# ---- core_sequencer_flat ----
core_sequencer_flat, I/O pins on the die edge:
Pins as bars across the die edge, other pins in gray.
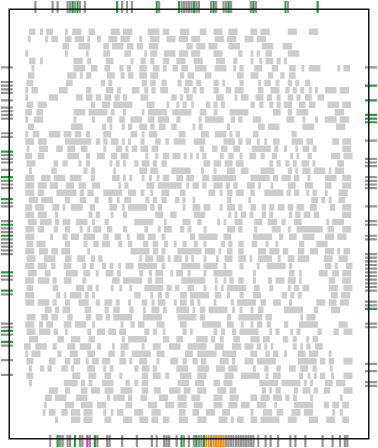

==> config.mk <==
export PLATFORM = sky130hd
export DESIGN_NAME = core_sequencer_flat
export DESIGN_NICKNAME = d
export VERILOG_FILES = /design/src/rtl/core_sequencer_if.sv /design/src/rtl/core_sequencer.sv /design/src/flat_wrapper.sv
export SDC_FILE = /design/constraint.sdc
export NUM_CORES = 1
export LEC_CHECK = 0
export CAP_MARGIN = 10
export CELL_PAD_IN_SITES_DETAIL_PLACEMENT = 1
export CELL_PAD_IN_SITES_GLOBAL_PLACEMENT = 1
export CORE_AREA = 5 5 128 154
export DETAILED_ROUTE_END_ITERATION = 16
export DIE_AREA = 0 0 133 159
export GPL_TIMING_DRIVEN = 0
export PLACE_DENSITY_LB_ADDON = 0.12
export SYNTH_ARGS = -nofsm -noshare
export SYNTH_HDL_FRONTEND = slang
export SYNTH_SLANG_ARGS = --single-unit
==> constraint.sdc <==
create_clock -name clk -period 7.9 [get_ports clk]
set_input_delay 0.79 -clock clk [delete_from_list [all_inputs] [get_ports clk]]
set_output_delay 0.79 -clock clk [all_outputs]
set_load 0.01 [all_outputs]
==> src/rtl/core_sequencer_if.sv <==
// Memory-side handshake bundle for core_sequencer: instruction fetch and data access.
interface core_sequencer_if;
    logic        imem_req;
    logic [31:0] imem_addr;
    logic        imem_ack;
    logic        inst_latch_en;
    logic        dmem_req;
    logic        dmem_we;
    logic        dmem_ack;

    modport master (
        output imem_req, imem_addr, inst_latch_en, dmem_req, dmem_we,
        input  imem_ack, dmem_ack
    );

    modport slave (
        input  imem_req, imem_addr, inst_latch_en, dmem_req, dmem_we,
        output imem_ack, dmem_ack
    );
endinterface

==> src/rtl/core_sequencer.sv <==
// Multi-cycle RV32I control sequencer: owns the PC and steps FETCH/DECODE/EXEC/MEM/WB.
// Optional retired-instruction counter enabled by defining SEQ_INSTRET_EN.
module core_sequencer #(
    parameter logic [31:0] RESET_ADDR = 32'h0000_0000
) (
    input  logic              clk,
    input  logic              rst,
    input  logic              start,
    input  logic              halt_req,
    core_sequencer_if.master  bus,
    input  logic [6:0]        opcode,
    input  logic [31:0]       imm,
    input  logic [31:0]       rs1_data,
    input  logic              reg_write_in,
    input  logic              branch,
    input  logic              jump,
    input  logic              mem_read,
    input  logic              mem_write,
    input  logic              br_taken,
    output logic              reg_write_en,
    output logic [31:0]       pc,
    output logic              busy,
    output logic              halted,
    output logic              misalign,
    output logic [31:0]       instret
);
    localparam logic [6:0] OP_JALR = 7'b1100111;

    typedef enum logic [2:0] {
        S_IDLE, S_FETCH, S_DECODE, S_EXEC, S_MEM, S_WB, S_HALT
    } state_t;

    state_t      state;
    logic        br_taken_q;
    logic        halt_pend;
    logic        imem_req_q;
    logic        dmem_req_q;
    logic [31:0] target;
    logic        target_bad;

    always_comb begin
        target = pc + 32'd4;
        if (jump && opcode == OP_JALR)
            target = (rs1_data + imm) & ~32'h1;
        else if (jump || (branch && br_taken_q))
            target = pc + imm;
    end
    assign target_bad = |target[1:0];

    // Request/status flags are registered from the next-state decision.
    always_ff @(posedge clk) begin
        if (rst) begin
            state      <= S_IDLE;
            pc         <= RESET_ADDR;
            br_taken_q <= 1'b0;
            imem_req_q <= 1'b0;
            dmem_req_q <= 1'b0;
            busy       <= 1'b0;
            halted     <= 1'b0;
            misalign   <= 1'b0;
        end else begin
            case (state)
                S_IDLE: if (start) begin
                    state      <= S_FETCH;
                    imem_req_q <= 1'b1;
                    busy       <= 1'b1;
                end
                S_FETCH: if (bus.imem_ack) begin
                    state      <= S_DECODE;
                    imem_req_q <= 1'b0;
                end
                S_DECODE: state <= S_EXEC;
                S_EXEC: begin
                    br_taken_q <= br_taken;
                    if (mem_read || mem_write) begin
                        state      <= S_MEM;
                        dmem_req_q <= 1'b1;
                    end else begin
                        state <= S_WB;
                    end
                end
                S_MEM: if (bus.dmem_ack) begin
                    state      <= S_WB;
                    dmem_req_q <= 1'b0;
                end
                S_WB: begin
                    if (target_bad) begin
                        state    <= S_HALT;
                        misalign <= 1'b1;
                        busy     <= 1'b0;
                        halted   <= 1'b1;
                    end else begin
                        pc <= target;
                        if (halt_pend) begin
                            state  <= S_HALT;
                            busy   <= 1'b0;
                            halted <= 1'b1;
                        end else begin
                            state      <= S_FETCH;
                            imem_req_q <= 1'b1;
                        end
                    end
                end
                S_HALT: if (start) begin
                    state      <= S_FETCH;
                    imem_req_q <= 1'b1;
                    busy       <= 1'b1;
                    halted     <= 1'b0;
                    misalign   <= 1'b0;
                end
                default: state <= S_IDLE;
            endcase
        end
    end

    // A halt request arriving in WB itself still gets honoured at the next WB.
    always_ff @(posedge clk) begin
        if (rst)
            halt_pend <= 1'b0;
        else if (state == S_HALT && start)
            halt_pend <= 1'b0;
        else if (halt_req)
            halt_pend <= 1'b1;
        else if (state == S_WB)
            halt_pend <= 1'b0;
    end

    assign bus.imem_req      = imem_req_q;
    assign bus.imem_addr     = pc;
    assign bus.inst_latch_en = (state == S_FETCH) && bus.imem_ack;
    assign bus.dmem_req      = dmem_req_q;
    assign bus.dmem_we       = dmem_req_q && mem_write;
    assign reg_write_en      = (state == S_WB) && reg_write_in;

`ifdef SEQ_INSTRET_EN
    logic [31:0] instret_q;
    always_ff @(posedge clk) begin
        if (rst)
            instret_q <= 32'h0;
        else if (state == S_WB)
            instret_q <= instret_q + 32'd1;
    end
    assign instret = instret_q;
`else
    assign instret = 32'h0;
`endif
endmodule

==> src/flat_wrapper.sv <==
// flat-port wrapper written by rule: the top's interface ports become plain ports
module core_sequencer_flat 
#(
    parameter logic [31:0] RESET_ADDR = 32'h0000_0000
)
  (clk, rst, start, halt_req, opcode, imm, rs1_data, reg_write_in, branch, jump, mem_read, mem_write, br_taken, reg_write_en, pc, busy, halted, misalign, instret, bus_imem_req, bus_imem_addr, bus_inst_latch_en, bus_dmem_req, bus_dmem_we, bus_imem_ack, bus_dmem_ack);
  core_sequencer_if bus_i ();
  input  logic clk;
  input  logic rst;
  input  logic start;
  input  logic halt_req;
  input  logic [6:0] opcode;
  input  logic [31:0] imm;
  input  logic [31:0] rs1_data;
  input  logic reg_write_in;
  input  logic branch;
  input  logic jump;
  input  logic mem_read;
  input  logic mem_write;
  input  logic br_taken;
  output logic reg_write_en;
  output logic [31:0] pc;
  output logic busy;
  output logic halted;
  output logic misalign;
  output logic [31:0] instret;
  output wire logic [$bits(bus_i.imem_req)-1:0] bus_imem_req;
  output wire logic [$bits(bus_i.imem_addr)-1:0] bus_imem_addr;
  output wire logic [$bits(bus_i.inst_latch_en)-1:0] bus_inst_latch_en;
  output wire logic [$bits(bus_i.dmem_req)-1:0] bus_dmem_req;
  output wire logic [$bits(bus_i.dmem_we)-1:0] bus_dmem_we;
  input wire logic [$bits(bus_i.imem_ack)-1:0] bus_imem_ack;
  input wire logic [$bits(bus_i.dmem_ack)-1:0] bus_dmem_ack;
  assign bus_imem_req = bus_i.imem_req;
  assign bus_imem_addr = bus_i.imem_addr;
  assign bus_inst_latch_en = bus_i.inst_latch_en;
  assign bus_dmem_req = bus_i.dmem_req;
  assign bus_dmem_we = bus_i.dmem_we;
  assign bus_i.imem_ack = bus_imem_ack;
  assign bus_i.dmem_ack = bus_dmem_ack;
  core_sequencer #(.RESET_ADDR(RESET_ADDR)) u_core (.clk(clk), .rst(rst), .start(start), .halt_req(halt_req), .bus(bus_i), .opcode(opcode), .imm(imm), .rs1_data(rs1_data), .reg_write_in(reg_write_in), .branch(branch), .jump(jump), .mem_read(mem_read), .mem_write(mem_write), .br_taken(br_taken), .reg_write_en(reg_write_en), .pc(pc), .busy(busy), .halted(halted), .misalign(misalign), .instret(instret));
endmodule
# ---- reg_cmd_driver ----
File: config.mk
export PLATFORM = sky130hd
export DESIGN_NAME = reg_cmd_driver
export DESIGN_NICKNAME = d
export VERILOG_FILES = /design/src/rtl/reg_cmd_driver.sv
export SDC_FILE = /design/constraint.sdc
export NUM_CORES = 1
export LEC_CHECK = 0
export ABC_AREA = 1
export CAP_MARGIN = 20
export CORE_MARGIN = 8
export CORE_UTILIZATION = 45
export CTS_CLUSTER_SIZE = 30
export DETAILED_ROUTE_END_ITERATION = 16
export PLACE_DENSITY = 0.74
export SYNTH_ARGS = -nofsm -noshare
export SYNTH_HDL_FRONTEND = slang
export SYNTH_SLANG_ARGS = --single-unit
export TNS_END_PERCENT = 100
File: constraint.sdc
create_clock -name clk -period 2.6 [get_ports clk]
set_input_delay 0.52 -clock clk [delete_from_list [all_inputs] [get_ports clk]]
set_output_delay 0.52 -clock clk [all_outputs]
set_load 0.05 [all_outputs]
File: src/rtl/reg_cmd_driver.sv
// reg_cmd_driver: accepts load / increment-burst / clear commands and turns
// them into registered, mutually exclusive strobes for an external 12-bit
// register. It also keeps a shadow copy of the value the register should hold.
// Optional build macro: REG_CMD_DRIVER_READBACK_CHECK_EN adds a readback
// comparator that drives err / err_cnt. When the macro is not defined, both
// outputs are tied to 0.
module reg_cmd_driver (
  input  logic        clk,
  input  logic        rst_n,
  input  logic        cmd_valid,
  output logic        cmd_ready,
  input  logic [1:0]  cmd_op,
  input  logic [15:0] cmd_data,
  input  logic [11:0] cmd_count,
  output logic        load,
  output logic        inc,
  output logic        clr,
  output logic [15:0] indata,
  input  logic [11:0] reg_out,
  output logic [11:0] shadow,
  output logic        busy,
  output logic        done,
  output logic        err,
  output logic [7:0]  err_cnt
);

  typedef enum logic [2:0] {
    S_IDLE = 3'd0,
    S_LOAD = 3'd1,
    S_CLR  = 3'd2,
    S_INC  = 3'd3,
    S_DONE = 3'd4
  } state_e;

  state_e      state_q, state_d;
  logic [11:0] cnt_q, cnt_d;
  logic [15:0] indata_q, indata_d;
  logic [11:0] shadow_q, shadow_d;
  logic        load_q, load_d;
  logic        inc_q, inc_d;
  logic        clr_q, clr_d;
  logic        done_q, done_d;
  logic        busy_q, busy_d;
  logic        ready_q, ready_d;
  logic        accept_s;

  // ready_q is 0 during reset and only goes to 1 in IDLE, so it also gates accept
  assign accept_s = cmd_valid & ready_q;

  // Next-state, latched-command and shadow computation; strobes decoded from the next state
  always_comb begin
    state_d  = state_q;
    cnt_d    = cnt_q;
    indata_d = indata_q;
    shadow_d = shadow_q;
    case (state_q)
      S_IDLE: begin
        if (accept_s) begin
          case (cmd_op)
            2'b01: begin
              state_d  = S_LOAD;
              indata_d = cmd_data;
              shadow_d = cmd_data[11:0];
            end
            2'b11: begin
              state_d  = S_CLR;
              shadow_d = 12'd0;
            end
            2'b10: begin
              if (cmd_count != 12'd0) begin
                state_d  = S_INC;
                cnt_d    = cmd_count;
                shadow_d = shadow_q + 12'd1;
              end else begin
                state_d  = S_DONE;
              end
            end
            default: state_d = S_DONE;
          endcase
        end else begin
          state_d = S_IDLE;
        end
      end
      S_LOAD: state_d = S_DONE;
      S_CLR:  state_d = S_DONE;
      S_INC: begin
        // cnt_q holds the number of pulses still owed, including the current one
        if (cnt_q == 12'd1) begin
          state_d = S_DONE;
        end else begin
          cnt_d    = cnt_q - 12'd1;
          shadow_d = shadow_q + 12'd1;
        end
      end
      S_DONE:  state_d = S_IDLE;
      default: state_d = S_IDLE;
    endcase
    load_d  = (state_d == S_LOAD);
    inc_d   = (state_d == S_INC);
    clr_d   = (state_d == S_CLR);
    done_d  = (state_d == S_DONE);
    busy_d  = (state_d != S_IDLE);
    ready_d = (state_d == S_IDLE);
  end

  // State, command latches and registered Moore outputs with synchronous reset
  always_ff @(posedge clk) begin
    if (!rst_n) begin
      state_q  <= S_IDLE;
      cnt_q    <= 12'd0;
      indata_q <= 16'd0;
      shadow_q <= 12'd0;
      load_q   <= 1'b0;
      inc_q    <= 1'b0;
      clr_q    <= 1'b0;
      done_q   <= 1'b0;
      busy_q   <= 1'b0;
      ready_q  <= 1'b0;
    end else begin
      state_q  <= state_d;
      cnt_q    <= cnt_d;
      indata_q <= indata_d;
      shadow_q <= shadow_d;
      load_q   <= load_d;
      inc_q    <= inc_d;
      clr_q    <= clr_d;
      done_q   <= done_d;
      busy_q   <= busy_d;
      ready_q  <= ready_d;
    end
  end

  assign cmd_ready = ready_q;
  assign load      = load_q;
  assign inc       = inc_q;
  assign clr       = clr_q;
  assign indata    = indata_q;
  assign shadow    = shadow_q;
  assign busy      = busy_q;
  assign done      = done_q;

`ifdef REG_CMD_DRIVER_READBACK_CHECK_EN
  logic        pend_q, pend_d;
  logic        armed_q, armed_d;
  logic        err_q, err_d;
  logic [11:0] chk_q, chk_d;
  logic [7:0]  err_cnt_q, err_cnt_d;
  logic        mismatch_s;

  // Readback compare: reg_out in the cycle after a strobe must match the shadow of the strobe cycle
  always_comb begin
    pend_d     = load_q | inc_q | clr_q;
    chk_d      = shadow_q;
    armed_d    = armed_q | load_q | clr_q;
    mismatch_s = pend_q & armed_q & (reg_out != chk_q);
    err_d      = err_q | mismatch_s;
    if (mismatch_s && (err_cnt_q != 8'hFF)) begin
      err_cnt_d = err_cnt_q + 8'd1;
    end else begin
      err_cnt_d = err_cnt_q;
    end
  end

  // Comparator state; the check stays disarmed until the register has a known value
  always_ff @(posedge clk) begin
    if (!rst_n) begin
      pend_q    <= 1'b0;
      armed_q   <= 1'b0;
      err_q     <= 1'b0;
      chk_q     <= 12'd0;
      err_cnt_q <= 8'd0;
    end else begin
      pend_q    <= pend_d;
      armed_q   <= armed_d;
      err_q     <= err_d;
      chk_q     <= chk_d;
      err_cnt_q <= err_cnt_d;
    end
  end

  assign err     = err_q;
  assign err_cnt = err_cnt_q;
`else
  logic unused_readback;
  assign unused_readback = ^reg_out;
  assign err             = 1'b0;
  assign err_cnt         = 8'd0;
`endif

endmodule

# ---- instruction_encoder_flat ----
File: config.mk
export PLATFORM = sky130hd
export DESIGN_NAME = instruction_encoder_flat
export DESIGN_NICKNAME = d
export VERILOG_FILES = /design/src/rtl/instruction_encoder_if.sv /design/src/rtl/instruction_encoder.sv /design/src/flat_wrapper.sv
export SDC_FILE = /design/constraint.sdc
export NUM_CORES = 1
export LEC_CHECK = 0
export CORE_MARGIN = 10
export CORE_UTILIZATION = 31
export CTS_CLUSTER_SIZE = 8
export DETAILED_ROUTE_END_ITERATION = 12
export GPL_TIMING_DRIVEN = 0
export PLACE_DENSITY = 0.58
export SYNTH_ARGS = -nofsm -noshare
export SYNTH_HDL_FRONTEND = slang
export SYNTH_SLANG_ARGS = --single-unit
File: constraint.sdc
create_clock -name clk -period 7.3 [get_ports clk]
set_input_delay 1.46 -clock clk [delete_from_list [all_inputs] [get_ports clk]]
set_output_delay 1.46 -clock clk [all_outputs]
set_load 0.05 [all_outputs]
File: src/rtl/instruction_encoder_if.sv
// Bus bundle between the control-word source, the instruction encoder and the
// instruction memory write port.
interface instruction_encoder_if #(
    parameter int ADDR_W = 8
);
    logic              start;
    logic [ADDR_W-1:0] base_addr;
    logic [ADDR_W:0]   word_count;
    logic              cw_valid;
    logic [19:0]       cw;
    logic              cw_ready;
    logic              mem_we;
    logic [ADDR_W-1:0] mem_addr;
    logic [15:0]       mem_wdata;
    logic              mem_ready;
    logic              busy;
    logic              done;
    logic              err;
    logic [7:0]        err_count;

    modport slave (
        input  start, base_addr, word_count, cw_valid, cw, mem_ready,
        output cw_ready, mem_we, mem_addr, mem_wdata, busy, done, err, err_count
    );

    modport master (
        output start, base_addr, word_count, cw_valid, cw, mem_ready,
        input  cw_ready, mem_we, mem_addr, mem_wdata, busy, done, err, err_count
    );
endinterface

File: src/rtl/instruction_encoder.sv
// Converts 20-bit microcode control words into 16-bit instruction words and
// streams them into instruction memory, rejecting illegal control words.
module instruction_encoder #(
    parameter int ADDR_W = 8
) (
    input logic                 clk,
    input logic                 rst_n,
    instruction_encoder_if.slave bus
);
    typedef enum logic [1:0] {IDLE, RUN, DRAIN} state_t;

    state_t            state_q, state_d;
    logic [ADDR_W:0]   rem_q, rem_d;
    logic [ADDR_W-1:0] addr_q, addr_d;
    logic [15:0]       wdata_q, wdata_d;
    logic              we_q, we_d;
    logic              err_q, err_d;
    logic [7:0]        errcnt_q, errcnt_d;
    logic              done_q, done_d;

    logic [15:0] enc;
    logic        legal;
    logic        cw_ready_c;
    logic        accept;
    logic        complete;

    function automatic logic [15:0] encode(input logic [19:0] c);
        logic [15:0] ir;
        ir[8:6] = c[19:17];
        ir[5:3] = c[16:14];
        ir[2:0] = c[13:11];
        ir[15]  = c[10];
        ir[14]  = ~c[4];
        ir[13]  = c[5];
        ir[12]  = c[9];
        ir[11]  = c[8];
        ir[10]  = c[7];
        ir[9]   = c[0];
        return ir;
    endfunction

    // Bits 6,3,2,1 are redundant with the encoded fields; any disagreement marks a corrupt word.
    function automatic logic is_legal(input logic [19:0] c);
        logic ir14, ir15;
        ir14 = ~c[4];
        ir15 = c[10];
        return (c[3] == (ir14 & ~ir15)) && (c[2] == (ir14 & ir15)) &&
               (c[1] == c[5]) && (c[6] == (c[0] & ~c[2]));
    endfunction

    always_comb begin
        enc        = encode(bus.cw);
        legal      = is_legal(bus.cw);
        cw_ready_c = (state_q == RUN) && (rem_q != '0) && (!we_q || bus.mem_ready);
        accept     = bus.cw_valid && cw_ready_c;
        complete   = we_q && bus.mem_ready;

        state_d  = state_q;
        rem_d    = rem_q;
        addr_d   = addr_q;
        wdata_d  = wdata_q;
        we_d     = we_q;
        err_d    = err_q;
        errcnt_d = errcnt_q;
        done_d   = 1'b0;

        if (complete) begin
            we_d   = 1'b0;
            addr_d = addr_q + 1'b1;
        end

        case (state_q)
            IDLE: begin
                if (bus.start) begin
                    if (bus.word_count != '0) begin
                        state_d  = RUN;
                        rem_d    = bus.word_count;
                        addr_d   = bus.base_addr;
                        err_d    = 1'b0;
                        errcnt_d = 8'd0;
                    end else begin
                        done_d = 1'b1;
                    end
                end
            end
            RUN: begin
                if (rem_q == '0) begin
                    state_d = DRAIN;
                end else if (accept) begin
                    rem_d = rem_q - 1'b1;
                    if (legal) begin
                        wdata_d = enc;
                        we_d    = 1'b1;
                    end else begin
                        err_d = 1'b1;
                        if (errcnt_q != 8'hFF) begin
                            errcnt_d = errcnt_q + 8'd1;
                        end
                    end
                end
            end
            DRAIN: begin
                if (!we_q || complete) begin
                    state_d = IDLE;
                    done_d  = 1'b1;
                end
            end
            default: state_d = IDLE;
        endcase
    end

    always_ff @(posedge clk or negedge rst_n) begin
        if (!rst_n) begin
            state_q  <= IDLE;
            rem_q    <= '0;
            addr_q   <= '0;
            wdata_q  <= '0;
            we_q     <= 1'b0;
            err_q    <= 1'b0;
            errcnt_q <= 8'd0;
            done_q   <= 1'b0;
        end else begin
            state_q  <= state_d;
            rem_q    <= rem_d;
            addr_q   <= addr_d;
            wdata_q  <= wdata_d;
            we_q     <= we_d;
            err_q    <= err_d;
            errcnt_q <= errcnt_d;
            done_q   <= done_d;
        end
    end

    assign bus.cw_ready  = cw_ready_c;
    assign bus.mem_we    = we_q;
    assign bus.mem_addr  = addr_q;
    assign bus.mem_wdata = wdata_q;
    assign bus.busy      = (state_q == RUN) || (state_q == DRAIN);
    assign bus.done      = done_q;
    assign bus.err       = err_q;
    assign bus.err_count = errcnt_q;
endmodule

File: src/flat_wrapper.sv
// flat-port wrapper written by rule: the top's interface ports become plain ports
module instruction_encoder_flat 
#(
    parameter int ADDR_W = 8
)
  (clk, rst_n, bus_start, bus_base_addr, bus_word_count, bus_cw_valid, bus_cw, bus_mem_ready, bus_cw_ready, bus_mem_we, bus_mem_addr, bus_mem_wdata, bus_busy, bus_done, bus_err, bus_err_count);
  instruction_encoder_if #(.ADDR_W(ADDR_W)) bus_i ();
  input logic clk;
  input logic rst_n;
  input wire logic [$bits(bus_i.start)-1:0] bus_start;
  input wire logic [$bits(bus_i.base_addr)-1:0] bus_base_addr;
  input wire logic [$bits(bus_i.word_count)-1:0] bus_word_count;
  input wire logic [$bits(bus_i.cw_valid)-1:0] bus_cw_valid;
  input wire logic [$bits(bus_i.cw)-1:0] bus_cw;
  input wire logic [$bits(bus_i.mem_ready)-1:0] bus_mem_ready;
  output wire logic [$bits(bus_i.cw_ready)-1:0] bus_cw_ready;
  output wire logic [$bits(bus_i.mem_we)-1:0] bus_mem_we;
  output wire logic [$bits(bus_i.mem_addr)-1:0] bus_mem_addr;
  output wire logic [$bits(bus_i.mem_wdata)-1:0] bus_mem_wdata;
  output wire logic [$bits(bus_i.busy)-1:0] bus_busy;
  output wire logic [$bits(bus_i.done)-1:0] bus_done;
  output wire logic [$bits(bus_i.err)-1:0] bus_err;
  output wire logic [$bits(bus_i.err_count)-1:0] bus_err_count;
  assign bus_i.start = bus_start;
  assign bus_i.base_addr = bus_base_addr;
  assign bus_i.word_count = bus_word_count;
  assign bus_i.cw_valid = bus_cw_valid;
  assign bus_i.cw = bus_cw;
  assign bus_i.mem_ready = bus_mem_ready;
  assign bus_cw_ready = bus_i.cw_ready;
  assign bus_mem_we = bus_i.mem_we;
  assign bus_mem_addr = bus_i.mem_addr;
  assign bus_mem_wdata = bus_i.mem_wdata;
  assign bus_busy = bus_i.busy;
  assign bus_done = bus_i.done;
  assign bus_err = bus_i.err;
  assign bus_err_count = bus_i.err_count;
  instruction_encoder #(.ADDR_W(ADDR_W)) u_core (.clk(clk), .rst_n(rst_n), .bus(bus_i));
endmodule

==> screenshots <==
Clock network drawn from the DEF.
(a)
The bar under the picture is 20 um long.
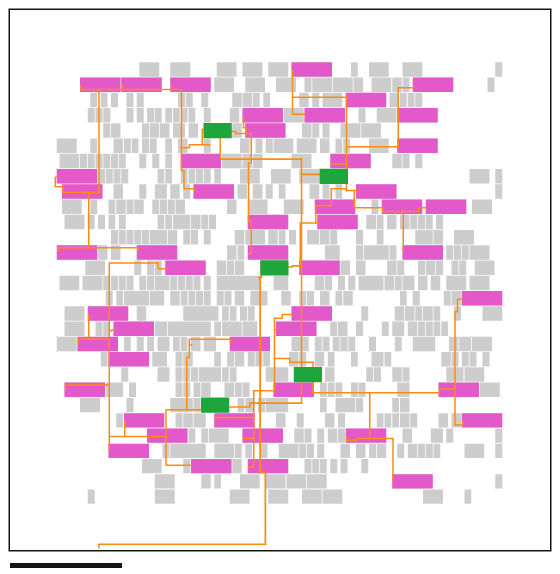
(b)
The bar under the picture is 20 um long.
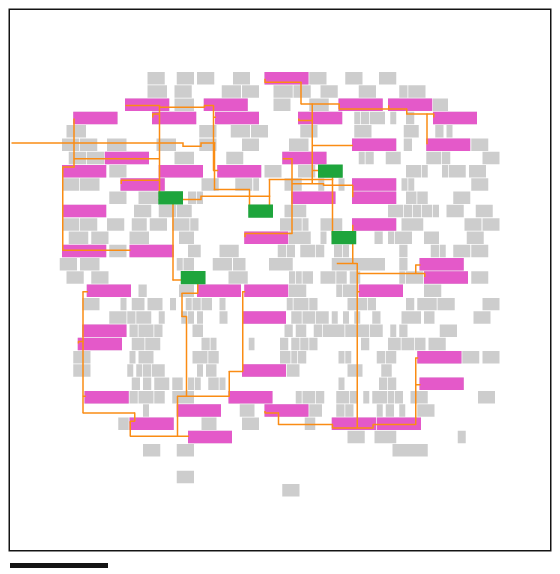
(c)
The bar under the picture is 50 um long.
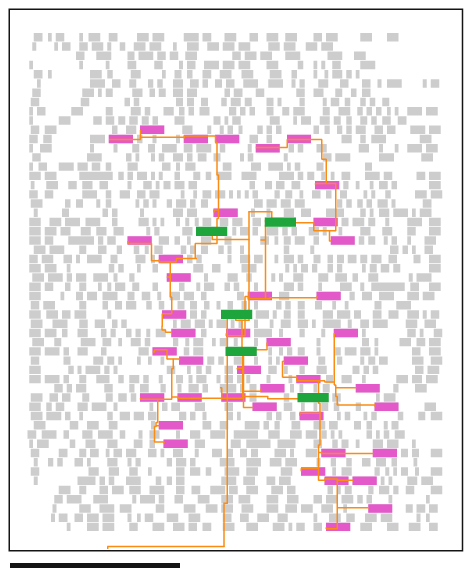
(b) is instruction_encoder_flat.
(a) is reg_cmd_driver.
(c) is core_sequencer_flat.
- smallest die: (a)
- largest die: (c)

instruction_encoder_flat, I/O pins on the die edge:
Pins as bars across the die edge, other pins in gray.
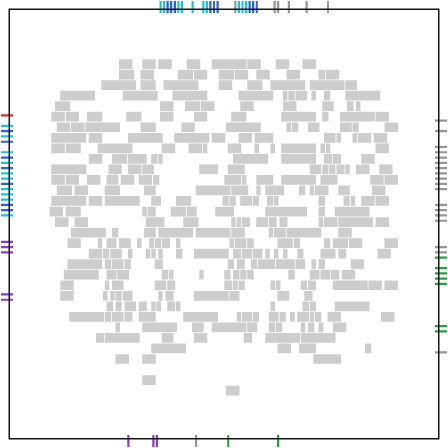
color	port	pins	direction	edge
red	clk	1	input	west
green	bus_word_count	9	input	7 east, 2 south
purple	bus_err_count	8	output	5 west, 3 south
blue	bus_mem_wdata	16	output	9 north, 7 west
cyan	bus_cw	20	input	10 west, 10 north
all pins by edge	25 east, 25 north, 23 west, 6 south

==> results.rst, instruction_encoder_flat <==
Flow metrics
------------

.. list-table::
   :header-rows: 1

   * - Metric
     - Value
   * - Final non-filler cell total
     - 443
   * - Setup Buffers After CTS
     - 0
   * - Number of violations reported at the end of detailed-routing iteration 0
     - 92
   * - Type of the worst setup path
     - in -> out
   * - Hold Fails Final Rpt
     - 0
   * - Static Leakage
     - 0.001498 uW
   * - Final core utilization
     - 45.49%
   * - Share of the clock period used by the worst path after layout
     - 64.49%
   * - Most used DFF post-synth
     - sky130_fd_sc_hd__dfrtp_1
   * - Synthesis warning total
     - 0
   * - Buffers from clock root to sink, at most
     - 2
   * - Outcome
     - completed
   * - Max reg flops
     - 16
   * - Worst slack after detailed placement
     - 2.590 ns
   * - Worst Setup Start Kind
     - input port
   * - Average vias per placed instance
     - 5.117
## instruction_encoder_flat: final timing paths
kind	from	end	slack (ns)
max	bus_mem_ready	bus_cw_ready	2.59
max in group asynchronous	rst_n	u_core.bus.mem_wdata[15]$_DFFE_PN0P_	5.65
min	u_core.bus.err$_DFFE_PN0P_	u_core.bus.err$_DFFE_PN0P_	0.50
max reg2reg	u_core.rem_q[0]$_DFFE_PN0P_	u_core.bus.mem_wdata[5]$_DFFE_PN0P_	4.68
min reg2reg	u_core.bus.err$_DFFE_PN0P_	u_core.bus.err$_DFFE_PN0P_	0.50
min in group asynchronous	rst_n	u_core.rem_q[0]$_DFFE_PN0P_	1.13
## instruction_encoder_flat: layout make-up
type / count / area (sq um)
Fill cell: 788 / 4278
Multi-Input combinational cell: 183 / 1261
Sequential cell: 46 / 1151
Timing Repair Buffer: 79 / 795.8
Tap cell: 102 / 127.6
Buffer: 12 / 78.83
Clock buffer: 7 / 76.32
Inverter: 13 / 48.80
Clock inverter: 1 / 30.03
## instruction_encoder_flat: where the power goes
part / switching [uW] / total [uW] / internal [uW]
Combinational: 502 / 800 / 298
Clock: 85.7 / 188 / 103
Sequential: 76.7 / 419 / 342
Total: 665 / 1410 / 743
reg_cmd_driver, metal 4:
Cells faint in the background.
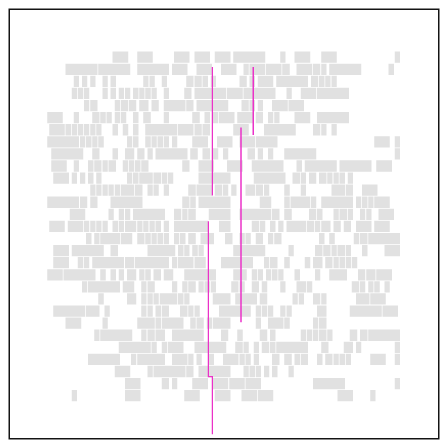
nets with wire on the layer	4
longest straight run	43.5 um
wire length on this layer	136 um

==> results.rst, reg_cmd_driver <==
Flow metrics
------------

.. list-table::
   :header-rows: 1

   * - Metric
     - Value
   * - Sequential element share of the synthesized area
     - 33.81%
   * - Outcome
     - completed
   * - Final Cell Area
     - 3652 sq um
   * - Final critical delay including setup and external delays
     - 2.116 ns
   * - Vias after detailed routing
     - 2928
   * - Source of the worst hold timing path
     - cnt_q[11]$_SDFFE_PN0P_
   * - Class of the worst hold path
     - reg -> reg
   * - Critical Path Start
     - shadow[9]$_SDFFE_PN0P_
   * - RePlAce Congestion
     - 0.8763
   * - Reg-to-reg startpoint
     - state_q[1]$_SDFF_PN0_
   * - Root buffer cell
     - sky130_fd_sc_hd__clkbuf_8
   * - Average routed wire per standard cell
     - 13.27 um
   * - Highest-count logic cell in the final layout
     - sky130_fd_sc_hd__nand2_1
   * - Flop and latch count out of synthesis
     - 49
   * - Design Power
     - 1787 uW
reg_cmd_driver: routing by layer:
layer  wire [um]  share of wire, %  vias up  GRT usage, %
met4         135               1.7        0         7.188
met1        3481                44     1312         20.77
met3         348               4.4       11         3.120
met5           0                 0        -             0
li1            -                 -     1547             -
met2        3945                50       58         30.93
reg_cmd_driver: state kept, by name (all words and copies together) (netlist names):
name	flops
load	1
inc	1
state_q	3
cnt_q	12
clr	1
shadow	12
busy	1
cmd_ready	1
done	1
indata	16
reg_cmd_driver: cell usage after synthesis, drive strengths merged:
cell	n	share of area (%)
nor2	103	14
o21ai	39	6.7
conb	1	0.13
clkinv	1	0.30
a22oi	3	0.78
clkbuf	8	1.1
or2	2	0.43
nand2	115	16
nand4	9	3.0
mux2i	1	0.34
nand3	41	8.3
a21oi	14	2.5
buf	13	3.8
inv	48	6.3
xor2	2	0.60
ha	3	1.3
nor3	1	0.17
xnor2	2	0.60
dfxtp	49	34
reg_cmd_driver: final cells by class:
type                       count  area share, %
clock buffer                   6          1.987
multi-input combinational    344          44.30
timing repair buffer          69          18.71
sequential                    49          26.86
inverter                      49          5.242
tap                           77          2.638
clock inverter                 2         0.2741
core_sequencer_flat, where the registers sit:
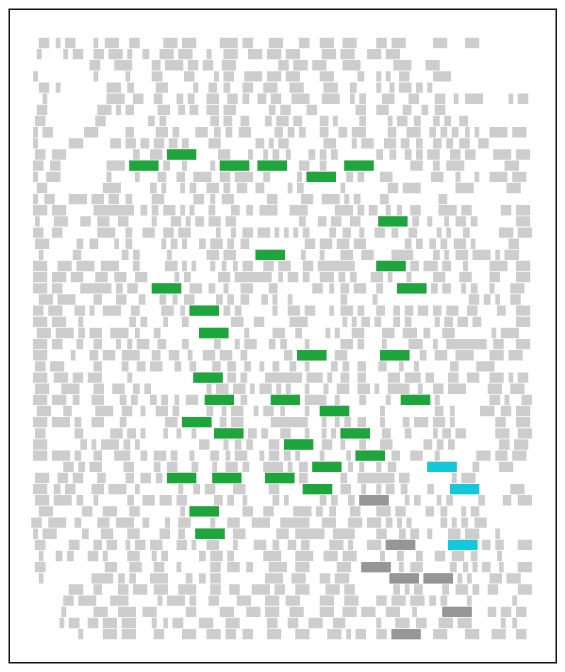
color	signal	placed flops
cyan	u_core.state	3
green	u_core.bus.imem_addr	32

Notes on 'I/O pins on the die edge' of core_sequencer_flat above:
color	port	pins	direction	edge
magenta	clk	1	input	south
orange	opcode	7	input	south
green	rs1_data	32	input	11 north, 9 west, 6 south, 6 east

==> results.rst, core_sequencer_flat <==
Flow metrics
------------

.. list-table::
   :header-rows: 1

   * - Metric
     - Value
   * - Outcome
     - completed
   * - Fraction of area in registers
     - 9.548%
   * - Nonclk buf count
     - 261
   * - Net switching power
     - 330.0 uW
   * - Reg power frac
     - 27.4%
   * - DRC violations left
     - 0
   * - Static Leakage
     - 0.003669 uW
   * - Data required time at the worst endpoint
     - 8.10 ns
   * - Multi-input gate area
     - 5254 sq um
   * - Max_cap viols
     - 0
   * - Met3 Routed Length
     - 1.148 mm
   * - Yosys cell count
     - 921
   * - Total tool warning count
     - 26
   * - Sequential element share of the synthesized area
     - 12.52%
   * - Count of nets after finishing
     - 1260
   * - Aggregate routed wire length
     - 26.24 mm
## core_sequencer_flat: worst max-delay path by stage
stage,to,depth (start not counted)
floorplan,u_core.bus.imem_addr[30]$_SDFFE_PP0N_,11
global placement,u_core.bus.imem_addr[30]$_SDFFE_PP0N_,12
detailed placement,u_core.bus.imem_addr[30]$_SDFFE_PP0N_,12
CTS,u_core.bus.imem_addr[30]$_SDFFE_PP0N_,12
global route,u_core.bus.imem_addr[30]$_SDFFE_PP0N_,12
finish,u_core.bus.imem_addr[30]$_SDFFE_PP0N_,12
## core_sequencer_flat: stage by stage
step / hold slack (ns) / util [%] / instances
final: 0.4781 / 48.81 / 1338
after global placement: 0.4472 / 47.97 / 1330
after CTS: 0.4859 / 48.81 / 1338
after floorplan: 0.4828 / - / 952
after detailed placement: 0.4621 / 47.97 / 1330
after global routing: 0.5135 / 48.81 / 1338
## core_sequencer_flat: power groups by stage
stage / clock, uW / combinational, uW / sequential [uW]
floorplan: 0 / 250 / 237
global placement: 0 / 387 / 239
detailed placement: 0 / 393 / 239
CTS: 223 / 396 / 234
global route: 229 / 434 / 236
finish: 224 / 398 / 234

# ---- ln_stats_accum ----
ln_stats_accum, I/O pins on the die edge:
Pins as bars across the die edge, other pins in gray.
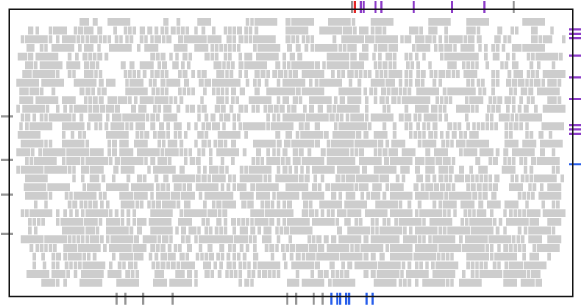

`src/rtl/ln_stats_accum.sv`:
```
// ---------------------------------------------------------------------------
// ln_stats_accum
//
// Streaming statistics stage for layernorm. Accepts LEN signed elements per
// vector over a valid/ready handshake, accumulates sum and sum of squares,
// and produces the vector mean and variance three cycles after the last
// element is accepted. A one-cycle norm_start pulse accompanies the first
// cycle of valid stats and starts the downstream normalize-pass timer.
//
// Parameters:
//   DW   element width (signed two's complement)
//   LEN  elements per vector (power of 2, at least 2)
//
// Ports:
//   clk          clock
//   rst          synchronous active-high reset
//   in_valid     input element valid
//   in_ready     block can accept an element (high only while accumulating)
//   in_data      signed input element, DW bits
//   stats_valid  mean/variance valid, held until stats_ready
//   stats_ready  consumer accepts stats
//   mean         signed mean, DW bits
//   variance     unsigned variance, 2*DW bits ("var" is a reserved word)
//   norm_start   one-cycle pulse on the first cycle stats are valid
//
// Optional feature:
//   LN_STATS_ROUND_EN  when defined, the divide step rounds half-up instead
//                      of flooring. Latency and the zero clamp on variance
//                      are unchanged.
// ---------------------------------------------------------------------------
module ln_stats_accum #(
  parameter int DW  = 8,
  parameter int LEN = 64
) (
  input  logic              clk,
  input  logic              rst,
  input  logic              in_valid,
  output logic              in_ready,
  input  logic [DW-1:0]     in_data,
  output logic              stats_valid,
  input  logic              stats_ready,
  output logic [DW-1:0]     mean,
  output logic [2*DW-1:0]   variance,
  output logic              norm_start
);

  localparam int LW  = $clog2(LEN);
  localparam int SW  = DW + LW;       // signed sum width
  localparam int QW  = 2*DW + LW;     // unsigned sum-of-squares width
  localparam int EW  = 2*DW;          // E[x^2] and variance width
  localparam int DFW = 2*DW + 1;      // signed E[x^2] - m^2 difference

  typedef enum logic [1:0] {
    ACC,
    DIV,
    SUB,
    OUT
  } state_t;

  state_t state;
  state_t state_next;

  logic [LW-1:0]        cnt;
  logic signed [SW-1:0] sum;
  logic [QW-1:0]        sumsq;
  logic signed [DW-1:0] m;
  logic [EW-1:0]        ex2;

  logic                 accept;
  logic                 last_elem;
  logic                 release_out;
  logic signed [EW-1:0] elem_sq;
  logic signed [SW-1:0] sum_adj;
  logic [QW-1:0]        sumsq_adj;
  logic signed [EW-1:0] m_sq;
  logic signed [DFW-1:0] diff;

  assign accept      = in_valid && in_ready;
  assign last_elem   = accept && (cnt == LW'(LEN-1));
  assign release_out = (state == OUT) && stats_ready;

  // Signed square of the element; always non-negative, so it is safe to
  // zero-extend into the unsigned accumulator (-128*-128 = 16384 for DW=8).
  assign elem_sq = $signed(in_data) * $signed(in_data);

`ifdef LN_STATS_ROUND_EN
  // Round-half-up: bias by LEN/2 before the shift. The biased values still
  // fit the accumulator widths because the extreme sums are exact multiples
  // of LEN that sit well inside the representable range.
  assign sum_adj   = sum + SW'(LEN/2);
  assign sumsq_adj = sumsq + QW'(LEN/2);
`else
  assign sum_adj   = sum;
  assign sumsq_adj = sumsq;
`endif

  // m*m is at most 2^(2*DW-2), so the 2*DW-bit signed product never wraps.
  assign m_sq = m * m;

  // One extra bit on both operands keeps the difference's sign explicit so
  // a slightly negative result (possible with rounding) can be clamped.
  assign diff = $signed({1'b0, ex2}) - $signed({1'b0, m_sq});

  // State register.
  always_ff @(posedge clk) begin
    if (rst) begin
      state <= ACC;
    end else begin
      state <= state_next;
    end
  end

  // Next-state decode and handshake output. DIV and SUB are single-cycle
  // pipeline steps; OUT waits for the consumer.
  always_comb begin
    state_next = state;
    in_ready   = 1'b0;
    case (state)
      ACC: begin
        in_ready = 1'b1;
        if (last_elem) begin
          state_next = DIV;
        end
      end
      DIV: begin
        state_next = SUB;
      end
      SUB: begin
        state_next = OUT;
      end
      OUT: begin
        if (stats_ready) begin
          state_next = ACC;
        end
      end
      default: begin
        state_next = ACC;
      end
    endcase
  end

  // Accumulators and element counter. The counter wraps to zero on the
  // last element by construction (LEN is a power of 2); the explicit clear
  // on release also discards anything left from the previous vector.
  always_ff @(posedge clk) begin
    if (rst) begin
      cnt   <= '0;
      sum   <= '0;
      sumsq <= '0;
    end else if (release_out) begin
      cnt   <= '0;
      sum   <= '0;
      sumsq <= '0;
    end else if (accept) begin
      cnt   <= cnt + 1'b1;
      sum   <= sum + {{LW{in_data[DW-1]}}, in_data};
      sumsq <= sumsq + {{LW{1'b0}}, elem_sq};
    end
  end

  // Divide step: power-of-2 divide by shifting. The arithmetic shift gives
  // floor for negative sums; the mean of DW-bit values always fits DW bits.
  always_ff @(posedge clk) begin
    if (rst) begin
      m   <= '0;
      ex2 <= '0;
    end else if (state == DIV) begin
      m   <= DW'(sum_adj >>> LW);
      ex2 <= EW'(sumsq_adj >> LW);
    end
  end

  // Result registers: loaded once in SUB and held through OUT so the
  // consumer sees stable values under backpressure.
  always_ff @(posedge clk) begin
    if (rst) begin
      mean     <= '0;
      variance <= '0;
    end else if (state == SUB) begin
      mean     <= m;
      variance <= diff[DFW-1] ? '0 : diff[EW-1:0];
    end
  end

  // stats_valid mirrors residence in OUT; norm_start fires only on the
  // SUB->OUT transition so backpressure never re-triggers the timer.
  always_ff @(posedge clk) begin
    if (rst) begin
      stats_valid <= 1'b0;
      norm_start  <= 1'b0;
    end else begin
      stats_valid <= (state_next == OUT);
      norm_start  <= (state == SUB);
    end
  end

endmodule
```
`config.mk`:
```
export PLATFORM = sky130hd
export DESIGN_NAME = ln_stats_accum
export DESIGN_NICKNAME = d
export VERILOG_FILES = /design/src/rtl/ln_stats_accum.sv
export SDC_FILE = /design/constraint.sdc
export NUM_CORES = 1
export LEC_CHECK = 0
export ABC_AREA = 1
export ABC_CLOCK_PERIOD_IN_PS = 11800
export CAP_MARGIN = 20
export CORE_ASPECT_RATIO = 0.5
export CORE_MARGIN = 1.5
export CORE_UTILIZATION = 70
export CTS_CLUSTER_SIZE = 24
export DETAILED_ROUTE_END_ITERATION = 8
export DONT_BUFFER_PORTS = 1
export PLACE_DENSITY = 0.86
export SYNTH_ARGS = -nofsm -noshare
export SYNTH_HDL_FRONTEND = slang
export SYNTH_SLANG_ARGS = --single-unit
```
`constraint.sdc`:
```
create_clock -name clk -period 11.8 [get_ports clk]
set_input_delay 2.36 -clock clk [delete_from_list [all_inputs] [get_ports clk]]
set_output_delay 2.36 -clock clk [all_outputs]
set_load 0.02 [all_outputs]
```
# ---- mem_port_arbiter ----
## config.mk

```make
export PLATFORM = sky130hd
export DESIGN_NAME = mem_port_arbiter
export DESIGN_NICKNAME = d
export VERILOG_FILES = /design/src/rtl/rv32_mem_pkg.sv /design/src/rtl/arb_tag_fifo.sv /design/src/rtl/mem_port_arbiter.sv
export SDC_FILE = /design/constraint.sdc
export NUM_CORES = 1
export LEC_CHECK = 0
export CAP_MARGIN = 20
export CORE_AREA = 5 5 106 108
export CTS_BUF_LIST = sky130_fd_sc_hd__clkbuf_4
export DETAILED_ROUTE_END_ITERATION = 12
export DIE_AREA = 0 0 111 113
export PLACE_DENSITY = 0.78
export SYNTH_ARGS = -nofsm -noshare
export SYNTH_HDL_FRONTEND = slang
export SYNTH_SLANG_ARGS = --single-unit
```

## constraint.sdc

```tcl
create_clock -name clk -period 2.45 [get_ports clk]
set_input_delay 0.3675 -clock clk [delete_from_list [all_inputs] [get_ports clk]]
set_output_delay 0.3675 -clock clk [all_outputs]
set_load 0.05 [all_outputs]
```

## src/rtl/rv32_mem_pkg.sv

```systemverilog
// Shared types for the rv32i unified-memory port arbiter: owner tags and the
// memory request field bundle.
package rv32_mem_pkg;

    localparam int WORD_W = 32;

    typedef enum logic {
        OWN_IF = 1'b0,
        OWN_DM = 1'b1
    } owner_e;

    typedef struct packed {
        logic              we;
        logic [WORD_W-1:0] addr;
        logic [WORD_W-1:0] wdata;
        logic [3:0]        be;
    } mem_req_t;

endpackage

```

## src/rtl/arb_tag_fifo.sv

```systemverilog
// In-order owner-tag FIFO for the memory port arbiter. One tag is pushed per
// accepted memory request and popped per memory response.
module arb_tag_fifo
    import rv32_mem_pkg::*;
#(
    parameter int DEPTH = 4
) (
    input  logic                     clk,
    input  logic                     reset,
    input  logic                     push,
    input  owner_e                   push_tag,
    input  logic                     pop,
    output owner_e                   pop_tag,
    output logic                     full,
    output logic                     empty,
    output logic [$clog2(DEPTH):0]   count
);

    localparam int PW = $clog2(DEPTH);
    localparam int CW = PW + 1;

    logic [DEPTH-1:0] tags_q, tags_d;
    logic [PW-1:0]    wr_ptr_q, wr_ptr_d;
    logic [PW-1:0]    rd_ptr_q, rd_ptr_d;
    logic [CW-1:0]    count_q, count_d;
    logic             do_push, do_pop;

    assign full    = (count_q == CW'(DEPTH));
    assign empty   = (count_q == '0);
    assign count   = count_q;
    assign pop_tag = owner_e'(tags_q[rd_ptr_q]);

    assign do_push = push & ~full;
    assign do_pop  = pop & ~empty;

    // DEPTH is a power of two, so pointer overflow is the modulo wrap.
    always_comb begin
        tags_d   = tags_q;
        wr_ptr_d = wr_ptr_q;
        rd_ptr_d = rd_ptr_q;
        count_d  = count_q;
        if (do_push) begin
            tags_d[wr_ptr_q] = push_tag;
            wr_ptr_d         = wr_ptr_q + PW'(1);
        end
        if (do_pop) begin
            rd_ptr_d = rd_ptr_q + PW'(1);
        end
        if (do_push && !do_pop) begin
            count_d = count_q + CW'(1);
        end else if (do_pop && !do_push) begin
            count_d = count_q - CW'(1);
        end
    end

    always_ff @(posedge clk or posedge reset) begin
        if (reset) begin
            tags_q   <= '0;
            wr_ptr_q <= '0;
            rd_ptr_q <= '0;
            count_q  <= '0;
        end else begin
            tags_q   <= tags_d;
            wr_ptr_q <= wr_ptr_d;
            rd_ptr_q <= rd_ptr_d;
            count_q  <= count_d;
        end
    end

endmodule

```

## src/rtl/mem_port_arbiter.sv

```systemverilog
// Shares one single-port memory between IF and DM with DM fixed priority and
// in-order response routing. MEM_ARB_STARVE_GUARD_EN adds the IF starvation guard.
module mem_port_arbiter
    import rv32_mem_pkg::*;
#(
    parameter int MAX_OUTST  = 4,
    parameter int STARVE_MAX = 3
) (
    input  logic              clk,
    input  logic              reset,
    input  logic              if_req,
    input  logic [WORD_W-1:0] if_addr,
    output logic              if_gnt,
    output logic              if_stall,
    output logic              if_rvalid,
    output logic [WORD_W-1:0] if_rdata,
    input  logic              dm_req,
    input  logic              dm_we,
    input  logic [WORD_W-1:0] dm_addr,
    input  logic [WORD_W-1:0] dm_wdata,
    input  logic [3:0]        dm_be,
    output logic              dm_gnt,
    output logic              dm_rvalid,
    output logic [WORD_W-1:0] dm_rdata,
    output logic              mem_req,
    output logic              mem_we,
    output logic [WORD_W-1:0] mem_addr,
    output logic [WORD_W-1:0] mem_wdata,
    output logic [3:0]        mem_be,
    input  logic              mem_gnt,
    input  logic              mem_rvalid,
    input  logic [WORD_W-1:0] mem_rdata,
    output logic              rsp_err
);

    localparam int CW = $clog2(MAX_OUTST) + 1;

    if (MAX_OUTST < 2 || (MAX_OUTST & (MAX_OUTST - 1)) != 0 || STARVE_MAX < 1) begin : g_bad_param
        $error("mem_port_arbiter: MAX_OUTST must be a power of two >= 2 and STARVE_MAX >= 1");
    end

    logic          full, empty;
    logic [CW-1:0] count;
    owner_e        head_tag;
    logic          force_if, sel_dm, accept, pop;
    logic          rsp_err_q, rsp_err_d;
    mem_req_t      req_sel;

`ifdef MEM_ARB_STARVE_GUARD_EN
    localparam int SW = $clog2(STARVE_MAX + 1);

    logic [SW-1:0] starve_q, starve_d;

    assign force_if = if_req & (starve_q == SW'(STARVE_MAX));

    always_comb begin
        starve_d = starve_q;
        if (!if_req || if_gnt) begin
            starve_d = '0;
        end else if (dm_gnt && starve_q != SW'(STARVE_MAX)) begin
            starve_d = starve_q + SW'(1);
        end
    end

    always_ff @(posedge clk or posedge reset) begin
        if (reset) begin
            starve_q <= '0;
        end else begin
            starve_q <= starve_d;
        end
    end
`else
    assign force_if = 1'b0;
`endif

    assign sel_dm = dm_req & ~force_if;

    // Full is judged on the registered count only, so a same-cycle response
    // never opens a slot combinationally.
    assign mem_req = (if_req | dm_req) & ~full & ~reset;
    assign accept  = mem_req & mem_gnt;
    assign dm_gnt  = accept & sel_dm;
    assign if_gnt  = accept & ~sel_dm;

    assign if_stall = if_req & ~if_gnt & ~reset;

    always_comb begin
        req_sel = '0;
        if (!reset) begin
            if (sel_dm) begin
                req_sel.we    = dm_we;
                req_sel.addr  = dm_addr;
                req_sel.wdata = dm_wdata;
                req_sel.be    = dm_be;
            end else begin
                req_sel.we    = 1'b0;
                req_sel.addr  = if_addr;
                req_sel.wdata = '0;
                req_sel.be    = 4'hF;
            end
        end
    end

    assign mem_we    = req_sel.we;
    assign mem_addr  = req_sel.addr;
    assign mem_wdata = req_sel.wdata;
    assign mem_be    = req_sel.be;

    assign pop       = mem_rvalid & ~empty & ~reset;
    assign if_rvalid = pop & (head_tag == OWN_IF);
    assign dm_rvalid = pop & (head_tag == OWN_DM);
    assign if_rdata  = if_rvalid ? mem_rdata : '0;
    assign dm_rdata  = dm_rvalid ? mem_rdata : '0;

    // A response with nothing outstanding (e.g. one in flight across a reset)
    // is dropped and flagged until the next reset.
    assign rsp_err_d = rsp_err_q | (mem_rvalid & (count == '0));
    assign rsp_err   = rsp_err_q;

    always_ff @(posedge clk or posedge reset) begin
        if (reset) begin
            rsp_err_q <= 1'b0;
        end else begin
            rsp_err_q <= rsp_err_d;
        end
    end

    arb_tag_fifo #(
        .DEPTH (MAX_OUTST)
    ) u_tag_fifo (
        .clk      (clk),
        .reset    (reset),
        .push     (accept),
        .push_tag (sel_dm ? OWN_DM : OWN_IF),
        .pop      (pop),
        .pop_tag  (head_tag),
        .full     (full),
        .empty    (empty),
        .count    (count)
    );

endmodule

```

# ---- drlp_dma_bridge_flat ----
File: config.mk
export PLATFORM = sky130hd
export DESIGN_NAME = drlp_dma_bridge_flat
export DESIGN_NICKNAME = d
export VERILOG_FILES = /design/src/rtl/drlp_dma_bridge_if.sv /design/src/rtl/drlp_dma_bridge.sv /design/src/flat_wrapper.sv
export SDC_FILE = /design/constraint.sdc
export NUM_CORES = 1
export LEC_CHECK = 0
export CAP_MARGIN = 0
export CORE_UTILIZATION = 32
export DETAILED_ROUTE_END_ITERATION = 8
export SYNTH_ARGS = -nofsm -noshare
export SYNTH_HDL_FRONTEND = slang
export SYNTH_SLANG_ARGS = --single-unit
File: constraint.sdc
create_clock -name i_clk -period 12.7 [get_ports i_clk]
set_input_delay 1.27 -clock i_clk [delete_from_list [all_inputs] [get_ports i_clk]]
set_output_delay 1.27 -clock i_clk [all_outputs]
set_load 0.02 [all_outputs]
File: src/rtl/drlp_dma_bridge_if.sv
// DMA and memory-side signal bundle for drlp_dma_bridge.
// The bridge takes the slave view; the driver of drlp/memory stimulus takes the master view.
interface drlp_dma_bridge_if #(
    parameter int ADDR_WIDTH = 32,
    parameter int DATA_WIDTH = 32
);
    logic                  i_dma_wr_en;
    logic [ADDR_WIDTH-1:0] i_dma_wr_addr;
    logic [DATA_WIDTH-1:0] i_dma_wr_data;
    logic                  i_dma_rd_en;
    logic [ADDR_WIDTH-1:0] i_dma_rd_addr;
    logic [DATA_WIDTH-1:0] o_dma_rd_data;
    logic                  o_dma_rd_ready;
    logic                  o_hand_shaked;
    logic                  o_mem_v;
    logic                  o_mem_we;
    logic [ADDR_WIDTH-1:0] o_mem_addr;
    logic [DATA_WIDTH-1:0] o_mem_wdata;
    logic                  i_mem_ready;
    logic [DATA_WIDTH-1:0] i_mem_rdata;
    logic                  i_mem_rdata_v;
    logic                  o_wfifo_full;
    logic                  o_overflow;
    logic                  o_busy;

    modport slave (
        input  i_dma_wr_en, i_dma_wr_addr, i_dma_wr_data, i_dma_rd_en, i_dma_rd_addr,
        input  i_mem_ready, i_mem_rdata, i_mem_rdata_v,
        output o_dma_rd_data, o_dma_rd_ready, o_hand_shaked,
        output o_mem_v, o_mem_we, o_mem_addr, o_mem_wdata,
        output o_wfifo_full, o_overflow, o_busy
    );

    modport master (
        output i_dma_wr_en, i_dma_wr_addr, i_dma_wr_data, i_dma_rd_en, i_dma_rd_addr,
        output i_mem_ready, i_mem_rdata, i_mem_rdata_v,
        input  o_dma_rd_data, o_dma_rd_ready, o_hand_shaked,
        input  o_mem_v, o_mem_we, o_mem_addr, o_mem_wdata,
        input  o_wfifo_full, o_overflow, o_busy
    );
endinterface

File: src/rtl/drlp_dma_bridge.sv
// Bridges drlp DMA writes (via a small FIFO) and single-outstanding reads onto one
// valid/ready memory port; reads wait until all earlier writes have drained.
module drlp_dma_bridge #(
    parameter int ADDR_WIDTH       = 32,
    parameter int DATA_WIDTH       = 32,
    parameter int WFIFO_ADDR_WIDTH = 3
) (
    input  logic               i_clk,
    input  logic               i_rst_n,
    drlp_dma_bridge_if.slave   bus
);
    localparam int DEPTH = 1 << WFIFO_ADDR_WIDTH;
    localparam logic [WFIFO_ADDR_WIDTH:0] FULL_CNT = (WFIFO_ADDR_WIDTH+1)'(DEPTH);

    typedef enum logic [1:0] {IDLE, WR, RD_REQ, RD_WAIT} state_t;

    state_t                      state, state_nxt;
    logic [ADDR_WIDTH-1:0]       fifo_addr [DEPTH];
    logic [DATA_WIDTH-1:0]       fifo_data [DEPTH];
    logic [WFIFO_ADDR_WIDTH-1:0] wr_ptr, rd_ptr;
    logic [WFIFO_ADDR_WIDTH:0]   count, count_nxt;
    logic                        push, pop, rd_capture, rd_done;
    logic                        rd_pend;
    logic [ADDR_WIDTH-1:0]       rd_addr;
    logic                        mem_v, mem_we;
    logic [ADDR_WIDTH-1:0]       mem_addr;
    logic [DATA_WIDTH-1:0]       mem_wdata;
    logic [DATA_WIDTH-1:0]       rd_data;
    logic                        rd_ready, hand_shaked, wfifo_full, overflow;

    // A pop frees a slot in the same cycle, so a full FIFO still accepts a push then.
    assign pop        = (state == WR) && bus.i_mem_ready;
    assign push       = bus.i_dma_wr_en && ((count != FULL_CNT) || pop);
    assign rd_capture = !rd_pend && (state != RD_REQ) && (state != RD_WAIT) && bus.i_dma_rd_en;
    assign rd_done    = (state == RD_WAIT) && bus.i_mem_rdata_v;

    always_comb begin
        count_nxt = count;
        if (push && !pop)
            count_nxt = count + 1'b1;
        else if (!push && pop)
            count_nxt = count - 1'b1;
    end

    always_comb begin
        state_nxt = state;
        mem_v     = 1'b0;
        mem_we    = 1'b0;
        mem_addr  = '0;
        mem_wdata = '0;
        case (state)
            IDLE: begin
                // Same-cycle push/capture are looked at so the request goes out next cycle.
                if ((count != '0) || push)
                    state_nxt = WR;
                else if (rd_pend || rd_capture)
                    state_nxt = RD_REQ;
            end
            WR: begin
                mem_v     = 1'b1;
                mem_we    = 1'b1;
                mem_addr  = fifo_addr[rd_ptr];
                mem_wdata = fifo_data[rd_ptr];
                if (bus.i_mem_ready && (count_nxt == '0))
                    state_nxt = IDLE;
            end
            RD_REQ: begin
                mem_v    = 1'b1;
                mem_addr = rd_addr;
                if (bus.i_mem_ready)
                    state_nxt = RD_WAIT;
            end
            RD_WAIT: begin
                if (bus.i_mem_rdata_v)
                    state_nxt = IDLE;
            end
            default: state_nxt = IDLE;
        endcase
    end

    always_ff @(posedge i_clk) begin
        if (push) begin
            fifo_addr[wr_ptr] <= bus.i_dma_wr_addr;
            fifo_data[wr_ptr] <= bus.i_dma_wr_data;
        end
    end

    always_ff @(posedge i_clk or negedge i_rst_n) begin
        if (!i_rst_n) begin
            state       <= IDLE;
            wr_ptr      <= '0;
            rd_ptr      <= '0;
            count       <= '0;
            wfifo_full  <= 1'b0;
            overflow    <= 1'b0;
            hand_shaked <= 1'b0;
            rd_pend     <= 1'b0;
            rd_addr     <= '0;
            rd_data     <= '0;
            rd_ready    <= 1'b0;
        end else begin
            state       <= state_nxt;
            count       <= count_nxt;
            wfifo_full  <= (count_nxt == FULL_CNT);
            hand_shaked <= push;
            rd_ready    <= rd_done;
            if (push)
                wr_ptr <= wr_ptr + 1'b1;
            if (pop)
                rd_ptr <= rd_ptr + 1'b1;
            if (bus.i_dma_wr_en && !push)
                overflow <= 1'b1;
            if (rd_capture) begin
                rd_pend <= 1'b1;
                rd_addr <= bus.i_dma_rd_addr;
            end else if (rd_done) begin
                rd_pend <= 1'b0;
            end
            if (rd_done)
                rd_data <= bus.i_mem_rdata;
        end
    end

    assign bus.o_mem_v        = mem_v;
    assign bus.o_mem_we       = mem_we;
    assign bus.o_mem_addr     = mem_addr;
    assign bus.o_mem_wdata    = mem_wdata;
    assign bus.o_dma_rd_data  = rd_data;
    assign bus.o_dma_rd_ready = rd_ready;
    assign bus.o_hand_shaked  = hand_shaked;
    assign bus.o_wfifo_full   = wfifo_full;
    assign bus.o_overflow     = overflow;
    assign bus.o_busy         = (state != IDLE) || (count != '0) || rd_pend;
endmodule

File: src/flat_wrapper.sv
// flat-port wrapper written by rule: the top's interface ports become plain ports
module drlp_dma_bridge_flat 
#(
    parameter int ADDR_WIDTH       = 32,
    parameter int DATA_WIDTH       = 32,
    parameter int WFIFO_ADDR_WIDTH = 3
)
  (i_clk, i_rst_n, bus_i_dma_wr_en, bus_i_dma_wr_addr, bus_i_dma_wr_data, bus_i_dma_rd_en, bus_i_dma_rd_addr, bus_i_mem_ready, bus_i_mem_rdata, bus_i_mem_rdata_v, bus_o_dma_rd_data, bus_o_dma_rd_ready, bus_o_hand_shaked, bus_o_mem_v, bus_o_mem_we, bus_o_mem_addr, bus_o_mem_wdata, bus_o_wfifo_full, bus_o_overflow, bus_o_busy);
  drlp_dma_bridge_if #(.ADDR_WIDTH(ADDR_WIDTH), .DATA_WIDTH(DATA_WIDTH)) bus_i ();
  input  logic i_clk;
  input  logic i_rst_n;
  input wire logic [$bits(bus_i.i_dma_wr_en)-1:0] bus_i_dma_wr_en;
  input wire logic [$bits(bus_i.i_dma_wr_addr)-1:0] bus_i_dma_wr_addr;
  input wire logic [$bits(bus_i.i_dma_wr_data)-1:0] bus_i_dma_wr_data;
  input wire logic [$bits(bus_i.i_dma_rd_en)-1:0] bus_i_dma_rd_en;
  input wire logic [$bits(bus_i.i_dma_rd_addr)-1:0] bus_i_dma_rd_addr;
  input wire logic [$bits(bus_i.i_mem_ready)-1:0] bus_i_mem_ready;
  input wire logic [$bits(bus_i.i_mem_rdata)-1:0] bus_i_mem_rdata;
  input wire logic [$bits(bus_i.i_mem_rdata_v)-1:0] bus_i_mem_rdata_v;
  output wire logic [$bits(bus_i.o_dma_rd_data)-1:0] bus_o_dma_rd_data;
  output wire logic [$bits(bus_i.o_dma_rd_ready)-1:0] bus_o_dma_rd_ready;
  output wire logic [$bits(bus_i.o_hand_shaked)-1:0] bus_o_hand_shaked;
  output wire logic [$bits(bus_i.o_mem_v)-1:0] bus_o_mem_v;
  output wire logic [$bits(bus_i.o_mem_we)-1:0] bus_o_mem_we;
  output wire logic [$bits(bus_i.o_mem_addr)-1:0] bus_o_mem_addr;
  output wire logic [$bits(bus_i.o_mem_wdata)-1:0] bus_o_mem_wdata;
  output wire logic [$bits(bus_i.o_wfifo_full)-1:0] bus_o_wfifo_full;
  output wire logic [$bits(bus_i.o_overflow)-1:0] bus_o_overflow;
  output wire logic [$bits(bus_i.o_busy)-1:0] bus_o_busy;
  assign bus_i.i_dma_wr_en = bus_i_dma_wr_en;
  assign bus_i.i_dma_wr_addr = bus_i_dma_wr_addr;
  assign bus_i.i_dma_wr_data = bus_i_dma_wr_data;
  assign bus_i.i_dma_rd_en = bus_i_dma_rd_en;
  assign bus_i.i_dma_rd_addr = bus_i_dma_rd_addr;
  assign bus_i.i_mem_ready = bus_i_mem_ready;
  assign bus_i.i_mem_rdata = bus_i_mem_rdata;
  assign bus_i.i_mem_rdata_v = bus_i_mem_rdata_v;
  assign bus_o_dma_rd_data = bus_i.o_dma_rd_data;
  assign bus_o_dma_rd_ready = bus_i.o_dma_rd_ready;
  assign bus_o_hand_shaked = bus_i.o_hand_shaked;
  assign bus_o_mem_v = bus_i.o_mem_v;
  assign bus_o_mem_we = bus_i.o_mem_we;
  assign bus_o_mem_addr = bus_i.o_mem_addr;
  assign bus_o_mem_wdata = bus_i.o_mem_wdata;
  assign bus_o_wfifo_full = bus_i.o_wfifo_full;
  assign bus_o_overflow = bus_i.o_overflow;
  assign bus_o_busy = bus_i.o_busy;
  drlp_dma_bridge #(.ADDR_WIDTH(ADDR_WIDTH), .DATA_WIDTH(DATA_WIDTH), .WFIFO_ADDR_WIDTH(WFIFO_ADDR_WIDTH)) u_core (.i_clk(i_clk), .i_rst_n(i_rst_n), .bus(bus_i));
endmodule
ln_stats_accum, where the registers sit:
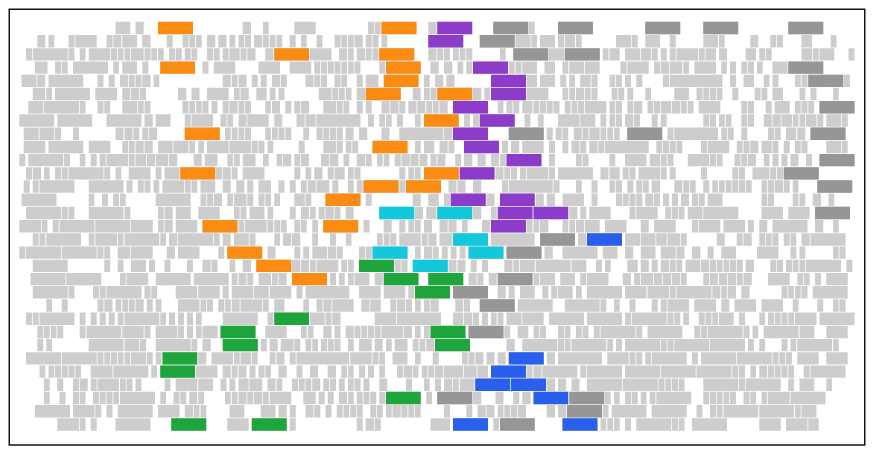
color	signal	placed flops
purple	ex2	16
green	sum	14
orange	sumsq	22
blue	mean	8
cyan	cnt	6
not colored	28
final core utilization: 74.70%
power drawn by the sequential cells: 368 uW
fraction of area in registers: 17.37%
Sequential Area: 1882 sq um

ln_stats_accum, routing congestion:
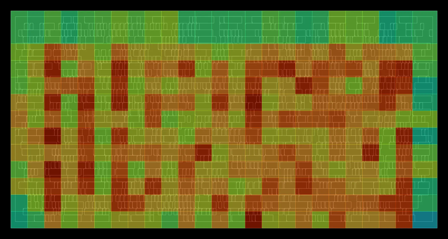
routing usage on met3: 4.549%
global-route layer with the greatest usage: met2

Notes on 'I/O pins on the die edge' of ln_stats_accum above:
color	port	pins	direction	edge
purple	variance	16	output	9 east, 7 north
blue	mean	8	output	7 south, 1 east
red	norm_start	1	output	north
all pins by edge	15 south, 10 north, 10 east, 4 west

==> results.rst, ln_stats_accum <==
Flow metrics
------------

.. list-table::
   :header-rows: 1

   * - Metric
     - Value
   * - Critical-path cell with the highest stage delay
     - sky130_fd_sc_hd__fa_1
   * - Final Cell Area
     - 10840 sq um
   * - Hold-critical path endpoint
     - cnt[2]$_SDFFE_PP0P_
   * - Data required time at the worst endpoint
     - 12.02 ns
   * - Actual slew at the worst max-slew pin
     - 0.9548 ns
   * - Flop and latch count out of synthesis
     - 94
   * - Total inserted antenna cells
     - 0
   * - Highest-count logic cell in the final layout
     - sky130_fd_sc_hd__nand2_1
   * - Max_cap viols
     - 0
   * - Hold path cells
     - 2
   * - Number of clock sinks
     - 94
   * - Root buffer cell
     - sky130_fd_sc_hd__clkbuf_16
   * - Height of the chip
     - 89.38 um
   * - Final WS setup
     - 4.705 ns
   * - Mapped Nets
     - 1730
   * - Antenna violations before repair
     - 0
   * - IO Pins
     - 39
   * - Gate family responsible for the most delay along the worst path
     - adder cells
   * - P_comb
     - 1170 uW
   * - Reg-to-reg startpoint
     - m[7]$_SDFFE_PP0N_
   * - Hold-fix buffer count after cts
     - 0
   * - Pre-placement core utilization
     - 72.01%
   * - Power attributed to the clock group
     - 320 uW
   * - Reg power frac
     - 19.8%
   * - Outcome
     - completed
   * - Critical Path Start
     - in_data[2]
   * - Worst R2R Path Depth
     - 27
   * - Setup Buffers After CTS
     - 0
==> ln_stats_accum: through the flow <==
step / util, % / total power [uW] / hold slack, ns / cells
2_1_floorplan: - / 1288 / 0.4331 / 1531
3_3_place_gp: 72.50 / 1480 / 0.4455 / 1688
3_5_place_dp: 72.50 / 1521 / 0.4540 / 1688
4_1_cts: 74.70 / 1841 / 0.4654 / 1703
5_1_grt: 74.70 / 2054 / 0.4848 / 1703
6_report: 74.70 / 1855 / 0.4632 / 1703
==> ln_stats_accum: sequential cells by signal (all words and copies together) (netlist names) <==
register / cells
state: 2
variance: 16
sum: 14
cnt: 6
norm_start: 1
sumsq: 22
mean: 8
stats_valid: 1
m: 8
ex2: 16
==> ln_stats_accum: logic make-up (layout without fill, tap and decap cells) <==
family,after synthesis,in the layout
adder cells (fa/ha/maj),187,187
AND/OR/NAND/NOR,623,623
flip-flops,94,94
XOR/XNOR,54,54
buffers and inverters,390,364
AND-OR/OR-AND,183,183
==> ln_stats_accum: layer usage <==
layer | GRT usage [%] | vias up
met5 | 0 | -
met1 | 40.73 | 4232
met4 | 7.382 | 0
li1 | - | 4580
met3 | 4.549 | 37
met2 | 58.32 | 227
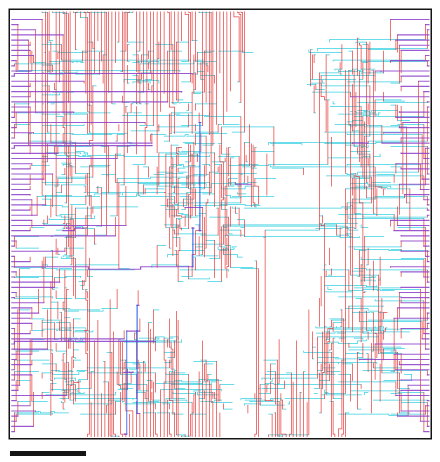
mem_port_arbiter: signal wires by layer
The bar under the picture is 20 um long.
color	layer	wire length
red	M2	6330 um
blue	M4	94.5 um
purple	M3	1290 um
cyan	M1	4090 um
gr usage total: 17.06%
vias after detailed routing: 2891

==> results.rst, mem_port_arbiter <==
Flow metrics
------------

.. list-table::
   :header-rows: 1

   * - Metric
     - Value
   * - Register ranked first by flip-flop count
     - u_tag_fifo.tags_q
   * - Max reg flops
     - 4
   * - Metal1 wirelength
     - 4.091 mm
   * - Worst rel slew slack
     - 63.64%
   * - Chain of cells forming the critical path
     - or3_4 -> and3_4 -> buf_6 -> and3_2 -> buf_12
   * - Total of endpoints with negative setup slack in the final report
     - 0
   * - Critical path capture point
     - dm_rdata[30]
   * - Met1 track utilization from global routing
     - 16.97%
   * - Biggest area consumer among synthesized cells
     - sky130_fd_sc_hd__and3_1
   * - Mapped Nets
     - 400
   * - Outcome
     - completed
   * - TritonCTS clock tree
     - done
   * - Setup TNS
     - 0 ns
   * - Max Slew Vio Count
     - 0
   * - Detailed placer's ending HPWL
     - 10.26 mm
   * - Clock latency on the worst-skew pair
     - 0.29 ns
   * - Uppermost layer routed
     - met4
mem_port_arbiter: power breakdown:
part / internal [uW] / switching (uW) / total [uW]
clock network: 59.2 / 73.4 / 133
logic: 1560 / 1750 / 3320
registers: 299 / 142 / 440
mem_port_arbiter: repair_timing:
item / in CTS / in global routing
setup endpoints to repair: 47 / 65
buffers inserted: 0 / 1
cloned: 0 / 2
resized: 2 / 9
mem_port_arbiter: cells by family (layout without fill, tap and decap cells):
family	Yosys count	after routing	synth area share, %
AND/OR/NAND/NOR	145	145	42.87
multiplexers	42	44	22.59
buffers and inverters	37	303	9.852
flip-flops	12	12	15.36
AND-OR/OR-AND	7	7	2.431
adder cells (fa/ha/maj)	6	6	4.223
XOR/XNOR	6	6	2.687
mem_port_arbiter: per-stage QoR:
step,total power (uW),cells
5_1_grt,4099,659
3_3_place_gp,3399,652
3_5_place_dp,3476,652
6_report,3892,659
2_1_floorplan,1996,255
4_1_cts,3632,656
mem_port_arbiter: cell type report:
class                   instances  area (sq um)
flip-flops and latches         12         302.8
multi-input cells             208          1534
well taps                     136         170.2
repair buffers                288          4248
inverters                      11         41.29
fillers                       756          3816
clock inverters                 1         3.754
clock buffers                   3         22.52
drlp_dma_bridge_flat, where the registers sit:
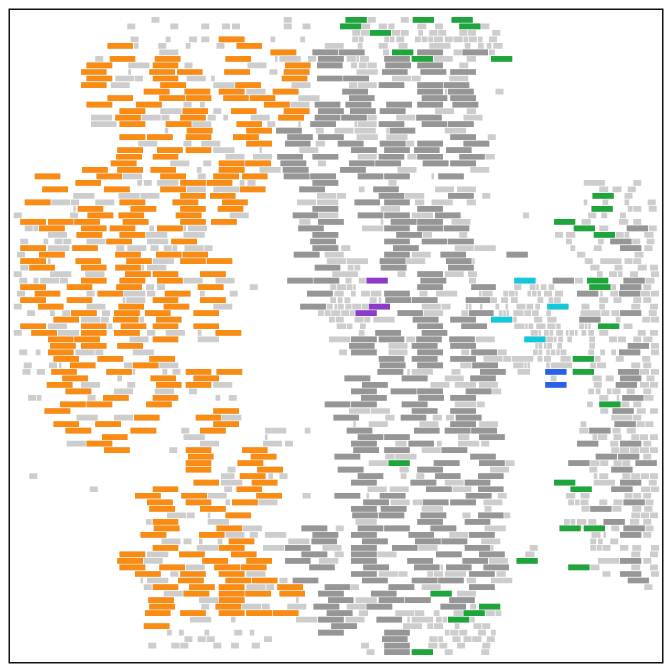
color	signal	placed flops
cyan	u_core.count	4
green	u_core.rd_addr	32
purple	u_core.wr_ptr	3
blue	u_core.state	2
orange	u_core.fifo_data	256

==> results.rst, drlp_dma_bridge_flat <==
Flow metrics
------------

.. list-table::
   :header-rows: 1

   * - Metric
     - Value
   * - Unrepaired setup endpoints after global routing
     - false
   * - Detailed-router iteration count before antenna repair
     - 4
   * - Compound-cell area share of the yosys netlist
     - 1.705%
   * - Outcome
     - completed
   * - Sequential Area
     - 17410 sq um
   * - Post-CTS resize count
     - 0
   * - Antenna violations before repair
     - 8
   * - Biggest Area Class
     - registers
   * - Most instantiated library cell after synthesis
     - sky130_fd_sc_hd__edfxtp_1
   * - Fraction of area in registers
     - 60.29%
   * - Area figure in the yosys stat output
     - 23330 sq um
   * - Area fraction in full adders, half adders and majority gates
     - 0.4290%
   * - IO Pins
     - 237
   * - Max_cap viols
     - 0
   * - Nonclk buf count
     - 262
   * - FP Rows
     - 98
   * - Pre-placement core utilization
     - 32.47%
   * - Mux cell area share
     - 18.50%
   * - Synthesis warning total
     - 0
   * - Reg-to-reg startpoint
     - u_core.state[1]$_DFFE_PN0P_
   * - List of most frequent post-synthesis cells
     - 512 x sky130_fd_sc_hd__edfxtp_1, 128 x sky130_fd_sc_hd__mux4_2, 98 x sky130_fd_sc_hd__mux2_2
-- drlp_dma_bridge_flat: through the flow --
| stage | total power (uW) | area (sq um) | worst slack (ns) | util [%] | hold slack, ns |
|---|---|---|---|---|---|
| after floorplan | 4234 | 23330 | 5.708 | - | 0.4805 |
| after global placement | 5116 | 26840 | 7.582 | 37.36 | 0.4785 |
| after detailed placement | 5152 | 26840 | 7.538 | 37.36 | 0.4876 |
| after CTS | 6988 | 28880 | 6.839 | 40.19 | 0.4773 |
| after global routing | 7202 | 28880 | 6.654 | 40.19 | 0.5034 |
| final | 6852 | 28880 | 7.067 | 40.19 | 0.4934 |
-- drlp_dma_bridge_flat: layer usage --
metal	global-route usage [%]	wire length (um)	vias up
met1	18.96	23440	6034
met3	4.382	3747	86
li1	-	-	5059
met5	0	69	-
met4	3.962	875	12
met2	23.60	25560	302

==> screenshots <==
Clock network drawn from the DEF.
picture 1
The bar under the picture is 100 um long.
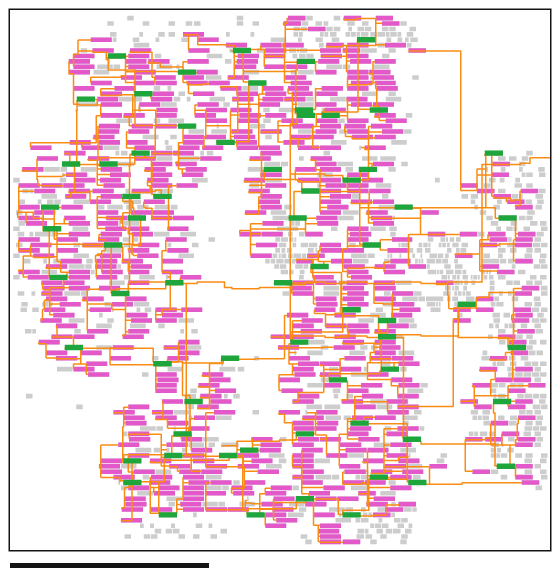
picture 2
The bar under the picture is 50 um long.
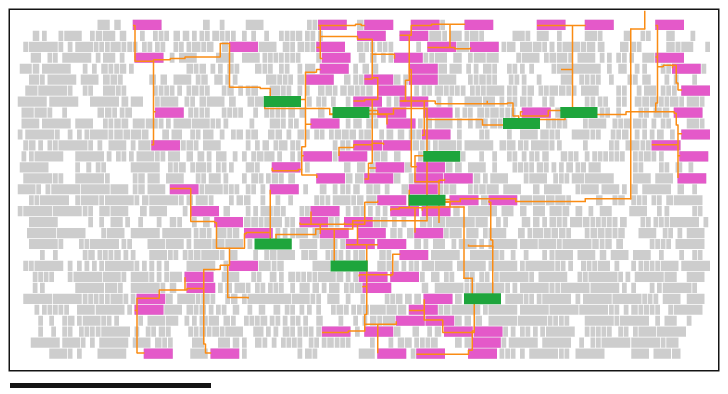
picture 3
The bar under the picture is 20 um long.
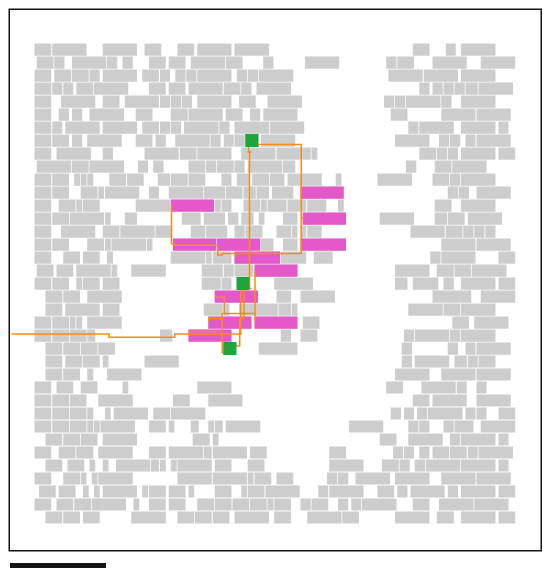
ln_stats_accum is picture 2.
drlp_dma_bridge_flat is picture 1.
mem_port_arbiter is picture 3.


# ---- bitcount_datapath_flat ----
## src/rtl/bitcount_datapath_if.sv

```systemverilog
// bitcount_datapath_if: result read-out bundle of the bit-count datapath.
// master drives result/result_valid and samples result_ack; slave is the reader.
interface bitcount_datapath_if #(
    parameter int CW = 4
);
    logic [CW-1:0] result;
    logic          result_valid;
    logic          result_ack;

    modport master (
        output result,
        output result_valid,
        input  result_ack
    );

    modport slave (
        input  result,
        input  result_valid,
        output result_ack
    );
endinterface

```

## src/rtl/bitcount_datapath.sv

```systemverilog
// bitcount_datapath: operand shift register, ones counter and result capture.
// Ports: clk, reset (sync, active-low), data_in, loadA, enableA, loadResult,
//   enableResult, done in; A, count, overrun, err out; rif (master) carries
//   result/result_valid/result_ack. Optional BITCOUNT_HEX_DISPLAY_EN adds HEX0.
module bitcount_datapath #(
    parameter int WIDTH = 8,
    parameter int CW    = $clog2(WIDTH + 1)
) (
    input  logic             clk,
    input  logic             reset,
    input  logic [WIDTH-1:0] data_in,
    input  logic             loadA,
    input  logic             enableA,
    input  logic             loadResult,
    input  logic             enableResult,
    input  logic             done,
    output logic [WIDTH-1:0] A,
    output logic [CW-1:0]    count,
    bitcount_datapath_if.master rif,
    output logic             overrun,
`ifdef BITCOUNT_HEX_DISPLAY_EN
    output logic             err,
    output logic [6:0]       HEX0
`else
    output logic             err
`endif
);

    localparam logic [CW-1:0] CMAX = CW'(WIDTH);

    logic done_q;
    logic capture;
    logic sat_hit;
    logic both_a;

    // Capture only on the rising edge of done, so a held done
    // produces a single result.
    assign capture = done & ~done_q;
    assign sat_hit = ~loadResult & enableResult & (count == CMAX);
    assign both_a  = loadA & enableA;

    // Operand shift register: load wins over shift.
    always_ff @(posedge clk) begin
        if (!reset) begin
            A <= '0;
        end else if (loadA) begin
            A <= data_in;
        end else if (enableA) begin
            A <= A >> 1;
        end
    end

    // Ones counter: clear wins over increment; saturates at WIDTH.
    always_ff @(posedge clk) begin
        if (!reset) begin
            count <= '0;
        end else if (loadResult) begin
            count <= '0;
        end else if (enableResult && count != CMAX) begin
            count <= count + CW'(1);
        end
    end

    // Sticky protocol error.
    always_ff @(posedge clk) begin
        if (!reset) begin
            err <= 1'b0;
        end else if (both_a || sat_hit) begin
            err <= 1'b1;
        end
    end

    // Result capture and valid/ack handshake.
    always_ff @(posedge clk) begin
        if (!reset) begin
            done_q           <= 1'b0;
            rif.result       <= '0;
            rif.result_valid <= 1'b0;
            overrun          <= 1'b0;
        end else begin
            done_q <= done;
            if (capture) begin
                rif.result       <= count;
                rif.result_valid <= 1'b1;
                // An ack in the same cycle consumes the old value.
                if (rif.result_valid && !rif.result_ack) begin
                    overrun <= 1'b1;
                end
            end else if (rif.result_valid && rif.result_ack) begin
                rif.result_valid <= 1'b0;
            end
        end
    end

`ifdef BITCOUNT_HEX_DISPLAY_EN
    logic [6:0] seg;

    // Active-low segments, bit order gfedcba.
    always_comb begin
        seg = 7'b1111111;
        unique case (4'(rif.result))
            4'h0: seg = 7'b1000000;
            4'h1: seg = 7'b1111001;
            4'h2: seg = 7'b0100100;
            4'h3: seg = 7'b0110000;
            4'h4: seg = 7'b0011001;
            4'h5: seg = 7'b0010010;
            4'h6: seg = 7'b0000010;
            4'h7: seg = 7'b1111000;
            4'h8: seg = 7'b0000000;
            4'h9: seg = 7'b0010000;
            4'hA: seg = 7'b0001000;
            4'hB: seg = 7'b0000011;
            4'hC: seg = 7'b1000110;
            4'hD: seg = 7'b0100001;
            4'hE: seg = 7'b0000110;
            4'hF: seg = 7'b0001110;
        endcase
    end

    // Display lags result by one edge; blank while nothing is valid.
    always_ff @(posedge clk) begin
        if (!reset) begin
            HEX0 <= 7'b1000000;
        end else begin
            HEX0 <= rif.result_valid ? seg : 7'b1111111;
        end
    end
`endif

endmodule

```

## src/flat_wrapper.sv

```systemverilog
// flat-port wrapper written by rule: the top's interface ports become plain ports
module bitcount_datapath_flat 
#(
    parameter int WIDTH = 8,
    parameter int CW    = $clog2(WIDTH + 1)
)
  (clk, reset, data_in, loadA, enableA, loadResult, enableResult, done, A, count, overrun, err, rif_result, rif_result_valid, rif_result_ack);
  bitcount_datapath_if #(.CW(CW)) rif_i ();
  input  logic clk;
  input  logic reset;
  input  logic [WIDTH-1:0] data_in;
  input  logic loadA;
  input  logic enableA;
  input  logic loadResult;
  input  logic enableResult;
  input  logic done;
  output logic [WIDTH-1:0] A;
  output logic [CW-1:0] count;
  output logic overrun;
  output logic err;
  output wire logic [$bits(rif_i.result)-1:0] rif_result;
  output wire logic [$bits(rif_i.result_valid)-1:0] rif_result_valid;
  input wire logic [$bits(rif_i.result_ack)-1:0] rif_result_ack;
  assign rif_result = rif_i.result;
  assign rif_result_valid = rif_i.result_valid;
  assign rif_i.result_ack = rif_result_ack;
  bitcount_datapath #(.WIDTH(WIDTH), .CW(CW)) u_core (.clk(clk), .reset(reset), .data_in(data_in), .loadA(loadA), .enableA(enableA), .loadResult(loadResult), .enableResult(enableResult), .done(done), .A(A), .count(count), .rif(rif_i), .overrun(overrun), .err(err));
endmodule
```

## config.mk

```make
export PLATFORM = sky130hd
export DESIGN_NAME = bitcount_datapath_flat
export DESIGN_NICKNAME = d
export VERILOG_FILES = /design/src/rtl/bitcount_datapath_if.sv /design/src/rtl/bitcount_datapath.sv /design/src/flat_wrapper.sv
export SDC_FILE = /design/constraint.sdc
export NUM_CORES = 1
export LEC_CHECK = 0
export CAP_MARGIN = 20
export CORE_MARGIN = 5
export CORE_UTILIZATION = 37
export CTS_CLUSTER_DIAMETER = 50
export CTS_CLUSTER_SIZE = 14
export DETAILED_ROUTE_END_ITERATION = 8
export GPL_TIMING_DRIVEN = 0
export PLACE_DENSITY_LB_ADDON = 0.2
export SETUP_SLACK_MARGIN = 0.2
export SYNTH_ARGS = -nofsm -noshare
export SYNTH_HDL_FRONTEND = slang
export SYNTH_SLANG_ARGS = --single-unit
```

## constraint.sdc

```tcl
create_clock -name clk -period 1.5 [get_ports clk]
set_clock_uncertainty 0.15 [all_clocks]
set_input_delay 0.3 -clock clk [delete_from_list [all_inputs] [get_ports clk]]
set_output_delay 0.3 -clock clk [all_outputs]
set_load 0.05 [all_outputs]
```

# ---- press_event_decoder ----
### src/rtl/press_event_decoder.sv
// Classifies debounced button presses as single, double or long and emits one-cycle ticks.
// Optional auto-repeat while held past a long press is built when AUTOREPEAT_EN is defined.
module press_event_decoder #(
  parameter int CLK_DIV   = 50_000,
  parameter int LONG_MS   = 1000,
  parameter int DCLICK_MS = 300,
  parameter int REPEAT_MS = 200,
  parameter int CNT_W     = 11
) (
  input  logic clk,
  input  logic reset,
  input  logic db,
  output logic press_tick,
  output logic single_tick,
  output logic double_tick,
  output logic long_tick,
  output logic repeat_tick,
  output logic busy
);

  localparam int PS_W   = (CLK_DIV > 1) ? $clog2(CLK_DIV) : 1;
  localparam int MAX_MS = (LONG_MS > DCLICK_MS)
                          ? ((LONG_MS > REPEAT_MS) ? LONG_MS : REPEAT_MS)
                          : ((DCLICK_MS > REPEAT_MS) ? DCLICK_MS : REPEAT_MS);

  if (((2 ** CNT_W) - 1) < MAX_MS) begin : g_cnt_w_check
    $error("CNT_W too narrow for the longest ms interval");
  end

  typedef enum logic [2:0] {
    IDLE   = 3'd0,
    PRESS1 = 3'd1,
    WAIT2  = 3'd2,
    PRESS2 = 3'd3,
    HELD   = 3'd4
  } state_t;

  state_t            state, state_n;
  logic [PS_W-1:0]   prescaler;
  logic [CNT_W-1:0]  ms_cnt;
  logic              db_q;
  logic              rise, fall, ms_tick;
  logic              restart;
  logic              single_n, double_n, long_n;

  function automatic logic [CNT_W-1:0] sat_inc(input logic [CNT_W-1:0] v);
    return (&v) ? v : v + 1'b1;
  endfunction

  // True on the cycle that completes t_ms full milliseconds since the counters last cleared.
  function automatic logic elapsed(input logic tick, input logic [CNT_W-1:0] cnt,
                                   input int t_ms);
    return tick && (cnt == CNT_W'(t_ms - 1));
  endfunction

  assign rise    = db & ~db_q;
  assign fall    = ~db & db_q;
  assign ms_tick = (prescaler == PS_W'(CLK_DIV - 1));

`ifdef AUTOREPEAT_EN
  logic repeat_n;
`endif

  always_comb begin
    state_n  = state;
    single_n = 1'b0;
    double_n = 1'b0;
    long_n   = 1'b0;
`ifdef AUTOREPEAT_EN
    repeat_n = 1'b0;
`endif
    // Edges are tested before timeouts so an edge on the expiry cycle wins.
    case (state)
      IDLE: begin
        if (rise) state_n = PRESS1;
      end
      PRESS1: begin
        if (fall) begin
          state_n = WAIT2;
        end else if (elapsed(ms_tick, ms_cnt, LONG_MS)) begin
          state_n = HELD;
          long_n  = 1'b1;
        end
      end
      WAIT2: begin
        if (rise) begin
          state_n = PRESS2;
        end else if (elapsed(ms_tick, ms_cnt, DCLICK_MS)) begin
          state_n  = IDLE;
          single_n = 1'b1;
        end
      end
      PRESS2: begin
        if (fall) begin
          state_n  = IDLE;
          double_n = 1'b1;
        end
      end
      HELD: begin
        if (fall) begin
          state_n = IDLE;
        end
`ifdef AUTOREPEAT_EN
        else if (elapsed(ms_tick, ms_cnt, REPEAT_MS)) begin
          repeat_n = 1'b1;
        end
`endif
      end
      default: state_n = IDLE;
    endcase
  end

`ifdef AUTOREPEAT_EN
  assign restart = (state_n != state) | repeat_n;
`else
  assign restart = (state_n != state);
`endif

  always_ff @(posedge clk) begin
    if (reset) begin
      state       <= IDLE;
      prescaler   <= '0;
      ms_cnt      <= '0;
      db_q        <= 1'b1;
      press_tick  <= 1'b0;
      single_tick <= 1'b0;
      double_tick <= 1'b0;
      long_tick   <= 1'b0;
      busy        <= 1'b0;
    end else begin
      state       <= state_n;
      db_q        <= db;
      press_tick  <= rise;
      single_tick <= single_n;
      double_tick <= double_n;
      long_tick   <= long_n;
      busy        <= (state != IDLE);
      if (restart) begin
        prescaler <= '0;
        ms_cnt    <= '0;
      end else begin
        prescaler <= ms_tick ? '0 : prescaler + 1'b1;
        if (ms_tick) ms_cnt <= sat_inc(ms_cnt);
      end
    end
  end

`ifdef AUTOREPEAT_EN
  always_ff @(posedge clk) begin
    if (reset) repeat_tick <= 1'b0;
    else       repeat_tick <= repeat_n;
  end
`else
  assign repeat_tick = 1'b0;
`endif

endmodule

### config.mk
export PLATFORM = sky130hd
export DESIGN_NAME = press_event_decoder
export DESIGN_NICKNAME = d
export VERILOG_FILES = /design/src/rtl/press_event_decoder.sv
export SDC_FILE = /design/constraint.sdc
export NUM_CORES = 1
export LEC_CHECK = 0
export CAP_MARGIN = 20
export CORE_ASPECT_RATIO = 0.6
export CORE_MARGIN = 3
export CORE_UTILIZATION = 40
export DETAILED_ROUTE_END_ITERATION = 10
export GPL_ROUTABILITY_DRIVEN = 0
export HOLD_SLACK_MARGIN = 0.05
export PLACE_DENSITY_LB_ADDON = 0.15
export SLEW_MARGIN = 20
export SYNTH_ARGS = -nofsm -noshare
export SYNTH_HDL_FRONTEND = slang
export SYNTH_SLANG_ARGS = --single-unit
### constraint.sdc
create_clock -name clk -period 2.95 [get_ports clk]
set_input_delay 0.4425 -clock clk [delete_from_list [all_inputs] [get_ports clk]]
set_output_delay 0.4425 -clock clk [all_outputs]
set_load 0.005 [all_outputs]

==> gallery <==
Routing congestion.
shot_01.png
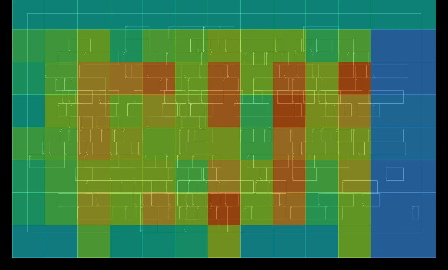
shot_02.png
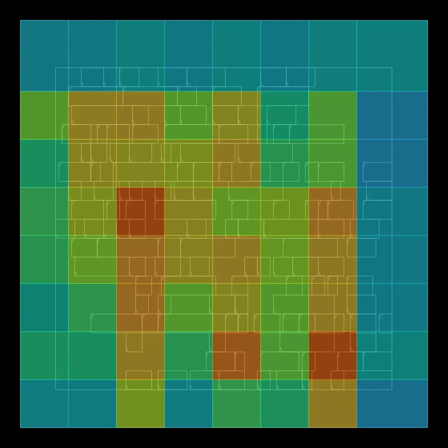
press_event_decoder -> shot_01.png
bitcount_datapath_flat -> shot_02.png

press_event_decoder, signal wires by layer:
The bar under the picture is 20 um long.
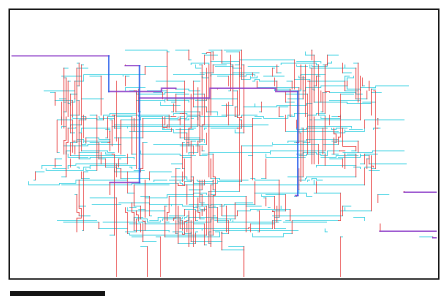
color	layer	wire length
red	M2	1290 um
purple	M3	99.3 um
blue	M4	53.7 um
cyan	M1	1720 um

==> results.rst, press_event_decoder <==
Flow metrics
------------

.. list-table::
   :header-rows: 1

   * - Metric
     - Value
   * - Outcome
     - completed
   * - Switching power as a share of total power
     - 23.45%
   * - Global-route wire length before repair
     - 5.457 mm
   * - Yosys cell count
     - 188
   * - Layout overhead on the synthesized area
     - 12.15%
   * - Mapped Nets
     - 193
   * - Final critical delay including setup and external delays
     - 2.327 ns
   * - Simple-Gate Area Share
     - 32.79%
   * - Number of enable flip-flop cells
     - 0
   * - Hold-fix buffer count after cts
     - 0
   * - Die outline width
     - 89.65 um
   * - Area figure in the yosys stat output
     - 1679 sq um
   * - Grt ovf
     - 0
   * - Root buffer cell
     - sky130_fd_sc_hd__clkbuf_8
   * - Share of the clock period used by the worst path after layout
     - 78.88%
   * - Crit path DAT
     - 2.48 ns
   * - Reg-to-reg startpoint
     - prescaler[9]$_SDFF_PP0_
   * - Vias after detailed routing
     - 1284
   * - Max_cap viols
     - 0
   * - Number of clock-tree buffers in the layout
     - 8
   * - List of most frequent post-synthesis cells
     - 36 x sky130_fd_sc_hd__dfxtp_1, 36 x sky130_fd_sc_hd__nor2_1, 19 x sky130_fd_sc_hd__xor2_1
   * - Final WS setup
     - 0.6231 ns
   * - Post-Route Skew
     - 0.004421 ns
   * - IO Pins
     - 9
   * - Synth top area share
     - 42.92%
   * - Net switching power
     - 222.1 uW
   * - DRC violations left
     - 0
   * - Area fraction in full adders, half adders and majority gates
     - 1.490%
## press_event_decoder: metal layers
metal | up-vias | global-route usage [%] | share of wire [%]
li1 | 672 | - | -
met1 | 596 | 19.50 | 54
met2 | 9 | 19.38 | 41
met3 | 7 | 4.438 | 3.1
met4 | 0 | 5.096 | 1.7
met5 | - | 0 | 0
## press_event_decoder: through the flow
stage	std cells	util, %	power (uW)	hold WS, ns	area, sq um
final	255	48.91	946.9	0.4730	1883
after floorplan	188	-	584.8	0.4262	1679
after CTS	255	48.91	956.6	0.4727	1883
after global routing	255	48.91	987.3	0.4963	1883
after global placement	247	46.57	598.6	0.4437	1793
after detailed placement	247	46.57	604.2	0.4588	1793
## press_event_decoder: worst reg2reg max path, delay by kind of cell, from the launching register on
kind | cells | cell delay (ns)
compound gates | 2 | 0.75
flops | 1 | 0.42
simple gates | 3 | 1.02
## press_event_decoder: flip-flops by register name, indices dropped and copies added, names as in the netlist
name         count
db_q             1
press_tick       1
prescaler       16
ms_cnt          11
single_tick      1
double_tick      1
state            3
busy             1
long_tick        1
bitcount_datapath_flat, where the registers sit:
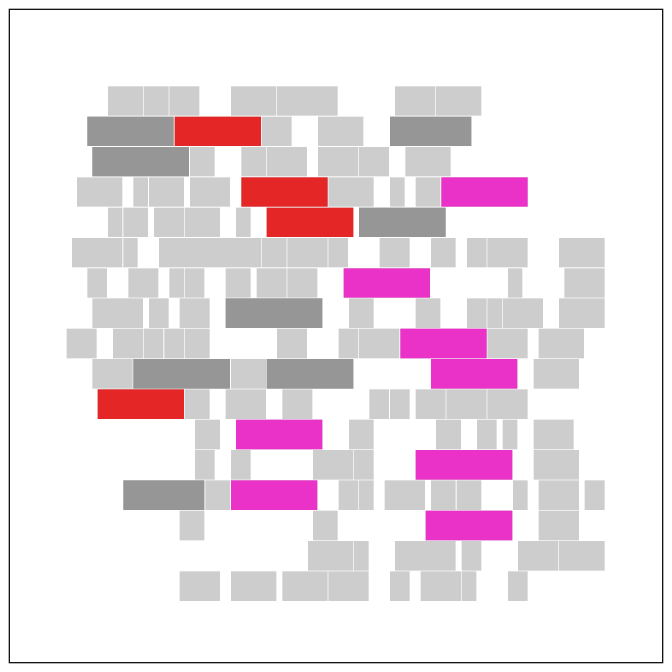
color	signal	placed flops
red	u_core.rif.result	4
magenta	u_core.A	8

bitcount_datapath_flat, I/O pins on the die edge:
Pins as bars across the die edge, other pins in gray.
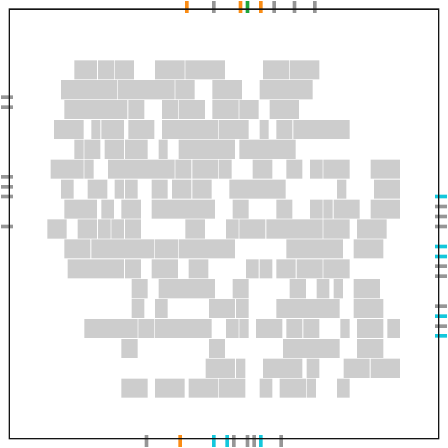
color	port	pins	direction	edge
orange	rif_result	4	output	3 north, 1 south
green	reset	1	input	north
cyan	A	8	output	5 east, 3 south
die outline width: 58.48 um
height of the chip: 58.48 um
Buffers on Ports: 32

==> results.rst, bitcount_datapath_flat <==
Flow metrics
------------

.. list-table::
   :header-rows: 1

   * - Metric
     - Value
   * - Outcome
     - completed
   * - Detailed placer's ending HPWL
     - 1.475 mm
   * - Min Hold Slack
     - 0.2142 ns
   * - Share of the clock period used by the worst path after layout
     - 94.69%
   * - Total tool warning count
     - 30
   * - Reg-to-reg startpoint
     - u_core.count[0]$_SDFFE_PP0P_
   * - Worst rel slew slack
     - 84.04%
   * - Hold-fix buffer count after cts
     - 0
   * - Static Leakage
     - 0.0005949 uW
   * - Synthesis warning total
     - 0
   * - Crit path depth
     - 5
   * - Gate Count Post-Synth
     - 94
   * - Design internal power
     - 748.3 uW
   * - Setup TNS
     - 0 ns
   * - Gr usage total
     - 12.64%
   * - Mapped Nets
     - 112
   * - P_comb
     - 229 uW
   * - Type of the worst setup path
     - reg -> reg
   * - Net switching power
     - 287.1 uW
[bitcount_datapath_flat: cells in the mapped netlist (all sizes together)]
cell    number
dfxtp       20
mux2i       11
nand2        9
o21ai        9
and2         8
a21oi        5
nor2b        5
buf          4
inv          3
nand2b       3
a21boi       2
ha           2
nand3        2
nor2         2
or3          2
and3b        1
clkbuf       1
nand3b       1
nand4        1
nor3b        1
o21a         1
xor2         1
[bitcount_datapath_flat: timing repair]
action,4_1_cts,5_1_grt
setup buffers,4,1
hold endpoints to repair,0,0
resized,136,21
setup endpoints to repair,32,18
[bitcount_datapath_flat: registers in the layout (all words and copies together), names as in the netlist]
register,cells
u_core.A,8
u_core.count,4
u_core.rif.result,4
u_core.rif.result_valid,1
u_core.err,1
u_core.overrun,1
u_core.done_q,1
[bitcount_datapath_flat: layout make-up]
cell class | count | area [sq um] | area share, %
well taps | 28 | 35.03 | 2.574
flip-flops and latches | 20 | 432.9 | 31.80
repair buffers | 37 | 381.6 | 28.03
multi-input cells | 66 | 450.4 | 33.09
clock buffers | 3 | 22.52 | 1.654
plain buffers | 5 | 25.02 | 1.838
inverters | 3 | 13.76 | 1.011

# ---- seg7_scan_driver ----
seg7_scan_driver, metal 4:
Cells faint in the background.
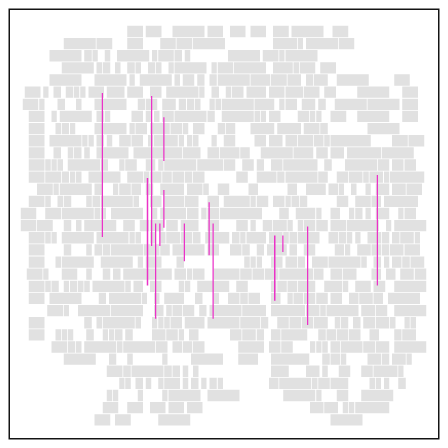

File: src/rtl/seg7_scan_driver.sv
// Time-multiplexed driver for an N-digit common-anode 7-segment display.
// Snapshots value/dp_mask/blank_lz once per frame and inserts a blanking gap before each digit.
module seg7_scan_driver #(
  parameter int unsigned NUM_DIGITS = 8,
  parameter int unsigned DIGIT_CYC  = 100000,
  parameter int unsigned BLANK_CYC  = 1000
) (
  input  logic                      clk,
  input  logic                      rst,
  input  logic                      en,
  input  logic [4*NUM_DIGITS-1:0]   value,
  input  logic [NUM_DIGITS-1:0]     dp_mask,
  input  logic                      blank_lz,
  output logic [6:0]                seg,
  output logic                      dp,
  output logic [NUM_DIGITS-1:0]     an,
  output logic                      frame_done
);

  localparam int unsigned VAL_W   = 4 * NUM_DIGITS;
  localparam int unsigned PRE_MAX = (DIGIT_CYC > BLANK_CYC) ? DIGIT_CYC : BLANK_CYC;
  localparam int unsigned PRE_W   = (PRE_MAX > 1) ? $clog2(PRE_MAX) : 1;
  localparam int unsigned IDX_W   = (NUM_DIGITS > 1) ? $clog2(NUM_DIGITS) : 1;

  typedef enum logic [1:0] {
    S_OFF   = 2'd0,
    S_BLANK = 2'd1,
    S_ON    = 2'd2
  } state_e;

  state_e                  state_q, state_d;
  logic [PRE_W-1:0]        pre_q, pre_d;
  logic [IDX_W-1:0]        idx_q, idx_d;
  logic [VAL_W-1:0]        val_q, val_d;
  logic [NUM_DIGITS-1:0]   dpm_q, dpm_d;
  logic                    lz_q, lz_d;
  logic [6:0]              seg_q, seg_d;
  logic                    dp_q, dp_d;
  logic [NUM_DIGITS-1:0]   an_q, an_d;
  logic                    frame_done_q, frame_done_d;

  logic                    snap;
  logic                    hi_zero;
  logic [NUM_DIGITS-1:0]   lz_blank;
  logic [3:0]              cur_nib;
  logic                    cur_dp;
  logic                    cur_blank;
  logic [NUM_DIGITS-1:0]   an_sel;

  function automatic logic [6:0] hex_to_seg(input logic [3:0] h);
    case (h)
      4'h0: hex_to_seg = 7'b1000000;
      4'h1: hex_to_seg = 7'b1111001;
      4'h2: hex_to_seg = 7'b0100100;
      4'h3: hex_to_seg = 7'b0110000;
      4'h4: hex_to_seg = 7'b0011001;
      4'h5: hex_to_seg = 7'b0010010;
      4'h6: hex_to_seg = 7'b0000010;
      4'h7: hex_to_seg = 7'b1111000;
      4'h8: hex_to_seg = 7'b0000000;
      4'h9: hex_to_seg = 7'b0010000;
      4'hA: hex_to_seg = 7'b0001000;
      4'hB: hex_to_seg = 7'b0000011;
      4'hC: hex_to_seg = 7'b1000110;
      4'hD: hex_to_seg = 7'b0100001;
      4'hE: hex_to_seg = 7'b0000110;
      default: hex_to_seg = 7'b0001110;
    endcase
  endfunction

  // Scan sequencing: prescaler, digit index and per-frame snapshot.
  always_comb begin
    state_d = state_q;
    pre_d   = pre_q;
    idx_d   = idx_q;
    val_d   = val_q;
    dpm_d   = dpm_q;
    lz_d    = lz_q;
    snap    = 1'b0;

    if (!en) begin
      state_d = S_OFF;
      pre_d   = '0;
      idx_d   = '0;
    end else begin
      case (state_q)
        S_OFF: begin
          state_d = S_BLANK;
          pre_d   = '0;
          idx_d   = '0;
          snap    = 1'b1;
        end
        S_BLANK: begin
          if (pre_q == PRE_W'(BLANK_CYC - 1)) begin
            state_d = S_ON;
            pre_d   = '0;
          end else begin
            pre_d = pre_q + PRE_W'(1);
          end
        end
        S_ON: begin
          if (pre_q == PRE_W'(DIGIT_CYC - 1)) begin
            state_d = S_BLANK;
            pre_d   = '0;
            if (idx_q == IDX_W'(NUM_DIGITS - 1)) begin
              idx_d = '0;
              snap  = 1'b1;
            end else begin
              idx_d = idx_q + IDX_W'(1);
            end
          end else begin
            pre_d = pre_q + PRE_W'(1);
          end
        end
        default: begin
          state_d = S_OFF;
          pre_d   = '0;
          idx_d   = '0;
        end
      endcase
    end

    if (snap) begin
      val_d = value;
      dpm_d = dp_mask;
      lz_d  = blank_lz;
    end
  end

  // Digit select and leading-zero mask; snapshot is stable whenever state_d is ON.
  always_comb begin
    hi_zero   = 1'b1;
    lz_blank  = '0;
    cur_nib   = 4'h0;
    cur_dp    = 1'b0;
    cur_blank = 1'b0;
    an_sel    = '1;
    for (int i = NUM_DIGITS - 1; i >= 0; i--) begin
      hi_zero     = hi_zero & (val_q[4*i +: 4] == 4'h0);
      lz_blank[i] = lz_q & hi_zero & (i != 0);
    end
    for (int i = 0; i < NUM_DIGITS; i++) begin
      if (IDX_W'(i) == idx_d) begin
        cur_nib   = val_q[4*i +: 4];
        cur_dp    = dpm_q[i];
        cur_blank = lz_blank[i];
        an_sel[i] = 1'b0;
      end
    end
  end

  // Outputs follow the next state so they switch on the same edge as the state.
  always_comb begin
    seg_d        = 7'h7F;
    dp_d         = 1'b1;
    an_d         = '1;
    frame_done_d = (state_d == S_ON) && (pre_d == PRE_W'(DIGIT_CYC - 1)) &&
                   (idx_d == IDX_W'(NUM_DIGITS - 1));
    if (state_d == S_ON && !cur_blank) begin
      seg_d = hex_to_seg(cur_nib);
      dp_d  = ~cur_dp;
      an_d  = an_sel;
    end
  end

  always_ff @(posedge clk) begin
    if (rst) begin
      state_q      <= S_OFF;
      pre_q        <= '0;
      idx_q        <= '0;
      val_q        <= '0;
      dpm_q        <= '0;
      lz_q         <= 1'b0;
      seg_q        <= 7'h7F;
      dp_q         <= 1'b1;
      an_q         <= '1;
      frame_done_q <= 1'b0;
    end else begin
      state_q      <= state_d;
      pre_q        <= pre_d;
      idx_q        <= idx_d;
      val_q        <= val_d;
      dpm_q        <= dpm_d;
      lz_q         <= lz_d;
      seg_q        <= seg_d;
      dp_q         <= dp_d;
      an_q         <= an_d;
      frame_done_q <= frame_done_d;
    end
  end

  assign seg        = seg_q;
  assign dp         = dp_q;
  assign an         = an_q;
  assign frame_done = frame_done_q;

endmodule

File: config.mk
export PLATFORM = sky130hd
export DESIGN_NAME = seg7_scan_driver
export DESIGN_NICKNAME = d
export VERILOG_FILES = /design/src/rtl/seg7_scan_driver.sv
export SDC_FILE = /design/constraint.sdc
export NUM_CORES = 1
export LEC_CHECK = 0
export CORE_MARGIN = 2
export CORE_UTILIZATION = 50
export CTS_BUF_LIST = sky130_fd_sc_hd__clkbuf_4
export CTS_CLUSTER_SIZE = 14
export DETAILED_ROUTE_END_ITERATION = 8
export PLACE_DENSITY = 0.77
export SLEW_MARGIN = 25
export SYNTH_ARGS = -nofsm -noshare
export SYNTH_HDL_FRONTEND = slang
export SYNTH_SLANG_ARGS = --single-unit
File: constraint.sdc
create_clock -name clk -period 3.2 [get_ports clk]
set_input_delay 0.64 -clock clk [delete_from_list [all_inputs] [get_ports clk]]
set_output_delay 0.64 -clock clk [all_outputs]
set_load 0.005 [all_outputs]
# ---- output_signature_analyzer ----
[config.mk]
export PLATFORM = sky130hd
export DESIGN_NAME = output_signature_analyzer
export DESIGN_NICKNAME = d
export VERILOG_FILES = /design/src/rtl/bist_defs_pkg.sv /design/src/rtl/misr_core.sv /design/src/rtl/output_signature_analyzer.sv
export SDC_FILE = /design/constraint.sdc
export NUM_CORES = 1
export LEC_CHECK = 0
export ABC_AREA = 1
export CAP_MARGIN = 30
export CELL_PAD_IN_SITES_DETAIL_PLACEMENT = 1
export CELL_PAD_IN_SITES_GLOBAL_PLACEMENT = 2
export CORE_MARGIN = 2
export CORE_UTILIZATION = 25
export CTS_BUF_LIST = sky130_fd_sc_hd__clkbuf_8
export DETAILED_ROUTE_END_ITERATION = 10
export DONT_BUFFER_PORTS = 1
export PLACE_DENSITY = 0.69
export SYNTH_ARGS = -nofsm -noshare
export SYNTH_HDL_FRONTEND = slang
export SYNTH_SLANG_ARGS = --single-unit
[constraint.sdc]
create_clock -name clock -period 2.2 [get_ports clock]
set_input_delay 0.33 -clock clock [delete_from_list [all_inputs] [get_ports clock]]
set_output_delay 0.33 -clock clock [all_outputs]
set_load 0.01 [all_outputs]
[src/rtl/bist_defs_pkg.sv]
// Shared BIST definitions used by both the stimulus generator and the
// output signature analyzer so the two ends of the datapath stay paired.
//   - bist_state_t : session FSM encoding (IDLE/COMPACT/CHECK/DONE)
//   - DEF_*        : default MISR geometry, feedback taps and seed
package bist_defs_pkg;

    typedef enum logic [1:0] {
        ST_IDLE    = 2'd0,
        ST_COMPACT = 2'd1,
        ST_CHECK   = 2'd2,
        ST_DONE    = 2'd3
    } bist_state_t;

    localparam int unsigned DEF_MISR_W      = 5;
    localparam int unsigned DEF_RESP_W      = 4;
    localparam logic [4:0]  DEF_TAPS        = 5'b01001;
    localparam logic [4:0]  DEF_SEED        = 5'b00000;
    localparam int unsigned DEF_NUM_VECTORS = 4;

endpackage

[src/rtl/misr_core.sv]
// Multiple-input signature register.
// Ports:
//   clock          in   posedge clock
//   reset_internal in   synchronous active-high reset (loads SEED)
//   load           in   reload SEED (takes priority over enable)
//   enable         in   fold response into the signature this cycle
//   response       in   RESP_W response vector, XORed into sig[RESP_W-1:0]
//   signature      out  MISR_W current register contents
module misr_core
    import bist_defs_pkg::*;
#(
    parameter int unsigned       MISR_W = DEF_MISR_W,
    parameter int unsigned       RESP_W = DEF_RESP_W,
    parameter logic [MISR_W-1:0] TAPS   = DEF_TAPS,
    parameter logic [MISR_W-1:0] SEED   = DEF_SEED
) (
    input  logic              clock,
    input  logic              reset_internal,
    input  logic              load,
    input  logic              enable,
    input  logic [RESP_W-1:0] response,
    output logic [MISR_W-1:0] signature
);

    logic [MISR_W-1:0] sig_d, sig_q;
    logic [MISR_W-1:0] resp_ext;
    logic              fb;

    always_comb begin
        resp_ext = '0;
        resp_ext[RESP_W-1:0] = response;
        fb = ^(sig_q & TAPS);
        sig_d = sig_q;
        if (load) begin
            sig_d = SEED;
        end else if (enable) begin
            // Shift right with feedback into the MSB, then fold the response in.
            sig_d = {fb, sig_q[MISR_W-1:1]} ^ resp_ext;
        end
    end

    always_ff @(posedge clock) begin
        if (reset_internal) sig_q <= SEED;
        else                sig_q <= sig_d;
    end

    assign signature = sig_q;

endmodule

[src/rtl/output_signature_analyzer.sv]
// Response-compaction end of the BIST datapath. Folds NUM_VECTORS captured
// CUT responses into a MISR, then compares against a golden signature.
// Ports:
//   clock          in   posedge clock
//   reset_internal in   synchronous active-high reset, wins over everything
//   start          in   begin a session (honoured in IDLE or DONE only)
//   control_output in   capture enable: response valid this cycle
//   response       in   RESP_W CUT response
//   golden         in   MISR_W expected signature, sampled in CHECK
//   signature      out  current MISR contents
//   busy           out  high in COMPACT and CHECK
//   done           out  high while in DONE
//   pass           out  signature==golden result, valid while done=1
module output_signature_analyzer
    import bist_defs_pkg::*;
#(
    parameter int unsigned       MISR_W      = DEF_MISR_W,
    parameter int unsigned       RESP_W      = DEF_RESP_W,
    parameter logic [MISR_W-1:0] TAPS        = DEF_TAPS,
    parameter logic [MISR_W-1:0] SEED        = DEF_SEED,
    parameter int unsigned       NUM_VECTORS = DEF_NUM_VECTORS
) (
    input  logic              clock,
    input  logic              reset_internal,
    input  logic              start,
    input  logic              control_output,
    input  logic [RESP_W-1:0] response,
    input  logic [MISR_W-1:0] golden,
    output logic [MISR_W-1:0] signature,
    output logic              busy,
    output logic              done,
    output logic              pass
);

    localparam int unsigned      CNT_W = $clog2(NUM_VECTORS + 1);
    localparam logic [CNT_W-1:0] LAST  = CNT_W'(NUM_VECTORS - 1);

    bist_state_t      state_d, state_q;
    logic [CNT_W-1:0] count_d, count_q;
    logic             pass_d, pass_q;
    logic             misr_load, misr_en;

    always_comb begin
        state_d   = state_q;
        count_d   = count_q;
        pass_d    = pass_q;
        misr_load = 1'b0;
        misr_en   = 1'b0;
        unique case (state_q)
            ST_IDLE: begin
                if (start) begin
                    state_d   = ST_COMPACT;
                    count_d   = '0;
                    misr_load = 1'b1;
                end
            end
            ST_COMPACT: begin
                // control_output low is a stall: signature and count hold.
                if (control_output) begin
                    misr_en = 1'b1;
                    count_d = count_q + 1'b1;
                    if (count_q == LAST) state_d = ST_CHECK;
                end
            end
            ST_CHECK: begin
                pass_d  = (signature == golden);
                state_d = ST_DONE;
            end
            ST_DONE: begin
                if (start) begin
                    state_d   = ST_COMPACT;
                    count_d   = '0;
                    pass_d    = 1'b0;
                    misr_load = 1'b1;
                end
            end
            default: state_d = ST_IDLE;
        endcase
    end

    always_ff @(posedge clock) begin
        if (reset_internal) begin
            state_q <= ST_IDLE;
            count_q <= '0;
            pass_q  <= 1'b0;
        end else begin
            state_q <= state_d;
            count_q <= count_d;
            pass_q  <= pass_d;
        end
    end

    misr_core #(
        .MISR_W (MISR_W),
        .RESP_W (RESP_W),
        .TAPS   (TAPS),
        .SEED   (SEED)
    ) u_misr (
        .clock          (clock),
        .reset_internal (reset_internal),
        .load           (misr_load),
        .enable         (misr_en),
        .response       (response),
        .signature      (signature)
    );

    assign busy = (state_q == ST_COMPACT) || (state_q == ST_CHECK);
    assign done = (state_q == ST_DONE);
    assign pass = pass_q;

endmodule
output_signature_analyzer, clock network drawn from the DEF:
The bar under the picture is 20 um long.
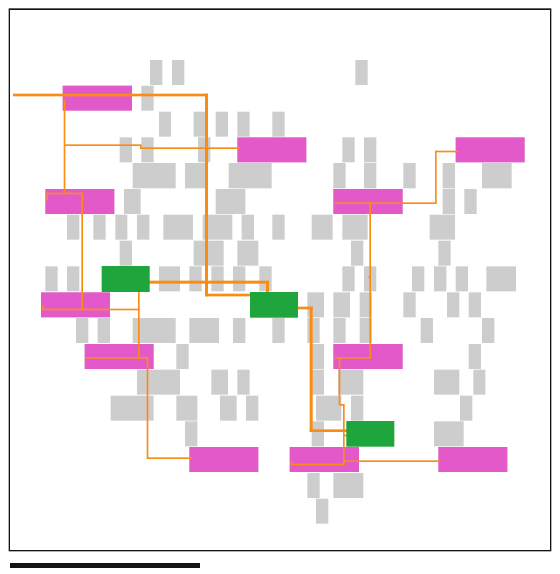
[magenta] flip-flops | count: 11
[orange] clock wires | length: 249 um
[green] clock-net drivers | count: 3
routed clock nets	4
clock power share: 20.2%
clock latency on the worst-skew pair: 0.25 ns
Post-Route Skew: 0.002056 ns
power attributed to the clock group: 211 uW

==> results.rst, output_signature_analyzer <==
Flow metrics
------------

.. list-table::
   :header-rows: 1

   * - Metric
     - Value
   * - Biggest area consumer among synthesized cells
     - sky130_fd_sc_hd__dfxtp_1
   * - Met2 Wirelength
     - 794 um
   * - Met3 Routed Length
     - 143 um
   * - Average routed wire per standard cell
     - 12.02 um
   * - Mapped Nets
     - 123
   * - Reg clk slew, reported paths
     - 0.05 ns
   * - Sequential element share of the synthesized area
     - 31.48%
   * - Most frequent cells in the layout
     - 28 x sky130_fd_sc_hd__nand2_1, 16 x sky130_fd_sc_hd__inv_1, 16 x sky130_fd_sc_hd__nor2_1
   * - Most instantiated library cell after synthesis
     - sky130_fd_sc_hd__nand2_1
   * - Sequential cell count
     - 11
   * - Count of multi-input gates
     - 73
   * - Highest-count logic cell in the final layout
     - sky130_fd_sc_hd__nand2_1
   * - Buffers from clock root to sink, at most
     - 2
   * - Hold Fails Final Rpt
     - 0
   * - Portion of total power attributed to combinational logic
     - 49.3%
   * - Setup Buffers After CTS
     - 0
   * - Grt ovf
     - 0
   * - Outcome
     - completed
   * - Count of nets after finishing
     - 128
   * - Sequential Area
     - 220.2 sq um
   * - Gate Count Post-Synth
     - 105
   * - Fraction of registers with async set/reset
     - 0%
   * - Worst Setup End Kind
     - output pin
output_signature_analyzer: flip-flops by register name (all words and copies together), names as in the netlist:
name              count
u_misr.signature      5
count_q               3
state_q               2
pass                  1
output_signature_analyzer: through the flow:
step | util (%) | setup slack, ns | area [sq um] | hold WS, ns | cells
after floorplan | - | 0.8921 | 699.4 | 0.3924 | 105
after global placement | 27.24 | 0.7695 | 738.2 | 0.3980 | 136
after detailed placement | 27.24 | 0.7095 | 738.2 | 0.3997 | 136
after CTS | 28.90 | 0.5967 | 783.3 | 0.1325 | 140
after global routing | 28.90 | 0.5535 | 783.3 | 0.1319 | 140
final | 28.90 | 0.6158 | 783.3 | 0.1423 | 140
output_signature_analyzer: worst min path at each step:
stage	to	cells after the start	start
after global routing	state_q[0]$_SDFFE_PP0P_	1	reset_internal
after floorplan	state_q[0]$_SDFFE_PP0P_	1	reset_internal
final	state_q[0]$_SDFFE_PP0P_	1	reset_internal
after CTS	state_q[0]$_SDFFE_PP0P_	1	reset_internal
after global placement	state_q[0]$_SDFFE_PP0P_	1	reset_internal
after detailed placement	state_q[0]$_SDFFE_PP0P_	1	reset_internal
seg7_scan_driver, where the registers sit:
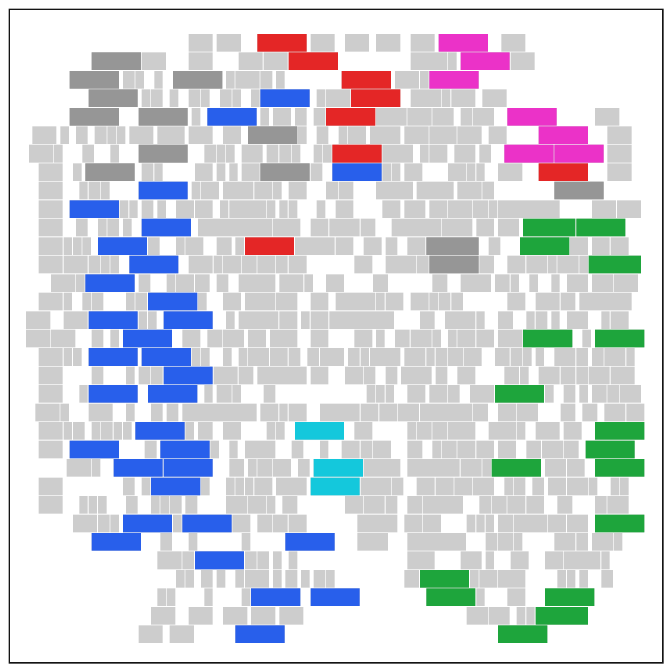
color	signal	placed flops
cyan	idx_q	3
green	pre_q	17
magenta	seg	7
red	an	8
blue	val_q	32
not colored	13
power drawn by the sequential cells: 1050 uW
final core utilization: 68.04%
fraction of area in registers: 28.74%

About 'metal 4' of seg7_scan_driver:
longest straight run	33.3 um
share of all routed wire	2.1%
main direction	vertical
wire length on this layer	237 um
nets with wire on the layer	13
aggregate routed wire length: 11.34 mm
vias after detailed routing: 4145

==> results.rst, seg7_scan_driver <==
Flow metrics
------------

.. list-table::
   :header-rows: 1

   * - Metric
     - Value
   * - Critical-path cell with the highest stage delay
     - sky130_fd_sc_hd__o211ai_1
   * - Outcome
     - completed
   * - Area figure in the yosys stat output
     - 4227 sq um
   * - Detailed-router iteration count before antenna repair
     - 7
   * - IO Pins
     - 61
   * - Worst Setup Start Kind
     - flop
   * - Total of endpoints with negative setup slack in the final report
     - 0
   * - Antenna violation net count after detailed routing
     - 0
   * - Metal1 wirelength
     - 4.986 mm
   * - P_comb
     - 243 uW
   * - Antenna violations before repair
     - 0
   * - Worst ir drop on vdd
     - 223.3 uV
   * - Post-Route Skew
     - 0.02025 ns
   * - Pin count of the biggest net entering global routing
     - 47
   * - Number of enable flip-flop cells
     - 0
   * - Portion of total power attributed to combinational logic
     - 12.0%
   * - Highest-count logic cell in the final layout
     - sky130_fd_sc_hd__nand2_1
   * - Met2 track utilization from global routing
     - 41.67%
   * - FP Rows
     - 33
   * - Detailed placer's ending HPWL
     - 7.967 mm
   * - Synthesis warning total
     - 0
   * - Reg power frac
     - 52.2%
   * - Count of nets after finishing
     - 683
[seg7_scan_driver: state kept, by name, indices dropped and copies added (netlist names)]
name,flops
an,8
dp,1
dpm_q,8
frame_done,1
idx_q,3
lz_q,1
pre_q,17
seg,7
state_q,2
val_q,32
[seg7_scan_driver: layout make-up]
class | instances | area (sq um)
well taps | 105 | 131.4
clock inverters | 7 | 102.6
repair buffers | 122 | 1079
inverters | 13 | 48.80
flip-flops and latches | 80 | 1607
fillers | 676 | 2626
clock buffers | 9 | 67.56
multi-input cells | 400 | 2555
[seg7_scan_driver: stage by stage]
stage	hold WS [ns]	setup TNS, ns	instance area, sq um	cells
after floorplan	0.4329	0	4247	523
after global placement	0.4468	-0.06658	5213	707
after detailed placement	0.4505	-0.4469	5213	707
after CTS	0.4543	0	5385	723
after global routing	0.4903	-0.2273	5590	736
final	0.4537	0	5590	736
[seg7_scan_driver: logic make-up after synthesis]
kind of cell             after synthesis  synth area share [%]
AND-OR/OR-AND                        116                 19.54
XOR/XNOR                              17                 3.523
adder cells (fa/ha/maj)               14                 4.085
buffers and inverters                 44                 4.677
flip-flops                            80                 37.89
multiplexers                          10                 2.575
AND/OR/NAND/NOR                      242                 27.71


==> notes/layouts.md <==
Pictures saved along the way, in no particular order.

I/O pins on the die edge.
Pins as bars across the die edge, other pins in gray.
panel A
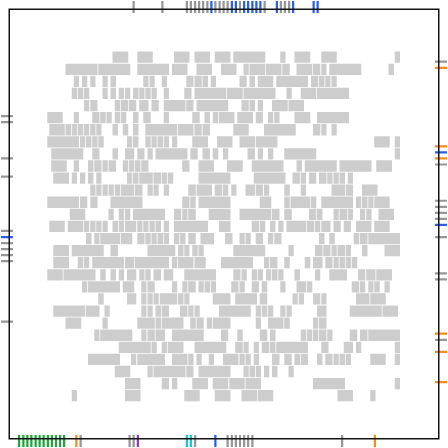
panel B
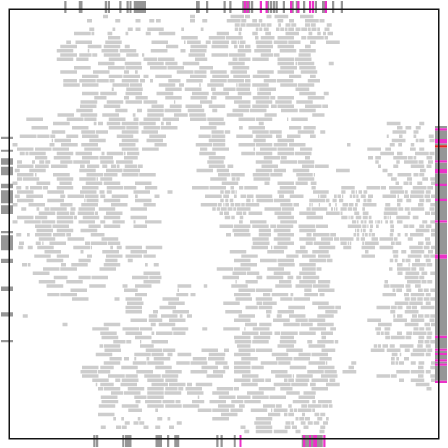
panel C
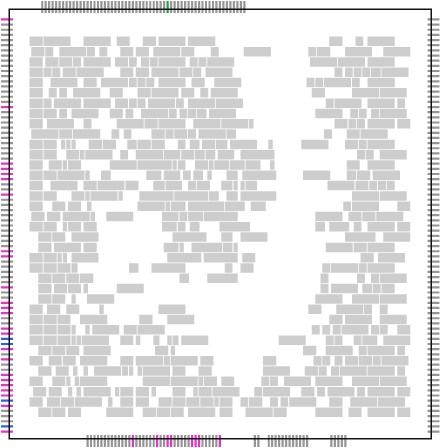
panel D
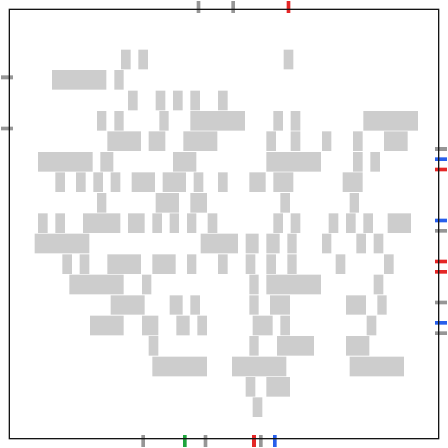
panel E
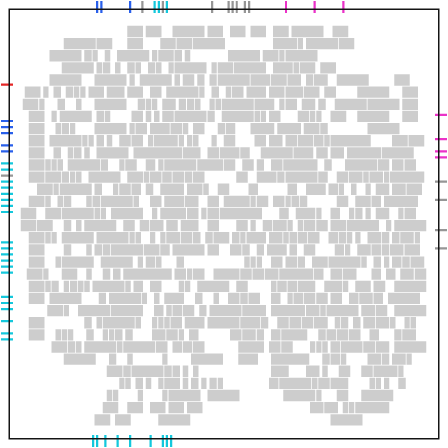
The one with the fewest pins is panel D.
The one with the most pins is panel C.
| picture | from |
|---|---|
| panel B | drlp_dma_bridge_flat |
| panel A | reg_cmd_driver |
| panel C | mem_port_arbiter |
| panel D | output_signature_analyzer |
| panel E | seg7_scan_driver |

Key to panel A:
color	port	pins	direction	edge
blue	indata	16	output	12 north, 2 east, 1 south, 1 west
orange	err_cnt	8	output	6 east, 2 south
cyan	cmd_op	2	input	south
green	reg_out	12	input	south
purple	cmd_ready	1	output	south
all pins by edge	30 south, 29 north, 18 east, 11 west


==> notes/layouts.md <==
Pictures saved along the way, in no particular order.

Clock network drawn from the DEF.
The bar under the picture is 20 um long.
Plate I
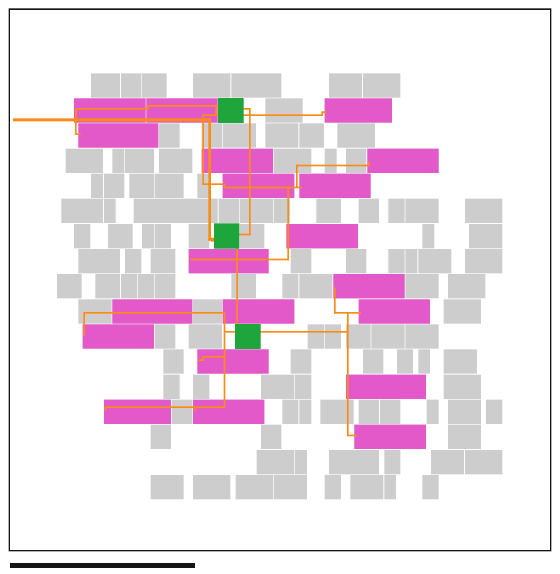
Plate II
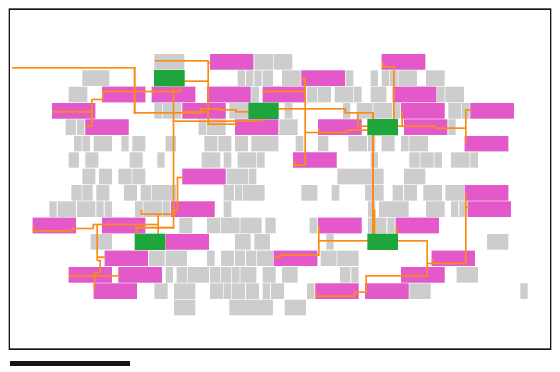
Plate III
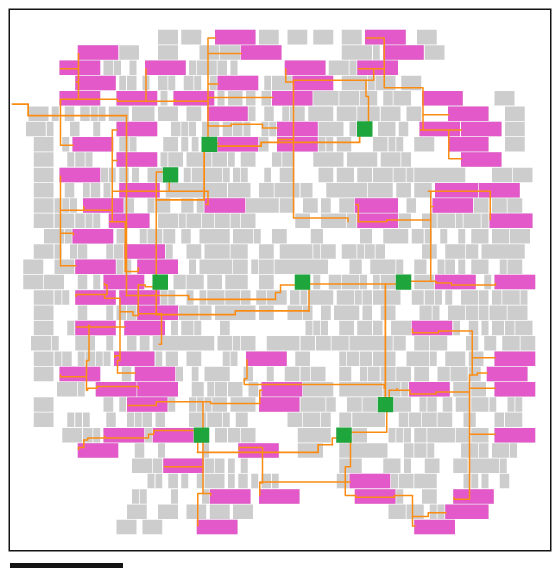
Plate II comes from press_event_decoder.
Plate I comes from bitcount_datapath_flat.
Plate III comes from seg7_scan_driver.
Of these, smallest die: Plate I
Of these, most sequential cells: Plate III

Key to Plate III:
[green] clock-net drivers | count: 9
[orange] clock wires | length: 1010 um
[magenta] flip-flops | count: 80
flops lie	all over the die
routed clock nets	10

Power figures rest on the tool's default switching activity, not on a simulated workload.
